# ---- bist_patgen ----
--- config.mk ---
export PLATFORM = sky130hd
export DESIGN_NAME = bist_patgen
export DESIGN_NICKNAME = d
export VERILOG_FILES = /design/src/rtl/bist_patgen.sv
export SDC_FILE = /design/constraint.sdc
export NUM_CORES = 1
export LEC_CHECK = 0
export CORE_MARGIN = 1
export CORE_UTILIZATION = 45
export CTS_CLUSTER_DIAMETER = 60
export DETAILED_ROUTE_END_ITERATION = 16
export GPL_TIMING_DRIVEN = 0
export HOLD_SLACK_MARGIN = 0.08
export PLACE_DENSITY = 0.82
export SYNTH_ARGS = -nofsm -noshare
export SYNTH_HDL_FRONTEND = slang
export SYNTH_SLANG_ARGS = --single-unit
--- constraint.sdc ---
create_clock -name CLK -period 2.3 [get_ports CLK]
set_input_delay 0.46 -clock CLK [delete_from_list [all_inputs] [get_ports CLK]]
set_output_delay 0.46 -clock CLK [all_outputs]
set_load 0.02 [all_outputs]
--- src/rtl/bist_patgen.sv ---
// BIST pattern generator: an exhaustive 3-bit stimulus set (LFSR plus an appended all-zero
// pattern) drives a combinational CUT, and a 4-bit MISR compacts the responses into a signature.
module bist_patgen #(
    parameter logic [3:0] GOLDEN_SIG = 4'h0
) (
    input  logic       CLK,
    input  logic       RST,
    input  logic       START,
    output logic       TA,
    output logic       TB,
    output logic       TC,
    input  logic       RY,
    input  logic       RZ,
    output logic       BUSY,
    output logic       DONE,
    output logic       PASS,
    output logic [3:0] SIG
);

    typedef enum logic [1:0] {
        S_IDLE,
        S_RUN,
        S_DONE
    } state_t;

    state_t     state, state_n;
    logic [2:0] pat, pat_n;
    logic [2:0] cnt, cnt_n;
    logic [3:0] misr, misr_n;
    logic       pass, pass_n;
    logic [2:0] lfsr_next;
    logic [3:0] misr_next;

    assign lfsr_next = {pat[1:0], pat[2] ^ pat[1]};
    assign misr_next = {misr[2:0], misr[3] ^ misr[2]} ^ {2'b00, RY, RZ};

    always_comb begin
        state_n = state;
        pat_n   = pat;
        cnt_n   = cnt;
        misr_n  = misr;
        pass_n  = pass;
        case (state)
            S_IDLE, S_DONE: begin
                if (START) begin
                    state_n = S_RUN;
                    pat_n   = 3'b001;
                    cnt_n   = 3'd0;
                    misr_n  = 4'h0;
                    pass_n  = 1'b0;
                end
            end
            S_RUN: begin
                misr_n = misr_next;
                cnt_n  = cnt + 3'd1;
                // The LFSR never reaches 000, so it is appended by hand after the 7th pattern.
                if (cnt == 3'd7) begin
                    state_n = S_DONE;
                    pat_n   = 3'b000;
                    pass_n  = (misr_next == GOLDEN_SIG);
                end else if (cnt == 3'd6) begin
                    pat_n = 3'b000;
                end else begin
                    pat_n = lfsr_next;
                end
            end
            default: state_n = S_IDLE;
        endcase
    end

    always_ff @(posedge CLK) begin
        if (RST) begin
            state <= S_IDLE;
            pat   <= 3'b000;
            cnt   <= 3'd0;
            misr  <= 4'h0;
            pass  <= 1'b0;
        end else begin
            state <= state_n;
            pat   <= pat_n;
            cnt   <= cnt_n;
            misr  <= misr_n;
            pass  <= pass_n;
        end
    end

    assign {TA, TB, TC} = pat;
    assign BUSY         = (state == S_RUN);
    assign DONE         = (state == S_DONE);
    assign PASS         = pass;
    assign SIG          = misr;

endmodule

# ---- adc_sar_control ----
--- config.mk ---
export PLATFORM = sky130hd
export DESIGN_NAME = adc_sar_control
export DESIGN_NICKNAME = d
export VERILOG_FILES = /design/src/rtl/adc_sar_control.sv
export SDC_FILE = /design/constraint.sdc
export NUM_CORES = 1
export LEC_CHECK = 0
export ABC_CLOCK_PERIOD_IN_PS = 3300
export CORE_UTILIZATION = 45
export CTS_CLUSTER_SIZE = 8
export DETAILED_ROUTE_END_ITERATION = 10
export PLACE_DENSITY = 0.76
export SETUP_SLACK_MARGIN = 0.1
export SLEW_MARGIN = 20
export SYNTH_ARGS = -nofsm -noshare
export SYNTH_HDL_FRONTEND = slang
export SYNTH_SLANG_ARGS = --single-unit
--- constraint.sdc ---
create_clock -name clk -period 3.3 [get_ports clk]
set_input_delay 0.495 -clock clk [delete_from_list [all_inputs] [get_ports clk]]
set_output_delay 0.495 -clock clk [all_outputs]
set_load 0.05 [all_outputs]
--- src/rtl/adc_sar_control.sv ---
// Successive-approximation ADC controller: sample phase, then one bit resolved per clock
// from the comparator, MSB first, with a registered result and one-cycle valid strobe.
module adc_sar_control #(
  parameter int RESOLUTION    = 8,
  parameter int SAMPLE_CYCLES = 2
) (
  input  logic                  clk,
  input  logic                  rst,
  input  logic                  ena_in,
  input  logic                  start,
  input  logic                  comp_in,
  output logic                  sample,
  output logic [RESOLUTION-1:0] dac_code,
  output logic [RESOLUTION-1:0] result,
  output logic                  valid,
  output logic                  busy
);

  localparam int IW = $clog2(RESOLUTION);
  localparam logic [RESOLUTION-1:0] MSB_TRIAL = {1'b1, {(RESOLUTION-1){1'b0}}};
  localparam logic [7:0]            CNT_LOAD  = 8'(SAMPLE_CYCLES - 1);
  localparam logic [IW-1:0]         IDX_TOP   = IW'(RESOLUTION - 1);

  typedef enum logic [1:0] {
    ST_IDLE,
    ST_SAMPLE,
    ST_CONVERT
  } state_t;

  state_t                state_q, state_d;
  logic [7:0]            cnt_q, cnt_d;
  logic [IW-1:0]         idx_q, idx_d;
  logic [IW-1:0]         idx_dec;
  logic                  sample_d, valid_d, busy_d;
  logic [RESOLUTION-1:0] dac_d, result_d, work;

  assign idx_dec = idx_q - IW'(1);

  always_ff @(posedge clk) begin
    if (rst) begin
      state_q  <= ST_IDLE;
      cnt_q    <= '0;
      idx_q    <= '0;
      sample   <= 1'b0;
      dac_code <= '0;
      result   <= '0;
      valid    <= 1'b0;
      busy     <= 1'b0;
    end else begin
      state_q  <= state_d;
      cnt_q    <= cnt_d;
      idx_q    <= idx_d;
      sample   <= sample_d;
      dac_code <= dac_d;
      result   <= result_d;
      valid    <= valid_d;
      busy     <= busy_d;
    end
  end

  always_comb begin
    state_d  = state_q;
    cnt_d    = cnt_q;
    idx_d    = idx_q;
    sample_d = sample;
    dac_d    = dac_code;
    result_d = result;
    valid_d  = 1'b0;
    busy_d   = busy;
    work     = dac_code;

    unique case (state_q)
      ST_IDLE: begin
        if (start && ena_in) begin
          state_d  = ST_SAMPLE;
          sample_d = 1'b1;
          busy_d   = 1'b1;
          cnt_d    = CNT_LOAD;
        end
      end

      ST_SAMPLE: begin
        if (!ena_in) begin
          state_d  = ST_IDLE;
          sample_d = 1'b0;
          dac_d    = '0;
          busy_d   = 1'b0;
        end else if (cnt_q == 8'd0) begin
          state_d  = ST_CONVERT;
          sample_d = 1'b0;
          dac_d    = MSB_TRIAL;
          idx_d    = IDX_TOP;
        end else begin
          cnt_d = cnt_q - 8'd1;
        end
      end

      ST_CONVERT: begin
        // Abort is checked first so a dropped enable wins over completing bit 0.
        if (!ena_in) begin
          state_d  = ST_IDLE;
          dac_d    = '0;
          busy_d   = 1'b0;
        end else begin
          work[idx_q] = comp_in;
          if (idx_q != '0) begin
            work[idx_dec] = 1'b1;
            idx_d         = idx_dec;
            dac_d         = work;
          end else begin
            result_d = work;
            valid_d  = 1'b1;
            busy_d   = 1'b0;
            dac_d    = '0;
            state_d  = ST_IDLE;
          end
        end
      end

      default: state_d = ST_IDLE;
    endcase
  end

endmodule

# ---- path_delay_tester ----
`src/rtl/path_delay_tester.sv`:
```
// Launch/capture controller for one delay path under test. It toggles the path input,
// samples the path output captureDelay edges later and counts late arrivals over a batch.
module path_delay_tester #(
  parameter int TRIAL_W       = 16,
  parameter int CNT_W         = 16,
  parameter int SETTLE_CYCLES = 8,
  parameter int PATH_INVERTS  = 0
) (
  input  logic               clk,
  input  logic               rst_n,
  input  logic               start,
  input  logic [TRIAL_W-1:0] numTrials,
  input  logic [3:0]         captureDelay,
  output logic               pathInput,
  input  logic               pathResult,
  output logic               busy,
  output logic               done,
  output logic [CNT_W-1:0]   failCount,
  output logic               lastSample
);

  localparam logic [2:0] IDLE    = 3'd0;
  localparam logic [2:0] LAUNCH  = 3'd1;
  localparam logic [2:0] WAIT    = 3'd2;
  localparam logic [2:0] COMPARE = 3'd3;
  localparam logic [2:0] SETTLE  = 3'd4;
  localparam logic [2:0] DONE    = 3'd5;

  localparam int   SET_W = $clog2(SETTLE_CYCLES + 1);
  localparam logic INV   = (PATH_INVERTS != 0);

  logic [2:0]         state;
  logic [TRIAL_W-1:0] numTrialsReg;
  logic [TRIAL_W-1:0] trialCnt;
  logic [3:0]         delayReg;
  logic [3:0]         waitCnt;
  logic [SET_W-1:0]   settleCnt;
  logic               captureReg;
  logic               lateArrival;

  // pathInput has already toggled by COMPARE, so it is the value the path should show now.
  assign lateArrival = (captureReg != (pathInput ^ INV));

  always_ff @(posedge clk or negedge rst_n) begin
    if (!rst_n) begin
      state        <= IDLE;
      numTrialsReg <= '0;
      trialCnt     <= '0;
      delayReg     <= 4'd1;
      waitCnt      <= '0;
      settleCnt    <= '0;
      captureReg   <= 1'b0;
      pathInput    <= 1'b0;
      busy         <= 1'b0;
      done         <= 1'b0;
      failCount    <= '0;
      lastSample   <= 1'b0;
    end else begin
      done <= 1'b0;
      case (state)
        IDLE: begin
          if (start) begin
            numTrialsReg <= numTrials;
            delayReg     <= (captureDelay == 4'd0) ? 4'd1 : captureDelay;
            failCount    <= '0;
            trialCnt     <= '0;
            busy         <= 1'b1;
            state        <= (numTrials == '0) ? DONE : LAUNCH;
          end
        end
        LAUNCH: begin
          pathInput <= ~pathInput;
          waitCnt   <= delayReg;
          state     <= WAIT;
        end
        WAIT: begin
          waitCnt <= waitCnt - 4'd1;
          // Raw sample, no synchronizer: a marginal arrival is exactly what is being measured.
          if (waitCnt == 4'd1) begin
            captureReg <= pathResult;
            lastSample <= pathResult;
            state      <= COMPARE;
          end
        end
        COMPARE: begin
          if (lateArrival && (failCount != '1))
            failCount <= failCount + CNT_W'(1);
          trialCnt  <= trialCnt + TRIAL_W'(1);
          settleCnt <= SET_W'(SETTLE_CYCLES);
          state     <= SETTLE;
        end
        SETTLE: begin
          settleCnt <= settleCnt - SET_W'(1);
          if (settleCnt == SET_W'(1))
            state <= (trialCnt == numTrialsReg) ? DONE : LAUNCH;
        end
        DONE: begin
          done  <= 1'b1;
          busy  <= 1'b0;
          state <= IDLE;
        end
        default: state <= IDLE;
      endcase
    end
  end

endmodule

```
`config.mk`:
```
export PLATFORM = sky130hd
export DESIGN_NAME = path_delay_tester
export DESIGN_NICKNAME = d
export VERILOG_FILES = /design/src/rtl/path_delay_tester.sv
export SDC_FILE = /design/constraint.sdc
export NUM_CORES = 1
export LEC_CHECK = 0
export CORE_MARGIN = 2
export CORE_UTILIZATION = 30
export CTS_CLUSTER_DIAMETER = 60
export DETAILED_ROUTE_END_ITERATION = 10
export GPL_ROUTABILITY_DRIVEN = 0
export SLEW_MARGIN = 0
export SYNTH_ARGS = -nofsm -noshare
export SYNTH_HDL_FRONTEND = slang
export SYNTH_SLANG_ARGS = --single-unit
```
`constraint.sdc`:
```
create_clock -name clk -period 2.58 [get_ports clk]
set_clock_uncertainty 0.15 [all_clocks]
set_input_delay 0.516 -clock clk [delete_from_list [all_inputs] [get_ports clk]]
set_output_delay 0.516 -clock clk [all_outputs]
set_load 0.01 [all_outputs]
```
# ---- caxi4interconnect_slot_allocator_flat ----
### src/rtl/caxi4interconnect_slot_allocator_pkg.sv
// Shared constants and elaboration helpers for the transaction slot allocator.
package caxi4interconnect_slot_allocator_pkg;

  localparam int unsigned DEFAULT_NUM_SLOTS = 4;
  localparam int unsigned DEFAULT_IDX_W     = 2;

  function automatic int unsigned clog2(input int unsigned value);
    int unsigned result;
    result = 0;
    while ((64'd1 << result) < 64'(value)) begin
      result++;
    end
    return result;
  endfunction

endpackage

### src/rtl/caxi4interconnect_slot_allocator_if.sv
// Allocation/release handshake bundle between the slot allocator and its consumer.
interface caxi4interconnect_slot_allocator_if
  import caxi4interconnect_slot_allocator_pkg::*;
#(
  parameter int unsigned NUM_SLOTS = DEFAULT_NUM_SLOTS,
  parameter int unsigned IDX_W     = DEFAULT_IDX_W
) ();

  logic                 allocValid;
  logic                 allocReady;
  logic [NUM_SLOTS-1:0] allocSlotOH;
  logic [IDX_W-1:0]     allocSlotIdx;
  logic                 relValid;
  logic [IDX_W-1:0]     relSlotIdx;
  logic [IDX_W:0]       busyCount;
  logic                 full;
  logic                 relErr;

  modport master (
    output allocValid, allocSlotOH, allocSlotIdx, busyCount, full, relErr,
    input  allocReady, relValid, relSlotIdx
  );

  modport slave (
    input  allocValid, allocSlotOH, allocSlotIdx, busyCount, full, relErr,
    output allocReady, relValid, relSlotIdx
  );

endinterface

### src/rtl/caxi4interconnect_slot_allocator_bitscan0.sv
// Finds the lowest-order zero bit of a vector and returns it one-hot.
module caxi4interconnect_BitScan0 #(
  parameter int unsigned WIDTH = 4
) (
  input  logic [WIDTH-1:0] vec_i,
  output logic             found_o,
  output logic [WIDTH-1:0] oneHot_o
);

  logic [WIDTH-1:0] inv;

  assign inv      = ~vec_i;
  // Two's-complement trick isolates the lowest set bit of the inverted vector.
  assign oneHot_o = inv & (~inv + WIDTH'(1));
  assign found_o  = |inv;

endmodule

### src/rtl/caxi4interconnect_slot_allocator.sv
// Hands out free transaction slots one at a time and reclaims them on release.
module caxi4interconnect_slot_allocator
  import caxi4interconnect_slot_allocator_pkg::*;
#(
  parameter int unsigned NUM_SLOTS = DEFAULT_NUM_SLOTS,
  parameter int unsigned IDX_W     = clog2(NUM_SLOTS)
) (
  input  logic ACLK,
  input  logic ARESET,
  caxi4interconnect_slot_allocator_if.master bus
);

  logic [NUM_SLOTS-1:0] busyMaskQ, busyMaskD;
  logic                 allocValidQ, allocValidD;
  logic [NUM_SLOTS-1:0] allocSlotOHQ, allocSlotOHD;
  logic [IDX_W-1:0]     allocSlotIdxQ, allocSlotIdxD;
  logic [IDX_W:0]       busyCountQ, busyCountD;
  logic                 fullQ, fullD;
  logic                 relErrQ, relErrD;

  logic [NUM_SLOTS-1:0] relMask;
  logic [NUM_SLOTS-1:0] nextBusy;
  logic [NUM_SLOTS-1:0] scanOH;
  logic [IDX_W-1:0]     scanIdx;
  logic                 scanFound;
  logic                 relLegal;
  logic                 handshake;

  // Out-of-range indices decode to an all-zero mask and therefore count as illegal.
  always_comb begin
    relMask = '0;
    for (int i = 0; i < int'(NUM_SLOTS); i++) begin
      relMask[i] = (bus.relSlotIdx == IDX_W'(i));
    end
  end

  // The offered candidate is reserved in busyMask but may not be released.
  assign relLegal  = bus.relValid & (|(relMask & busyMaskQ & ~allocSlotOHQ));
  assign handshake = allocValidQ & bus.allocReady;
  assign nextBusy  = relLegal ? (busyMaskQ & ~relMask) : busyMaskQ;

  caxi4interconnect_BitScan0 #(
    .WIDTH (NUM_SLOTS)
  ) u_scan (
    .vec_i    (nextBusy),
    .found_o  (scanFound),
    .oneHot_o (scanOH)
  );

  always_comb begin
    scanIdx = '0;
    for (int i = 0; i < int'(NUM_SLOTS); i++) begin
      if (scanOH[i]) scanIdx = scanIdx | IDX_W'(i);
    end
  end

  always_comb begin
    busyMaskD     = nextBusy;
    allocValidD   = allocValidQ;
    allocSlotOHD  = allocSlotOHQ;
    allocSlotIdxD = allocSlotIdxQ;
    if (!allocValidQ || handshake) begin
      if (scanFound) begin
        allocValidD   = 1'b1;
        allocSlotOHD  = scanOH;
        allocSlotIdxD = scanIdx;
        busyMaskD     = nextBusy | scanOH;
      end else begin
        allocValidD   = 1'b0;
        allocSlotOHD  = '0;
        allocSlotIdxD = '0;
      end
    end
    // A legal release implies a slot is outstanding, so this cannot underflow.
    busyCountD = busyCountQ + (IDX_W+1)'(handshake) - (IDX_W+1)'(relLegal);
    fullD      = (busyCountD == (IDX_W+1)'(NUM_SLOTS));
    relErrD    = relErrQ | (bus.relValid & ~relLegal);
  end

  always_ff @(posedge ACLK or posedge ARESET) begin
    if (ARESET) begin
      busyMaskQ     <= '0;
      allocValidQ   <= 1'b0;
      allocSlotOHQ  <= '0;
      allocSlotIdxQ <= '0;
      busyCountQ    <= '0;
      fullQ         <= 1'b0;
      relErrQ       <= 1'b0;
    end else begin
      busyMaskQ     <= busyMaskD;
      allocValidQ   <= allocValidD;
      allocSlotOHQ  <= allocSlotOHD;
      allocSlotIdxQ <= allocSlotIdxD;
      busyCountQ    <= busyCountD;
      fullQ         <= fullD;
      relErrQ       <= relErrD;
    end
  end

  assign bus.allocValid   = allocValidQ;
  assign bus.allocSlotOH  = allocSlotOHQ;
  assign bus.allocSlotIdx = allocSlotIdxQ;
  assign bus.busyCount    = busyCountQ;
  assign bus.full         = fullQ;
  assign bus.relErr       = relErrQ;

endmodule

### src/flat_wrapper.sv
// flat-port wrapper written by rule: the top's interface ports become plain ports
module caxi4interconnect_slot_allocator_flat import caxi4interconnect_slot_allocator_pkg::*;
#(
  parameter int unsigned NUM_SLOTS = DEFAULT_NUM_SLOTS,
  parameter int unsigned IDX_W     = clog2(NUM_SLOTS)
)
  (ACLK, ARESET, bus_allocValid, bus_allocSlotOH, bus_allocSlotIdx, bus_busyCount, bus_full, bus_relErr, bus_allocReady, bus_relValid, bus_relSlotIdx);
  caxi4interconnect_slot_allocator_if #(.NUM_SLOTS(NUM_SLOTS), .IDX_W(IDX_W)) bus_i ();
  input  logic ACLK;
  input  logic ARESET;
  output wire logic [$bits(bus_i.allocValid)-1:0] bus_allocValid;
  output wire logic [$bits(bus_i.allocSlotOH)-1:0] bus_allocSlotOH;
  output wire logic [$bits(bus_i.allocSlotIdx)-1:0] bus_allocSlotIdx;
  output wire logic [$bits(bus_i.busyCount)-1:0] bus_busyCount;
  output wire logic [$bits(bus_i.full)-1:0] bus_full;
  output wire logic [$bits(bus_i.relErr)-1:0] bus_relErr;
  input wire logic [$bits(bus_i.allocReady)-1:0] bus_allocReady;
  input wire logic [$bits(bus_i.relValid)-1:0] bus_relValid;
  input wire logic [$bits(bus_i.relSlotIdx)-1:0] bus_relSlotIdx;
  assign bus_allocValid = bus_i.allocValid;
  assign bus_allocSlotOH = bus_i.allocSlotOH;
  assign bus_allocSlotIdx = bus_i.allocSlotIdx;
  assign bus_busyCount = bus_i.busyCount;
  assign bus_full = bus_i.full;
  assign bus_relErr = bus_i.relErr;
  assign bus_i.allocReady = bus_allocReady;
  assign bus_i.relValid = bus_relValid;
  assign bus_i.relSlotIdx = bus_relSlotIdx;
  caxi4interconnect_slot_allocator #(.NUM_SLOTS(NUM_SLOTS), .IDX_W(IDX_W)) u_core (.ACLK(ACLK), .ARESET(ARESET), .bus(bus_i));
endmodule
### config.mk
export PLATFORM = sky130hd
export DESIGN_NAME = caxi4interconnect_slot_allocator_flat
export DESIGN_NICKNAME = d
export VERILOG_FILES = /design/src/rtl/caxi4interconnect_slot_allocator_pkg.sv /design/src/rtl/caxi4interconnect_slot_allocator_if.sv /design/src/rtl/caxi4interconnect_slot_allocator_bitscan0.sv /design/src/rtl/caxi4interconnect_slot_allocator.sv /design/src/flat_wrapper.sv
export SDC_FILE = /design/constraint.sdc
export NUM_CORES = 1
export LEC_CHECK = 0
export ABC_AREA = 1
export ABC_CLOCK_PERIOD_IN_PS = 2200
export CAP_MARGIN = 20
export CORE_UTILIZATION = 43
export DETAILED_ROUTE_END_ITERATION = 10
export HOLD_SLACK_MARGIN = 0.08
export PLACE_DENSITY_LB_ADDON = 0.2
export REMOVE_ABC_BUFFERS = 1
export SETUP_SLACK_MARGIN = 0.3
export SLEW_MARGIN = 20
export SYNTH_ARGS = -nofsm -noshare
export SYNTH_HDL_FRONTEND = slang
export SYNTH_HIERARCHICAL = 1
export SYNTH_SLANG_ARGS = --single-unit
### constraint.sdc
create_clock -name ACLK -period 2.2 [get_ports ACLK]
set_input_delay 0.66 -clock ACLK [delete_from_list [all_inputs] [get_ports ACLK]]
set_output_delay 0.66 -clock ACLK [all_outputs]
set_load 0.005 [all_outputs]
# ---- otp_access_arbiter ----
`config.mk`:
```
export PLATFORM = sky130hd
export DESIGN_NAME = otp_access_arbiter
export DESIGN_NICKNAME = d
export VERILOG_FILES = /design/src/rtl/otp_pkg.sv /design/src/rtl/otp_rr_picker.sv /design/src/rtl/otp_access_arbiter.sv
export SDC_FILE = /design/constraint.sdc
export NUM_CORES = 1
export LEC_CHECK = 0
export CAP_MARGIN = 10
export CORE_MARGIN = 5
export CORE_UTILIZATION = 49
export DETAILED_ROUTE_END_ITERATION = 8
export GPL_TIMING_DRIVEN = 0
export PLACE_DENSITY = 0.85
export SETUP_SLACK_MARGIN = 0.15
export SLEW_MARGIN = 10
export SYNTH_ARGS = -nofsm -noshare
export SYNTH_HDL_FRONTEND = slang
export SYNTH_SLANG_ARGS = --single-unit
```
`constraint.sdc`:
```
create_clock -name clk -period 2.11 [get_ports clk]
set_input_delay 0.422 -clock clk [delete_from_list [all_inputs] [get_ports clk]]
set_output_delay 0.422 -clock clk [all_outputs]
set_load 0.01 [all_outputs]
```
`src/rtl/otp_pkg.sv`:
```
// Shared definitions for the OTP access arbiter: controller mode codes,
// FSM state encoding and the ISSUE phase length.
package otp_pkg;

    localparam logic [1:0] MODE_READ  = 2'b00;
    localparam logic [1:0] MODE_WRITE = 2'b01;
    localparam logic [1:0] MODE_IDLE  = 2'b10;

    // The array controller double-samples its inputs, so a command is held this long.
    localparam int ISSUE_CYC = 3;

    typedef enum logic [2:0] {
        ST_IDLE,
        ST_ARB,
        ST_ISSUE,
        ST_WAIT,
        ST_RESP
    } otp_state_t;

    function automatic logic [1:0] mode_for(input logic is_write);
        return is_write ? MODE_WRITE : MODE_READ;
    endfunction

endpackage

```
`src/rtl/otp_rr_picker.sv`:
```
// Combinational round-robin picker: lowest requesting index at or above
// rr_ptr, wrapping modulo NREQ; returns both one-hot and binary winner.
module otp_rr_picker #(
    parameter int NREQ  = 2,
    parameter int IDX_W = 1
) (
    input  logic [NREQ-1:0]  req,
    input  logic [IDX_W-1:0] rr_ptr,
    output logic [NREQ-1:0]  winner_oh,
    output logic [IDX_W-1:0] winner_idx,
    output logic             any_req
);

    logic found;

    always_comb begin
        winner_oh  = '0;
        winner_idx = '0;
        found      = 1'b0;
        for (int i = 0; i < NREQ; i++) begin
            for (int j = 0; j < NREQ; j++) begin
                if (!found && (j == (int'(rr_ptr) + i) % NREQ) && req[j]) begin
                    found         = 1'b1;
                    winner_oh[j]  = 1'b1;
                    winner_idx    = IDX_W'(j);
                end
            end
        end
    end

    assign any_req = |req;

endmodule

```
`src/rtl/otp_access_arbiter.sv`:
```
// Round-robin arbiter granting requesters exclusive access to an OTP array
// controller. Optional WAIT watchdog enabled by defining OTP_ARB_TIMEOUT_EN.
module otp_access_arbiter
    import otp_pkg::*;
#(
    parameter int NREQ        = 2,
    parameter int A           = 2,
    parameter int B           = 2,
    parameter int ADDR_WIDTH  = $clog2(B),
    parameter int TIMEOUT_CYC = 1023
) (
    input  logic                       clk,
    input  logic                       reset,
    input  logic [NREQ-1:0]            req,
    input  logic [NREQ-1:0]            req_wr,
    input  logic [NREQ*ADDR_WIDTH-1:0] req_col,
    input  logic [NREQ*A-1:0]          req_data,
    output logic [NREQ-1:0]            gnt,
    output logic [NREQ-1:0]            done,
    output logic [NREQ-1:0]            err,
    output logic [A-1:0]               rdata,
    output logic                       busy,
    output logic [1:0]                 ctl_mode,
    output logic [ADDR_WIDTH-1:0]      ctl_column,
    output logic [A-1:0]               ctl_data_in,
    input  logic                       ctl_done,
    input  logic [A-1:0]               ctl_data_out
);

    localparam int IDX_W = (NREQ > 1) ? $clog2(NREQ) : 1;
    localparam int WD_W  = $clog2(TIMEOUT_CYC + 1);

    if (NREQ < 1 || ADDR_WIDTH < 1 || TIMEOUT_CYC < 1) begin : g_param_check
        $error("otp_access_arbiter: NREQ, ADDR_WIDTH and TIMEOUT_CYC must be >= 1");
    end

    otp_state_t            state;
    logic [IDX_W-1:0]      rr_ptr;
    logic [IDX_W-1:0]      win_idx;
    logic                  wr_q;
    logic [ADDR_WIDTH-1:0] col_q;
    logic [A-1:0]          data_q;
    logic [1:0]            issue_cnt;
`ifdef OTP_ARB_TIMEOUT_EN
    logic [WD_W-1:0]       watchdog;
`endif

    logic [NREQ-1:0]       pick_oh;
    logic [IDX_W-1:0]      pick_idx;
    logic                  pick_any;
    logic                  sel_wr;
    logic [ADDR_WIDTH-1:0] sel_col;
    logic [A-1:0]          sel_data;
    logic                  col_bad;
    logic [IDX_W-1:0]      rr_next;

    otp_rr_picker #(
        .NREQ  (NREQ),
        .IDX_W (IDX_W)
    ) u_picker (
        .req        (req),
        .rr_ptr     (rr_ptr),
        .winner_oh  (pick_oh),
        .winner_idx (pick_idx),
        .any_req    (pick_any)
    );

    assign sel_wr   = req_wr[pick_idx];
    assign sel_col  = req_col[pick_idx*ADDR_WIDTH +: ADDR_WIDTH];
    assign sel_data = req_data[pick_idx*A +: A];
    // Widen before comparing so a column field that cannot reach B still elaborates cleanly.
    assign col_bad  = 32'(col_q) >= 32'(B);
    assign rr_next  = (32'(win_idx) == NREQ - 1) ? '0 : win_idx + IDX_W'(1);
    assign busy     = (state != ST_IDLE);

    always_ff @(posedge clk) begin
        if (reset) begin
            state       <= ST_IDLE;
            gnt         <= '0;
            done        <= '0;
            err         <= '0;
            rdata       <= '0;
            ctl_mode    <= MODE_IDLE;
            ctl_column  <= '0;
            ctl_data_in <= '0;
            rr_ptr      <= '0;
            win_idx     <= '0;
            wr_q        <= 1'b0;
            col_q       <= '0;
            data_q      <= '0;
            issue_cnt   <= '0;
`ifdef OTP_ARB_TIMEOUT_EN
            watchdog    <= '0;
`endif
        end else begin
            done <= '0;
            err  <= '0;
            case (state)
                ST_IDLE: begin
                    // Grant is registered here so it is already visible during ARB.
                    if (pick_any) begin
                        state   <= ST_ARB;
                        gnt     <= pick_oh;
                        win_idx <= pick_idx;
                        wr_q    <= sel_wr;
                        col_q   <= sel_col;
                        data_q  <= sel_data;
                    end
                end
                ST_ARB: begin
                    if (!pick_any) begin
                        state <= ST_IDLE;
                        gnt   <= '0;
                    end else if (col_bad) begin
                        state <= ST_RESP;
                        err   <= gnt;
                    end else begin
                        state       <= ST_ISSUE;
                        ctl_mode    <= mode_for(wr_q);
                        ctl_column  <= col_q;
                        ctl_data_in <= data_q;
                        issue_cnt   <= '0;
                    end
                end
                ST_ISSUE: begin
                    if (issue_cnt == 2'(ISSUE_CYC - 1)) begin
                        state <= ST_WAIT;
`ifdef OTP_ARB_TIMEOUT_EN
                        watchdog <= '0;
`endif
                    end else begin
                        issue_cnt <= issue_cnt + 2'd1;
                    end
                end
                ST_WAIT: begin
                    if (ctl_done) begin
                        state    <= ST_RESP;
                        done     <= gnt;
                        ctl_mode <= MODE_IDLE;
                        if (!wr_q) begin
                            rdata <= ctl_data_out;
                        end
                    end
`ifdef OTP_ARB_TIMEOUT_EN
                    else if (watchdog == WD_W'(TIMEOUT_CYC - 1)) begin
                        state    <= ST_RESP;
                        err      <= gnt;
                        ctl_mode <= MODE_IDLE;
                    end else begin
                        watchdog <= watchdog + WD_W'(1);
                    end
`endif
                end
                ST_RESP: begin
                    state  <= ST_IDLE;
                    gnt    <= '0;
                    rr_ptr <= rr_next;
                end
                default: begin
                    state    <= ST_IDLE;
                    gnt      <= '0;
                    ctl_mode <= MODE_IDLE;
                end
            endcase
        end
    end

endmodule
```

## Gallery

Zoomed window.
image #1
Window x 16 to 41, y 73 to 98 microns. Cells in grey, sequential cells in the stronger grey; small squares are vias.
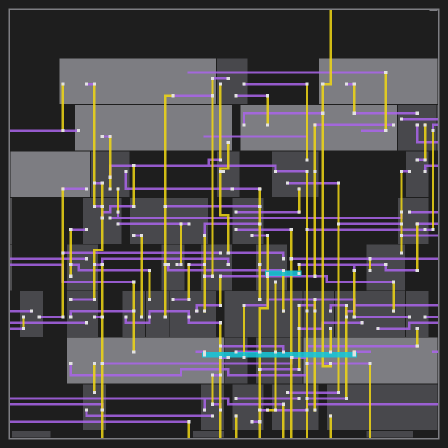
image #2
Window x 4 to 29, y 37 to 62 microns. Cells in grey, sequential cells in the stronger grey; small squares are vias.
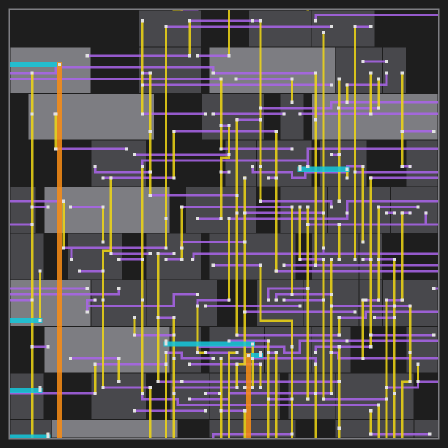
image #3
Window x 0 to 25, y 20 to 45 microns. Cells in grey, sequential cells in the stronger grey; small squares are vias.
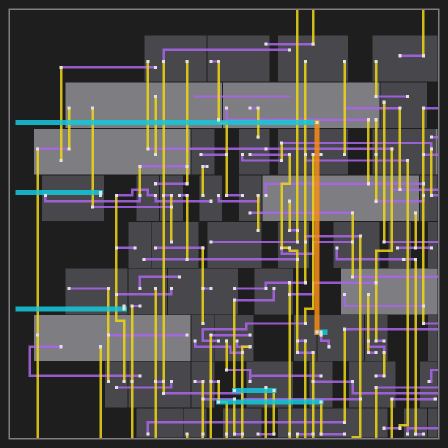
image #4
Window x 0 to 25, y 13 to 38 microns. Cells in grey, sequential cells in the stronger grey; small squares are vias.
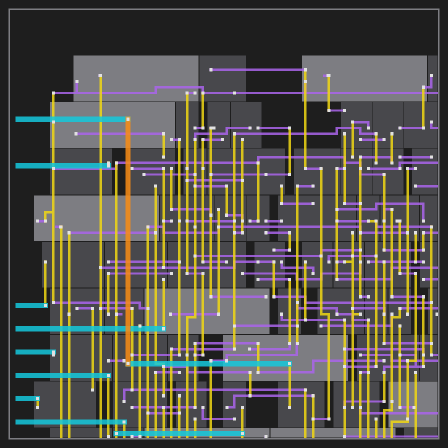
image #5
Window x 1 to 26, y 29 to 54 microns. Cells in grey, sequential cells in the stronger grey; small squares are vias.
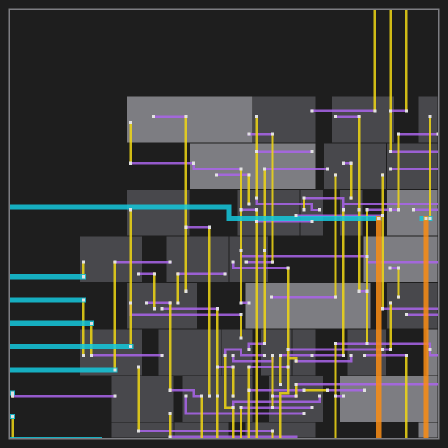
image #5 -> otp_access_arbiter
image #2 -> adc_sar_control
image #4 -> bist_patgen
image #3 -> caxi4interconnect_slot_allocator_flat
image #1 -> path_delay_tester

Key to image #1:
layer	colour
metal 1	purple
metal 3	cyan
metal 2	yellow
most frequent	dfrtp_1 (7), nor2_1 (5), a21oi_1 (5)
cells with their middle in the window	38
netlist names of flops here include	waitCnt (4), delayReg (2)
sequential cells in the window	7

**adc_sar_control: track usage over the die**

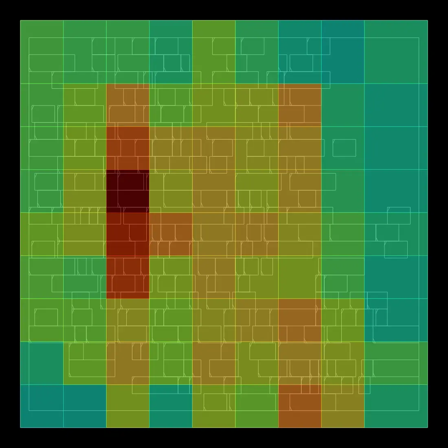
busiest layer in global routing: met2
grt met1 use: 28.4%
fin util: 57.5%
GR Util All Layers: 20.2%
met3 Usage GRT: 5.38%

==> qor.txt, adc_sar_control <==
Status -> completed
Htree depth -> 2
Non-filler cells, final -> 268
Max FO, Critical Path -> 13
Most numerous logic cell after layout -> dfxtp_1
Post-synth top area share -> 35.5%
Area leader, netlist -> dfxtp_1
Period utilisation layout -> 65.5%
Core region area -> 3740 sq um
I/O pin cnt -> 24
Most used flip-flop cell -> dfxtp_1
Max power group -> combinational logic
Sw Ratio -> 43.1%
Largest registers -> cnt_q: 8 flops, dac_code: 8 flops, result: 8 flops
# diodes -> 0
Placed cell areas -> 2060 sq um
NonClk Buf Share -> 11.7%
Post-CTS setup buffers -> 0
Comb area share -> 49.5%
Required time of the worst setup path -> 3.43 ns
Cells in synth_stat.txt -> 199
Worst Setup Start Kind -> input port
Yosys warnings -> 0
Remaining DRCs -> 0
Resize count post-CTS -> 0
Yosys stat area -> 1810 sq um
Mean post-synth cell area -> 9.07 sq um
Stages on the worst setup path -> 5
Complex Gates by Area -> 23.3%
Clock Path Buffers -> 2
CP Buf/Inv Count -> 1
Largest delay share family, worst path -> buffers and inverters
Clock transition at the registers of the reported paths -> 0.06 ns
Worst-Margin Slew -> 0.608 ns
Detailed placer's ending HPWL -> 2.67 mm
Top post-synthesis cells by count -> dfxtp_1 (32), nor2_1 (18), a21oi_1 (11)
CP peak stage delay -> 0.72 ns
Met1 WL -> 2.10 mm
Internal power -> 1.04 mW
Synth async-reset ratio -> 0%
Routed WL -> 3.94 mm
Clkbuf count -> 7
Fp_density -> 48.2%
Fill cell total of the finished layout -> 355
Worst IR Drop VDD -> 0.535 mV
RSZ-0062 raised after global routing -> no
CTS tree -> done
Clock network area share -> 4.48%
PD cells -> 851 nW/um^2
Most frequent cells in the layout -> dfxtp_1 (32), clkdlybuf4s50_1 (23), nor2_1 (18)
**otp_access_arbiter: the metal 1 layer**

Scale: 8 px per micron.
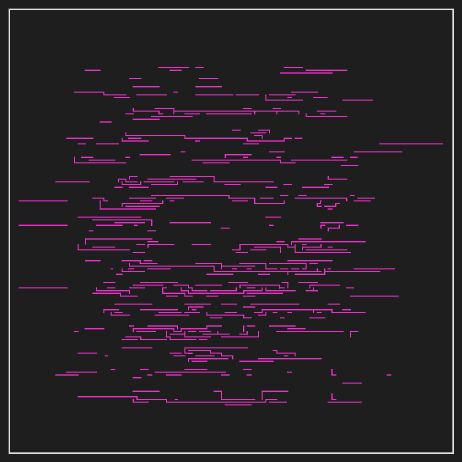
nets with wire on the layer	144
share of all routed wire	42%
via count: 897
Routed WL: 2.21 mm

==> qor.txt, otp_access_arbiter <==
Critical path origin -> state[2]
Number of flops mapped to enable cells by yosys -> 0
Adder Share, Synth -> 1.24%
Yosys warnings -> 0
Synth async-reset ratio -> 0%
Die Y -> 55.3 microns
Post-cts hold buffer count -> 0
I/O pin cnt -> 29
# diodes -> 0
Top reg by flops -> state
Clock transition at the registers of the reported paths -> 0.12 ns
Slowest CP cell -> dfxtp_1
Max-cap check violation count -> 0
Routability congestion estimate -> 0.838
CTS buffer count -> 3
Yosys cell types -> 41
Max power group -> sequential cells
Sw Ratio -> 27.7%
# setup viols final -> 0
Reg2Reg Capture Point -> rdata[1]
Routed len/inst -> 13.4 microns
Met3 Usage GRT -> 3.26%
Registers -> 22
Status -> completed
Clk root buf -> clkbuf_4
Fin util -> 68.9%
Simple Share, Synth -> 20.6%
Seq pwr -> 0.480 mW
Max reg flops -> 3
Num rows -> 16
Clock network fraction of design power -> 23.8%
HP Start -> ctl_mode[1]
GR Util All Layers -> 15.0%
First-pass GRT wire length -> 3.84 mm
Synth Seq Share -> 43.8%
Internal power -> 0.691 mW
Fraction of layout cells with a size suffix above 1 -> 13.8%
Latency at later pin -> 0.30 ns
Top layer reached by signal wires -> met4
Non-filler cells, final -> 165
Comb pwr -> 0.248 mW
**caxi4interconnect_slot_allocator_flat: cell sizes after repair**

Scale: 8 px per micron.
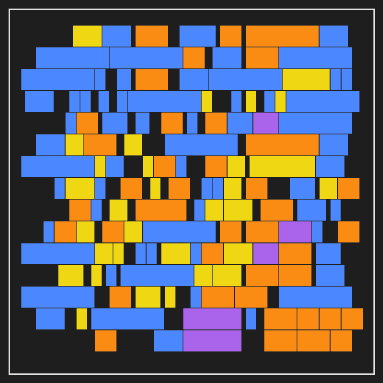
size	colour	cells
_0 and _1 cells	blue	63
_3 and _4 cells	orange	40
_2 cells	yellow	31
_6 and larger	purple	5
area grow syn2layout: 73.5%
setup ws final: -0.186 ns

**caxi4interconnect_slot_allocator_flat: placement by cell class**

Scale: 8 px per micron.
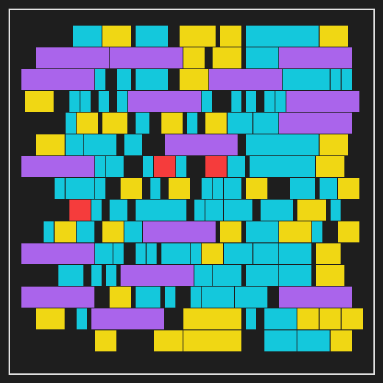
class	colour	cells
clock drivers	red	3
remaining buffers and delay cells	yellow	38
combinational and other logic	cyan	82
sequential cells	purple	16

==> qor.txt, caxi4interconnect_slot_allocator_flat <==
Status -> complete, but fails checks
Failing checks -> negative setup slack
Met1 WL -> 933 microns
Clock network area share -> 1.60%
Core region area -> 1750 sq um
OpenROAD warning count -> 27
Via count -> 771
Hold endpoint -> u_core/bus.relErr
Top logic family -> simple AND/OR/NAND/NOR gates
Worst Setup Start Kind -> input port
Fmax -> 419 MHz
Sum of negative setup slack -> -0.191 ns
Critical Path, Cell by Cell -> buf_12 -> inv_6 -> nand2_4 -> nor2_4 -> nor2_4 -> nand2_4 -> nand2_2 -> inv_2 -> ha_4 -> inv_2 -> ha_4 -> fa_2 -> xnor2_2 -> xor2_1 -> nand2_1 -> nor2_1
Chip Width -> 45.4 microns
Reg2Reg Capture Point -> u_core/bus.full
Clock transition at the registers of the reported paths -> 0.10 ns
Leakage -> 0.737 nW
Clock network fraction of design power -> 8.4%
CP arrival -> 2.61 ns
Hold Crit Depth -> 1
Setup ws final -> -0.186 ns
Sequential standard cell area -> 400 sq um
Num Clock Sinks -> 16
Post-cts hold buffer count -> 0
Worst-Margin Slew -> 0.627 ns
Max-cap check violation count -> 0
Most frequent cells in the layout -> buf_4 (20), dfrtp_1 (16), nand2_1 (13)
Grt met1 use -> 25.6%
CP Capture Type -> register
Reg2reg path depth -> 15
HP Start -> u_core/bus.relErr
Busiest layer in global routing -> met2
Hold Crit Class -> register to register
Comb area share -> 35.6%
# setup viols final -> 2
Number of global-route vias before repair -> 716
Placed cell areas -> 1090 sq um
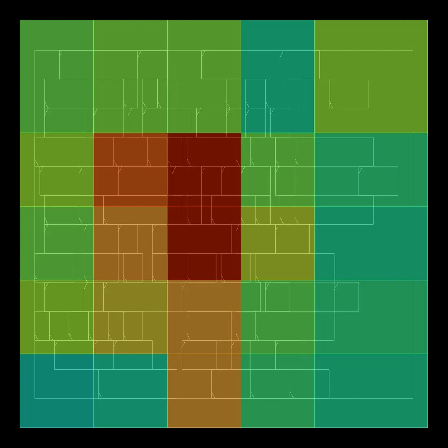
**Above:** bist_patgen (track usage over the die).
routed len/inst: 13.1 microns
fin util: 67.2%
met3 Usage GRT: 5.81%

**bist_patgen: the metal 1 layer**

Scale: 12 px per micron.
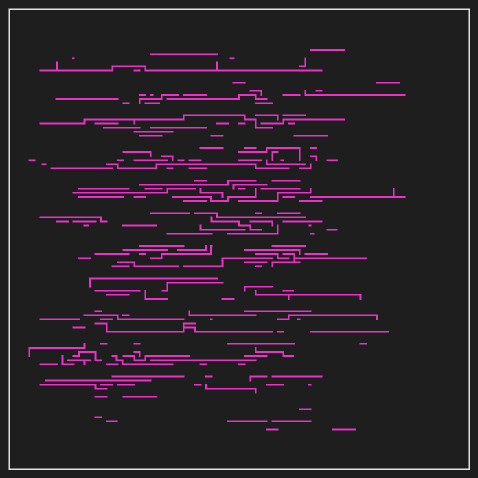
longest straight run	14.7 microns
main direction	horizontal

==> qor.txt, bist_patgen <==
Status -> completed
XORs/XNORs by Area -> 5.94%
Post-synth top area share -> 44.2%
CTS buffer count -> 3
# setup viols final -> 0
Num rows -> 12
Slew headroom -> 68.2%
Grt met1 use -> 24.0%
Seq pwr -> 0.243 mW
I/O pin cnt -> 15
Mean post-synth cell area -> 8.80 sq um
Gate Area -> 307 sq um
Fin crit period -> 2.18 ns
Comb gates -> 48
Setup CP Type -> register to output port
Hold Crit Class -> register to register
CP arrival -> 1.72 ns
Yosys cell types -> 22
Synthesized Nets -> 75
WL met3 -> 64 microns
GR Util All Layers -> 22.0%
Worst-Margin Slew -> 0.477 ns
Number of global-route vias before repair -> 531
HP Start -> PASS
DRT Pass-1 Iters -> 4
Clk power -> 0.142 mW
First-pass GRT wire length -> 2.15 mm
Remaining DRCs -> 0
Setup WS pre-CTS -> 0.427 ns
Sum of negative setup slack -> 0 ns
Sequential standard cell area -> 260 sq um
Reg2reg path depth -> 3
CP peak stage delay -> 0.58 ns
Yosys top cell by instances -> dfxtp_1
Via count -> 558
Met2 wire len -> 656 microns
# diodes -> 0
Placed cell areas -> 747 sq um
Resize count post-CTS -> 0
Slowest CP cell -> clkdlybuf4s50_1
Top post-synthesis cells by count -> dfxtp_1 (13), a21oi_1 (11), nand3_1 (11)
Hold Crit Depth -> 2
Fin. max-slew vios -> 0
Max-cap check violation count -> 0
Latency at later pin -> 0.27 ns
Comb pwr -> 0.0744 mW
PD cells -> 591 nW/um^2
Most frequent cells in the layout -> clkdlybuf4s50_1 (14), dfxtp_1 (13), nand3_1 (11), a21oi_1 (11), nand2_1 (5)
Yosys warnings -> 0
Period utilisation layout -> 94.7%
Fp_density -> 51.0%
Synth Seq Share -> 44.2%
RSZ-0062 raised after global routing -> no
Flop pwr share -> 52.8%
Registers -> 13
Antenna violations before repair -> 0
Fraction of layout cells with a size suffix above 1 -> 5.88%
Synth async-reset ratio -> 0%
Well Taps -> 14
Worst Setup Start Kind -> register
Crit path to -> BUSY
Worst reg2reg startpoint -> state[1]
**path_delay_tester: track usage over the die**

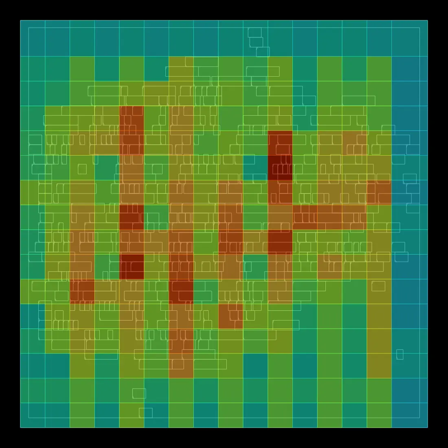
M2 GR Usage: 21.7%
routed len/inst: 14.4 microns
fin util: 37.8%
met3 Usage GRT: 3.03%

==> qor.txt, path_delay_tester <==
Status -> completed
Design area -> 4480 sq um
Nets -> 466
Most used flip-flop cell -> dfrtp_1
Clock transition at the registers of the reported paths -> 0.06 ns
GR Util All Layers -> 14.0%
Simple Share, Synth -> 26.2%
Yosys cell types -> 56
Vias per cell -> 5.16
Worst Hold Slack -> 0.0112 ns
Htree depth -> 3
Setup CP Type -> input port to register
# diodes -> 0
Grt met1 use -> 19.4%
Logic inverters -> 7
Top logic family -> simple AND/OR/NAND/NOR gates
Num Clock Sinks -> 67
Die ar. -> 12,900 sq um
CTS tree -> done
R2r setup slk -> 0.66 ns
Comb gates -> 300
Worst reg2reg startpoint -> state[0]
Number of global-route vias before repair -> 2,960
Total grt overflow -> 0
CP Buf/Inv Count -> 1
Clk root buf -> clkbuf_16
Reg2Reg Capture Point -> trialCnt[8]
CP peak stage delay -> 0.64 ns
Detail Route Antenna Nets -> 0
Power consumption -> 4.09 mW
CP Capture Type -> register
Max FO, Critical Path -> 8
Setup WS pre-CTS -> 0.0963 ns
Registers -> 67
Top post-synthesis cells by area -> dfrtp_1 (46%), nand2_1 (8.9%), xor2_1 (3.6%)
Resize count post-CTS -> 0
Period utilisation layout -> 82.8%
Detailed placer's ending HPWL -> 6.09 mm
Largest registers -> failCount: 16 flops, numTrialsReg: 16 flops, trialCnt: 16 flops
Antenna violations before repair -> 0
Clock Path Buffers -> 2
Yosys stat area -> 3600 sq um
Largest delay share family, worst path -> simple AND/OR/NAND/NOR gates
Yosys top cell by instances -> nand2_1
XORs/XNORs by Area -> 4.59%
CP arrival -> 2.20 ns
Final hold viol count -> 0
Chip Width -> 114 microns
Comb area share -> 40.2%

# ---- booth_mult_flat ----
**booth_mult_flat: zoomed window**

Window x 21 to 46, y 87 to 112 microns. Cells in grey, sequential cells in the stronger grey; small squares are vias.
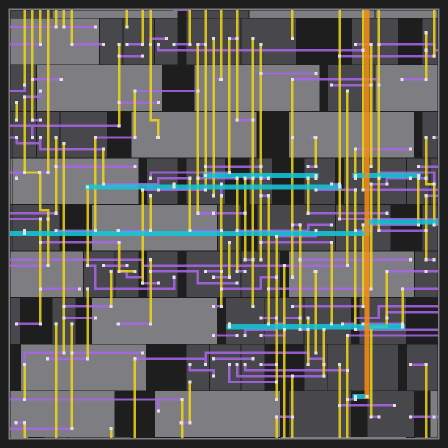

### src/rtl/booth_mult_pkg.sv
// Shared constants and state encoding for the radix-2 Booth multiplier.
// Also used by the divider for the common hi/low result convention.
package booth_mult_pkg;

    localparam int WORD  = 32;
    localparam int STEPS = 32;

    typedef enum logic [1:0] {
        IDLE = 2'd0,
        RUN  = 2'd1,
        DONE = 2'd2
    } state_t;

endpackage

### src/rtl/booth_mult_if.sv
// Request/result bundle between the control unit and the multiplier.
// master = control unit, slave = multiplier.
interface booth_mult_if;
    import booth_mult_pkg::*;

    logic            multInit;
    logic [WORD-1:0] value_A;
    logic [WORD-1:0] value_B;
    logic [WORD-1:0] hi;
    logic [WORD-1:0] low;
    logic            busy;
    logic            multDone;

    modport master (
        output multInit, value_A, value_B,
        input  hi, low, busy, multDone
    );

    modport slave (
        input  multInit, value_A, value_B,
        output hi, low, busy, multDone
    );

endinterface

### src/rtl/booth_mult.sv
// Sequential signed 32x32 radix-2 Booth multiplier, one step per clock.
// Product appears on hi/low; multDone pulses for one cycle in DONE.
module booth_mult
    import booth_mult_pkg::*;
(
    input  logic         clk,
    input  logic         reset,
    booth_mult_if.slave  bus
);

    state_t          state, state_n;
    logic [WORD:0]   M, m_n;
    logic [WORD:0]   Acc, acc_n;
    logic [WORD-1:0] Q, q_n;
    logic            q_1, q1_n;
    logic [5:0]      count, cnt_n;
    logic            armed, armed_n;
    logic [WORD-1:0] hi_r, hi_n;
    logic [WORD-1:0] low_r, low_n;

    logic [WORD:0]   sum;
    logic [WORD:0]   step_acc;
    logic [WORD-1:0] step_q;
    logic            step_q1;

    // Booth step: add/sub by recoded pair, then arithmetic shift of {Acc,Q,q_1}
    always_comb begin
        sum = Acc;
        unique case (1'b1)
            ({Q[0], q_1} == 2'b01): sum = Acc + M;
            ({Q[0], q_1} == 2'b10): sum = Acc - M;
            default:                sum = Acc;
        endcase
        step_acc = {sum[WORD], sum[WORD:1]};
        step_q   = {sum[0], Q[WORD-1:1]};
        step_q1  = Q[0];
    end

    always_comb begin
        state_n = state;
        m_n     = M;
        acc_n   = Acc;
        q_n     = Q;
        q1_n    = q_1;
        cnt_n   = count;
        armed_n = armed;
        hi_n    = hi_r;
        low_n   = low_r;
        case (state)
            IDLE: begin
                if (bus.multInit && armed) begin
                    m_n     = {bus.value_A[WORD-1], bus.value_A};
                    q_n     = bus.value_B;
                    acc_n   = '0;
                    q1_n    = 1'b0;
                    cnt_n   = '0;
                    armed_n = 1'b0;
                    state_n = RUN;
                end else if (!bus.multInit) begin
                    armed_n = 1'b1;
                end
            end
            RUN: begin
                acc_n = step_acc;
                q_n   = step_q;
                q1_n  = step_q1;
                cnt_n = count + 6'd1;
                if (count == 6'(STEPS - 1)) begin
                    hi_n    = step_acc[WORD-1:0];
                    low_n   = step_q;
                    state_n = DONE;
                end
            end
            DONE:    state_n = IDLE;
            default: state_n = IDLE;
        endcase
    end

    always_ff @(posedge clk) begin
        if (reset) begin
            state <= IDLE;
            M     <= '0;
            Acc   <= '0;
            Q     <= '0;
            q_1   <= 1'b0;
            count <= '0;
            armed <= 1'b1;
            hi_r  <= '0;
            low_r <= '0;
        end else begin
            state <= state_n;
            M     <= m_n;
            Acc   <= acc_n;
            Q     <= q_n;
            q_1   <= q1_n;
            count <= cnt_n;
            armed <= armed_n;
            hi_r  <= hi_n;
            low_r <= low_n;
        end
    end

    assign bus.hi       = hi_r;
    assign bus.low      = low_r;
    assign bus.busy     = (state == RUN) || (state == DONE);
    assign bus.multDone = (state == DONE);

endmodule

### src/flat_wrapper.sv
// flat-port wrapper written by rule: the top's interface ports become plain ports
module booth_mult_flat import booth_mult_pkg::*;
  (clk, reset, bus_multInit, bus_value_A, bus_value_B, bus_hi, bus_low, bus_busy, bus_multDone);
  booth_mult_if bus_i ();
  input  logic clk;
  input  logic reset;
  input wire logic [$bits(bus_i.multInit)-1:0] bus_multInit;
  input wire logic [$bits(bus_i.value_A)-1:0] bus_value_A;
  input wire logic [$bits(bus_i.value_B)-1:0] bus_value_B;
  output wire logic [$bits(bus_i.hi)-1:0] bus_hi;
  output wire logic [$bits(bus_i.low)-1:0] bus_low;
  output wire logic [$bits(bus_i.busy)-1:0] bus_busy;
  output wire logic [$bits(bus_i.multDone)-1:0] bus_multDone;
  assign bus_i.multInit = bus_multInit;
  assign bus_i.value_A = bus_value_A;
  assign bus_i.value_B = bus_value_B;
  assign bus_hi = bus_i.hi;
  assign bus_low = bus_i.low;
  assign bus_busy = bus_i.busy;
  assign bus_multDone = bus_i.multDone;
  booth_mult u_core (.clk(clk), .reset(reset), .bus(bus_i));
endmodule
### config.mk
export PLATFORM = sky130hd
export DESIGN_NAME = booth_mult_flat
export DESIGN_NICKNAME = d
export VERILOG_FILES = /design/src/rtl/booth_mult_pkg.sv /design/src/rtl/booth_mult_if.sv /design/src/rtl/booth_mult.sv /design/src/flat_wrapper.sv
export SDC_FILE = /design/constraint.sdc
export NUM_CORES = 1
export LEC_CHECK = 0
export ABC_CLOCK_PERIOD_IN_PS = 4100
export CORE_MARGIN = 3
export CORE_UTILIZATION = 57
export CTS_BUF_LIST = sky130_fd_sc_hd__clkbuf_4
export DETAILED_ROUTE_END_ITERATION = 10
export PLACE_DENSITY = 0.81
export SLEW_MARGIN = 20
export SYNTH_ARGS = -nofsm -noshare
export SYNTH_HDL_FRONTEND = slang
export SYNTH_SLANG_ARGS = --single-unit
### constraint.sdc
create_clock -name clk -period 4.1 [get_ports clk]
set_input_delay 1.23 -clock clk [delete_from_list [all_inputs] [get_ports clk]]
set_output_delay 1.23 -clock clk [all_outputs]
set_load 0.02 [all_outputs]
# ---- run_ctrl_flat ----
--- config.mk ---
export PLATFORM = sky130hd
export DESIGN_NAME = run_ctrl_flat
export DESIGN_NICKNAME = d
export VERILOG_FILES = /design/src/rtl/run_ctrl_if.sv /design/src/rtl/run_ctrl.sv /design/src/flat_wrapper.sv
export SDC_FILE = /design/constraint.sdc
export NUM_CORES = 1
export LEC_CHECK = 0
export CAP_MARGIN = 20
export CELL_PAD_IN_SITES_DETAIL_PLACEMENT = 1
export CELL_PAD_IN_SITES_GLOBAL_PLACEMENT = 2
export CORE_MARGIN = 5
export CORE_UTILIZATION = 35
export CTS_BUF_LIST = sky130_fd_sc_hd__clkbuf_16
export CTS_CLUSTER_SIZE = 20
export DETAILED_ROUTE_END_ITERATION = 8
export PLACE_DENSITY = 0.84
export SYNTH_ARGS = -nofsm -noshare
export SYNTH_HDL_FRONTEND = slang
export SYNTH_SLANG_ARGS = --single-unit
--- constraint.sdc ---
create_clock -name clk -period 4.86 [get_ports clk]
set_input_delay 0.729 -clock clk [delete_from_list [all_inputs] [get_ports clk]]
set_output_delay 0.729 -clock clk [all_outputs]
set_load 0.03 [all_outputs]
--- src/rtl/run_ctrl_if.sv ---
// Run-control bundle. It groups the board inputs, the core-side inputs and the
// run-control status outputs. The run_ctrl block uses the master view. The
// board/core side uses the slave view.
interface run_ctrl_if #(
  parameter int PC_WIDTH  = 16,
  parameter int NUM_BP    = 2,
  parameter int CNT_WIDTH = 32
);
  localparam int IDX_WIDTH = (NUM_BP > 1) ? $clog2(NUM_BP) : 1;

  logic                       exec_btn;
  logic                       step_mode;
  logic                       halt;
  logic [PC_WIDTH-1:0]        pc;
  logic [NUM_BP*PC_WIDTH-1:0] bp_addr;
  logic [NUM_BP-1:0]          bp_en;
  logic                       cpu_en;
  logic [1:0]                 state;
  logic                       step_done;
  logic                       bp_hit;
  logic [IDX_WIDTH-1:0]       bp_idx;
  logic [CNT_WIDTH-1:0]       cycle;

  modport master (
    input  exec_btn, step_mode, halt, pc, bp_addr, bp_en,
    output cpu_en, state, step_done, bp_hit, bp_idx, cycle
  );

  modport slave (
    output exec_btn, step_mode, halt, pc, bp_addr, bp_en,
    input  cpu_en, state, step_done, bp_hit, bp_idx, cycle
  );
endinterface

--- src/rtl/run_ctrl.sv ---
// Run-control unit for the pipelined processor. It debounces the exec button
// and runs a STOP/RUN/STEP/HALTED machine. The machine drives a registered
// clock enable, stops on PC breakpoints and counts the enabled cycles.
module run_ctrl #(
  parameter int unsigned DEB_CYCLES = 500000,
  parameter int          DEB_WIDTH  = 20,
  parameter int          PC_WIDTH   = 16,
  parameter int          NUM_BP     = 2,
  parameter int          CNT_WIDTH  = 32
) (
  input  logic      clk,
  input  logic      reset,
  run_ctrl_if.master bus
);
  localparam int IDX_WIDTH = (NUM_BP > 1) ? $clog2(NUM_BP) : 1;
  localparam logic [DEB_WIDTH-1:0] DEB_LAST = DEB_WIDTH'(DEB_CYCLES - 1);

  typedef enum logic [1:0] {
    ST_STOP   = 2'd0,
    ST_RUN    = 2'd1,
    ST_STEP   = 2'd2,
    ST_HALTED = 2'd3
  } state_t;

  state_t                     state_q, state_d;
  logic                       sync1, sync2;
  logic                       deb_level;
  logic [DEB_WIDTH-1:0]       deb_cnt;
  logic                       deb_flip;
  logic                       press;
  logic [NUM_BP*PC_WIDTH-1:0] bp_addr_q;
  logic [NUM_BP-1:0]          bp_en_q;
  logic                       bp_match;
  logic [IDX_WIDTH-1:0]       match_idx;
  logic                       skip_q, skip_d;
  logic                       bp_hit_q, bp_hit_d;
  logic                       bp_load;
  logic [IDX_WIDTH-1:0]       bp_idx_q;
  logic                       cpu_en_q;
  logic                       step_done_q;
  logic [CNT_WIDTH-1:0]       cycle_q;

  // The new level is accepted on the last of DEB_CYCLES disagreeing samples.
  // Only the rising acceptance is a press.
  assign deb_flip = (sync2 != deb_level) && (deb_cnt == DEB_LAST);
  assign press    = deb_flip && sync2;

  // Two-flop synchroniser for the asynchronous exec button.
  always_ff @(posedge clk or negedge reset) begin
    if (!reset) begin
      sync1 <= 1'b0;
      sync2 <= 1'b0;
    end else begin
      sync1 <= bus.exec_btn;
      sync2 <= sync1;
    end
  end

  // Debounce counter: it counts consecutive disagreeing samples and restarts
  // on any agreement.
  always_ff @(posedge clk or negedge reset) begin
    if (!reset) begin
      deb_level <= 1'b0;
      deb_cnt   <= '0;
    end else if (sync2 == deb_level) begin
      deb_cnt <= '0;
    end else if (deb_flip) begin
      deb_level <= sync2;
      deb_cnt   <= '0;
    end else begin
      deb_cnt <= deb_cnt + 1'b1;
    end
  end

  // Breakpoint setup is registered. Edits therefore apply from the next cycle.
  always_ff @(posedge clk or negedge reset) begin
    if (!reset) begin
      bp_addr_q <= '0;
      bp_en_q   <= '0;
    end else begin
      bp_addr_q <= bus.bp_addr;
      bp_en_q   <= bus.bp_en;
    end
  end

  // Compare the live PC against every enabled breakpoint. The downward scan
  // lets the lowest matching index win.
  always_comb begin
    bp_match  = 1'b0;
    match_idx = '0;
    for (int i = NUM_BP - 1; i >= 0; i--) begin
      if (bp_en_q[i] && (bus.pc == bp_addr_q[i*PC_WIDTH +: PC_WIDTH])) begin
        bp_match  = 1'b1;
        match_idx = IDX_WIDTH'(i);
      end
    end
  end

  // Next-state logic. Within RUN the priority is halt, then breakpoint, then press.
  always_comb begin
    state_d  = state_q;
    skip_d   = skip_q;
    bp_hit_d = bp_hit_q;
    bp_load  = 1'b0;
    case (state_q)
      ST_STOP: begin
        if (press) begin
          state_d  = bus.step_mode ? ST_STEP : ST_RUN;
          skip_d   = 1'b1;
          bp_hit_d = 1'b0;
        end
      end
      ST_RUN: begin
        skip_d = 1'b0;
        if (bus.halt) begin
          state_d = ST_HALTED;
        end else if (bp_match && !skip_q) begin
          state_d  = ST_STOP;
          bp_hit_d = 1'b1;
          bp_load  = 1'b1;
        end else if (press) begin
          state_d = ST_STOP;
        end
      end
      ST_STEP: begin
        skip_d  = 1'b0;
        state_d = bus.halt ? ST_HALTED : ST_STOP;
      end
      ST_HALTED: state_d = ST_HALTED;
      default:   state_d = ST_STOP;
    endcase
  end

  // State register. It also holds the registered enable and the status flags.
  always_ff @(posedge clk or negedge reset) begin
    if (!reset) begin
      state_q     <= ST_STOP;
      skip_q      <= 1'b0;
      bp_hit_q    <= 1'b0;
      bp_idx_q    <= '0;
      cpu_en_q    <= 1'b0;
      step_done_q <= 1'b0;
    end else begin
      state_q     <= state_d;
      skip_q      <= skip_d;
      bp_hit_q    <= bp_hit_d;
      cpu_en_q    <= (state_d == ST_RUN) || (state_d == ST_STEP);
      step_done_q <= (state_q == ST_STEP);
      if (bp_load) begin
        bp_idx_q <= match_idx;
      end
    end
  end

  // Count the enabled cycles. The count sticks at all-ones and does not wrap.
  always_ff @(posedge clk or negedge reset) begin
    if (!reset) begin
      cycle_q <= '0;
    end else if (cpu_en_q && (cycle_q != '1)) begin
      cycle_q <= cycle_q + 1'b1;
    end
  end

  assign bus.cpu_en    = cpu_en_q;
  assign bus.state     = state_q;
  assign bus.step_done = step_done_q;
  assign bus.bp_hit    = bp_hit_q;
  assign bus.bp_idx    = bp_idx_q;
  assign bus.cycle     = cycle_q;
endmodule

--- src/flat_wrapper.sv ---
// flat-port wrapper written by rule: the top's interface ports become plain ports
module run_ctrl_flat 
#(
  parameter int unsigned DEB_CYCLES = 500000,
  parameter int          DEB_WIDTH  = 20,
  parameter int          PC_WIDTH   = 16,
  parameter int          NUM_BP     = 2,
  parameter int          CNT_WIDTH  = 32
)
  (clk, reset, bus_exec_btn, bus_step_mode, bus_halt, bus_pc, bus_bp_addr, bus_bp_en, bus_cpu_en, bus_state, bus_step_done, bus_bp_hit, bus_bp_idx, bus_cycle);
  run_ctrl_if #(.PC_WIDTH(PC_WIDTH), .NUM_BP(NUM_BP), .CNT_WIDTH(CNT_WIDTH)) bus_i ();
  input  logic clk;
  input  logic reset;
  input wire logic [$bits(bus_i.exec_btn)-1:0] bus_exec_btn;
  input wire logic [$bits(bus_i.step_mode)-1:0] bus_step_mode;
  input wire logic [$bits(bus_i.halt)-1:0] bus_halt;
  input wire logic [$bits(bus_i.pc)-1:0] bus_pc;
  input wire logic [$bits(bus_i.bp_addr)-1:0] bus_bp_addr;
  input wire logic [$bits(bus_i.bp_en)-1:0] bus_bp_en;
  output wire logic [$bits(bus_i.cpu_en)-1:0] bus_cpu_en;
  output wire logic [$bits(bus_i.state)-1:0] bus_state;
  output wire logic [$bits(bus_i.step_done)-1:0] bus_step_done;
  output wire logic [$bits(bus_i.bp_hit)-1:0] bus_bp_hit;
  output wire logic [$bits(bus_i.bp_idx)-1:0] bus_bp_idx;
  output wire logic [$bits(bus_i.cycle)-1:0] bus_cycle;
  assign bus_i.exec_btn = bus_exec_btn;
  assign bus_i.step_mode = bus_step_mode;
  assign bus_i.halt = bus_halt;
  assign bus_i.pc = bus_pc;
  assign bus_i.bp_addr = bus_bp_addr;
  assign bus_i.bp_en = bus_bp_en;
  assign bus_cpu_en = bus_i.cpu_en;
  assign bus_state = bus_i.state;
  assign bus_step_done = bus_i.step_done;
  assign bus_bp_hit = bus_i.bp_hit;
  assign bus_bp_idx = bus_i.bp_idx;
  assign bus_cycle = bus_i.cycle;
  run_ctrl #(.DEB_CYCLES(DEB_CYCLES), .DEB_WIDTH(DEB_WIDTH), .PC_WIDTH(PC_WIDTH), .NUM_BP(NUM_BP), .CNT_WIDTH(CNT_WIDTH)) u_core (.clk(clk), .reset(reset), .bus(bus_i));
endmodule

==> layout pictures side by side <==
Placement by cell class.
Scale: 3 px per micron.
picture 1
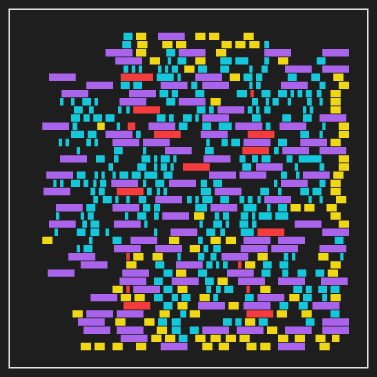
picture 2
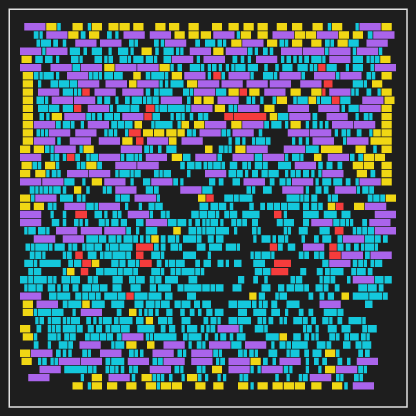
For booth_mult_flat, see picture 2.
For run_ctrl_flat, see picture 1.
Of these, highest utilization: picture 2
Of these, most sequential cells: picture 2

**booth_mult_flat: track usage over the die**

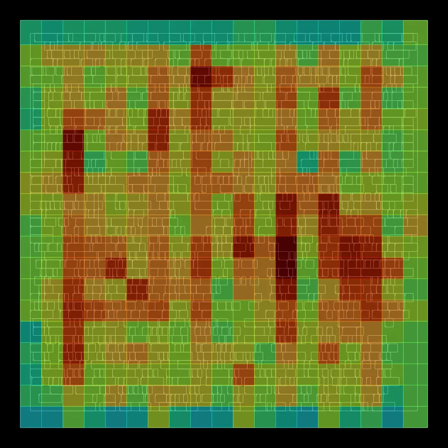
busiest layer in global routing: met2
GR Util All Layers: 27.5%
grt met1 use: 34.7%

**booth_mult_flat: cell sizes after repair**

Scale: 3 px per micron.
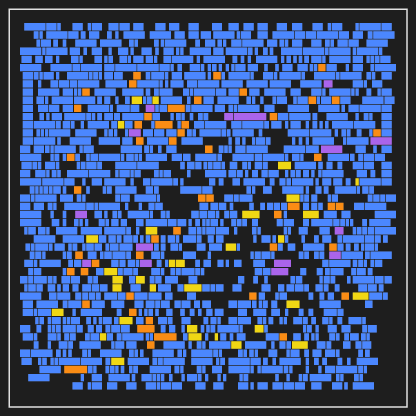
size	colour	cells
_3 and _4 cells	orange	50
_6 and larger	purple	15
_0 and _1 cells	blue	1,181
_2 cells	yellow	32

## Picture notes: 'zoomed window' of booth_mult_flat
layer	colour
metal 4	orange
metal 2	yellow
metal 3	cyan
metal 1	purple
cells with their middle in the window	51
most frequent	dfxtp_1 (13), nor2_1 (6), nand2_1 (6)
sequential cells in the window	13
netlist names of flops here include	u_core.count (6), u_core.Q (5)

==> qor.txt, booth_mult_flat <==
Status -> completed
Sequential standard cell area -> 3400 sq um
Post-synth top area share -> 37.6%
Gate Area -> 5390 sq um
Clkbuf count -> 17
Reg2Reg Capture Point -> u_core.Acc[30]
Period utilisation layout -> 93.1%
Placed instance count -> 1,457
Most used flip-flop cell -> dfxtp_1
Comb area share -> 49.0%
Critical path origin -> u_core.M[6]
Chip Width -> 132 microns
Flop pwr share -> 46.7%
Switching pwr -> 1.33 mW
Routed len/inst -> 16.3 microns
Fp_density -> 58.9%
**Run_ctrl_flat: cell sizes after repair**

Scale: 3 px per micron.
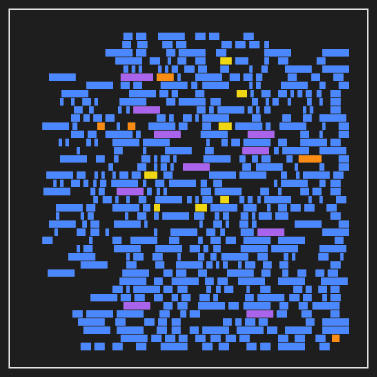
size	colour	cells	most used
_0 and _1 cells	blue	440	dfrtp_1
_3 and _4 cells	orange	5	buf_4
_6 and larger	purple	10	clkbuf_16
_2 cells	yellow	7	mux2_2

==> qor.txt, run_ctrl_flat <==
CP peak stage delay -> 0.63 ns
Critical Path, Cell by Cell -> ha_1 -> and4_1 -> nand2_1 -> or4_1 -> mux2_2 -> a221o_1
Period utilisation layout -> 51.2%
Setup Skew -> 0.00782 ns
Crit path to -> u_core.bus.state[1]
Top logic family -> simple AND/OR/NAND/NOR gates
Number of flops mapped to enable cells by yosys -> 0
Sum of negative setup slack -> 0 ns
Hold Crit Depth -> 0
Vias per cell -> 4.91
Placed cell areas -> 5240 sq um
Nets -> 518
Reg2reg path depth -> 6
NonClk Buf Share -> 16.8%
Most used flip-flop cell -> dfrtp_1
Placed instance count -> 589
Slew headroom -> 37.8%
Required time of the worst setup path -> 5.08 ns
Fill cell total of the finished layout -> 1,248
Post-CTS setup buffers -> 0
Fin. max-slew vios -> 0
Comb area share -> 30.6%
Yosys stat area -> 4160 sq um
Detailed placer's ending HPWL -> 7.61 mm
Post-cts hold buffer count -> 0
Worst reg2reg startpoint -> u_core.deb_cnt[0]
Adder Share, Synth -> 1.81%
Mean post-synth cell area -> 11.6 sq um
Resize count post-CTS -> 0
Worst Hold Slack -> 0.374 ns
Latency at later pin -> 0.34 ns
Max power group -> sequential cells
Hold Crit Class -> register to register
Yosys top cell by instances -> dfrtp_1
R2r setup slk -> 2.37 ns
Complex Gates by Area -> 3.85%
Fraction of layout cells with a size suffix above 1 -> 4.76%
Stages on the worst setup path -> 6
Synthesized Nets -> 418
Status -> completed
Most numerous logic cell after layout -> dfrtp_1
Clock network area share -> 5.10%
MUX share of area -> 0.542%
Largest cell class by area -> sequential cells
Routed len/inst -> 16.6 microns
IO buf count -> 92
Post-synth top area share -> 57.8%
CTS buffer count -> 9
GR Util All Layers -> 14.8%
Worst Setup Start Kind -> register
Switching pwr -> 0.343 mW
Seq pwr -> 0.826 mW
Top layer reached by signal wires -> met4
Clock transition at the registers of the reported paths -> 0.06 ns
OpenROAD warning count -> 29
Setup CP Type -> register to register
Logic inverters -> 10


==> notes/layouts.md <==
Pictures saved along the way, in no particular order.

Cell sizes after repair.
Plate I
Scale: 6 px per micron.
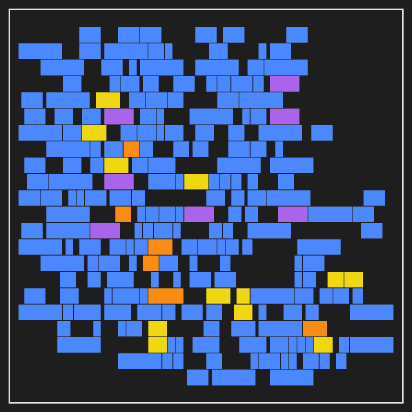
Plate II
Scale: 3 px per micron.
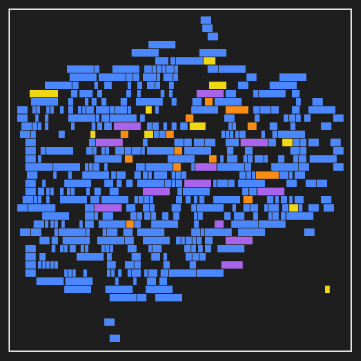
Plate III
Scale: 6 px per micron.
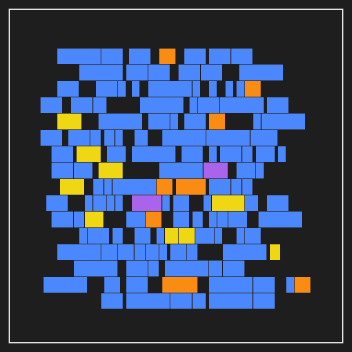
Plate IV
Scale: 10 px per micron.
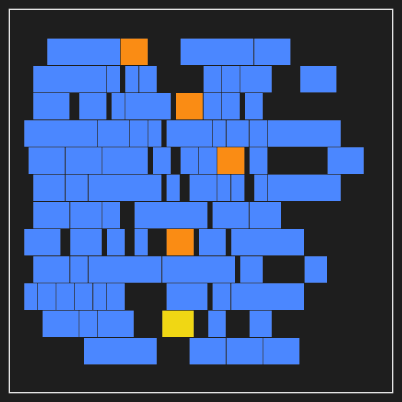
| picture | from |
|---|---|
| Plate I | adc_sar_control |
| Plate III | otp_access_arbiter |
| Plate IV | bist_patgen |
| Plate II | path_delay_tester |
The one with the fewest cells is Plate IV.

Key to Plate I:
size	colour	cells	most used
_6 and larger	purple	7	clkbuf_8
_3 and _4 cells	orange	6	buf_4
_0 and _1 cells	blue	195	dfxtp_1
_2 cells	yellow	12	mux2_2


==> layout pictures side by side <==
Placement by cell class.
panel A
Scale: 3 px per micron.
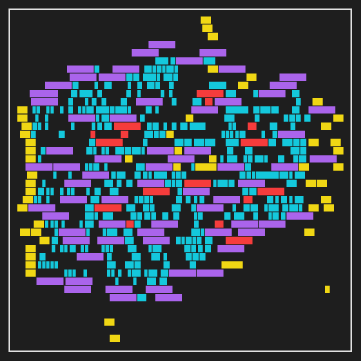
panel B
Scale: 10 px per micron.
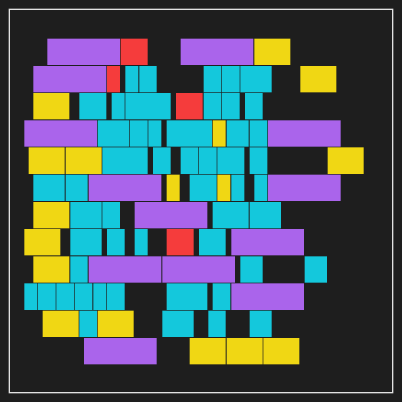
panel C
Scale: 6 px per micron.
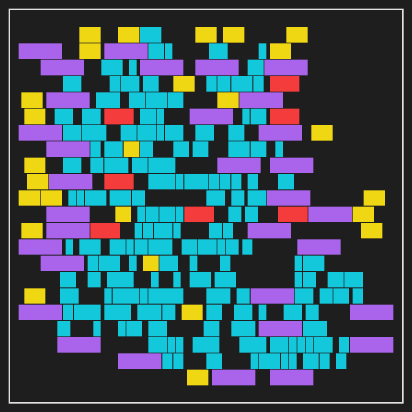
panel D
Scale: 6 px per micron.
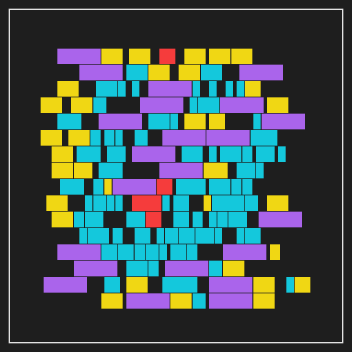
panel C -> adc_sar_control
panel B -> bist_patgen
panel D -> otp_access_arbiter
panel A -> path_delay_tester
Of these, lowest utilization: panel A
Of these, fewest sequential cells: panel B

Key to panel C:
class	colour	cells
sequential cells	purple	32
remaining buffers and delay cells	yellow	26
clock drivers and dummy loads	red	7
combinational and other logic	cyan	155

Power is estimated from default activity; no workload was simulated.
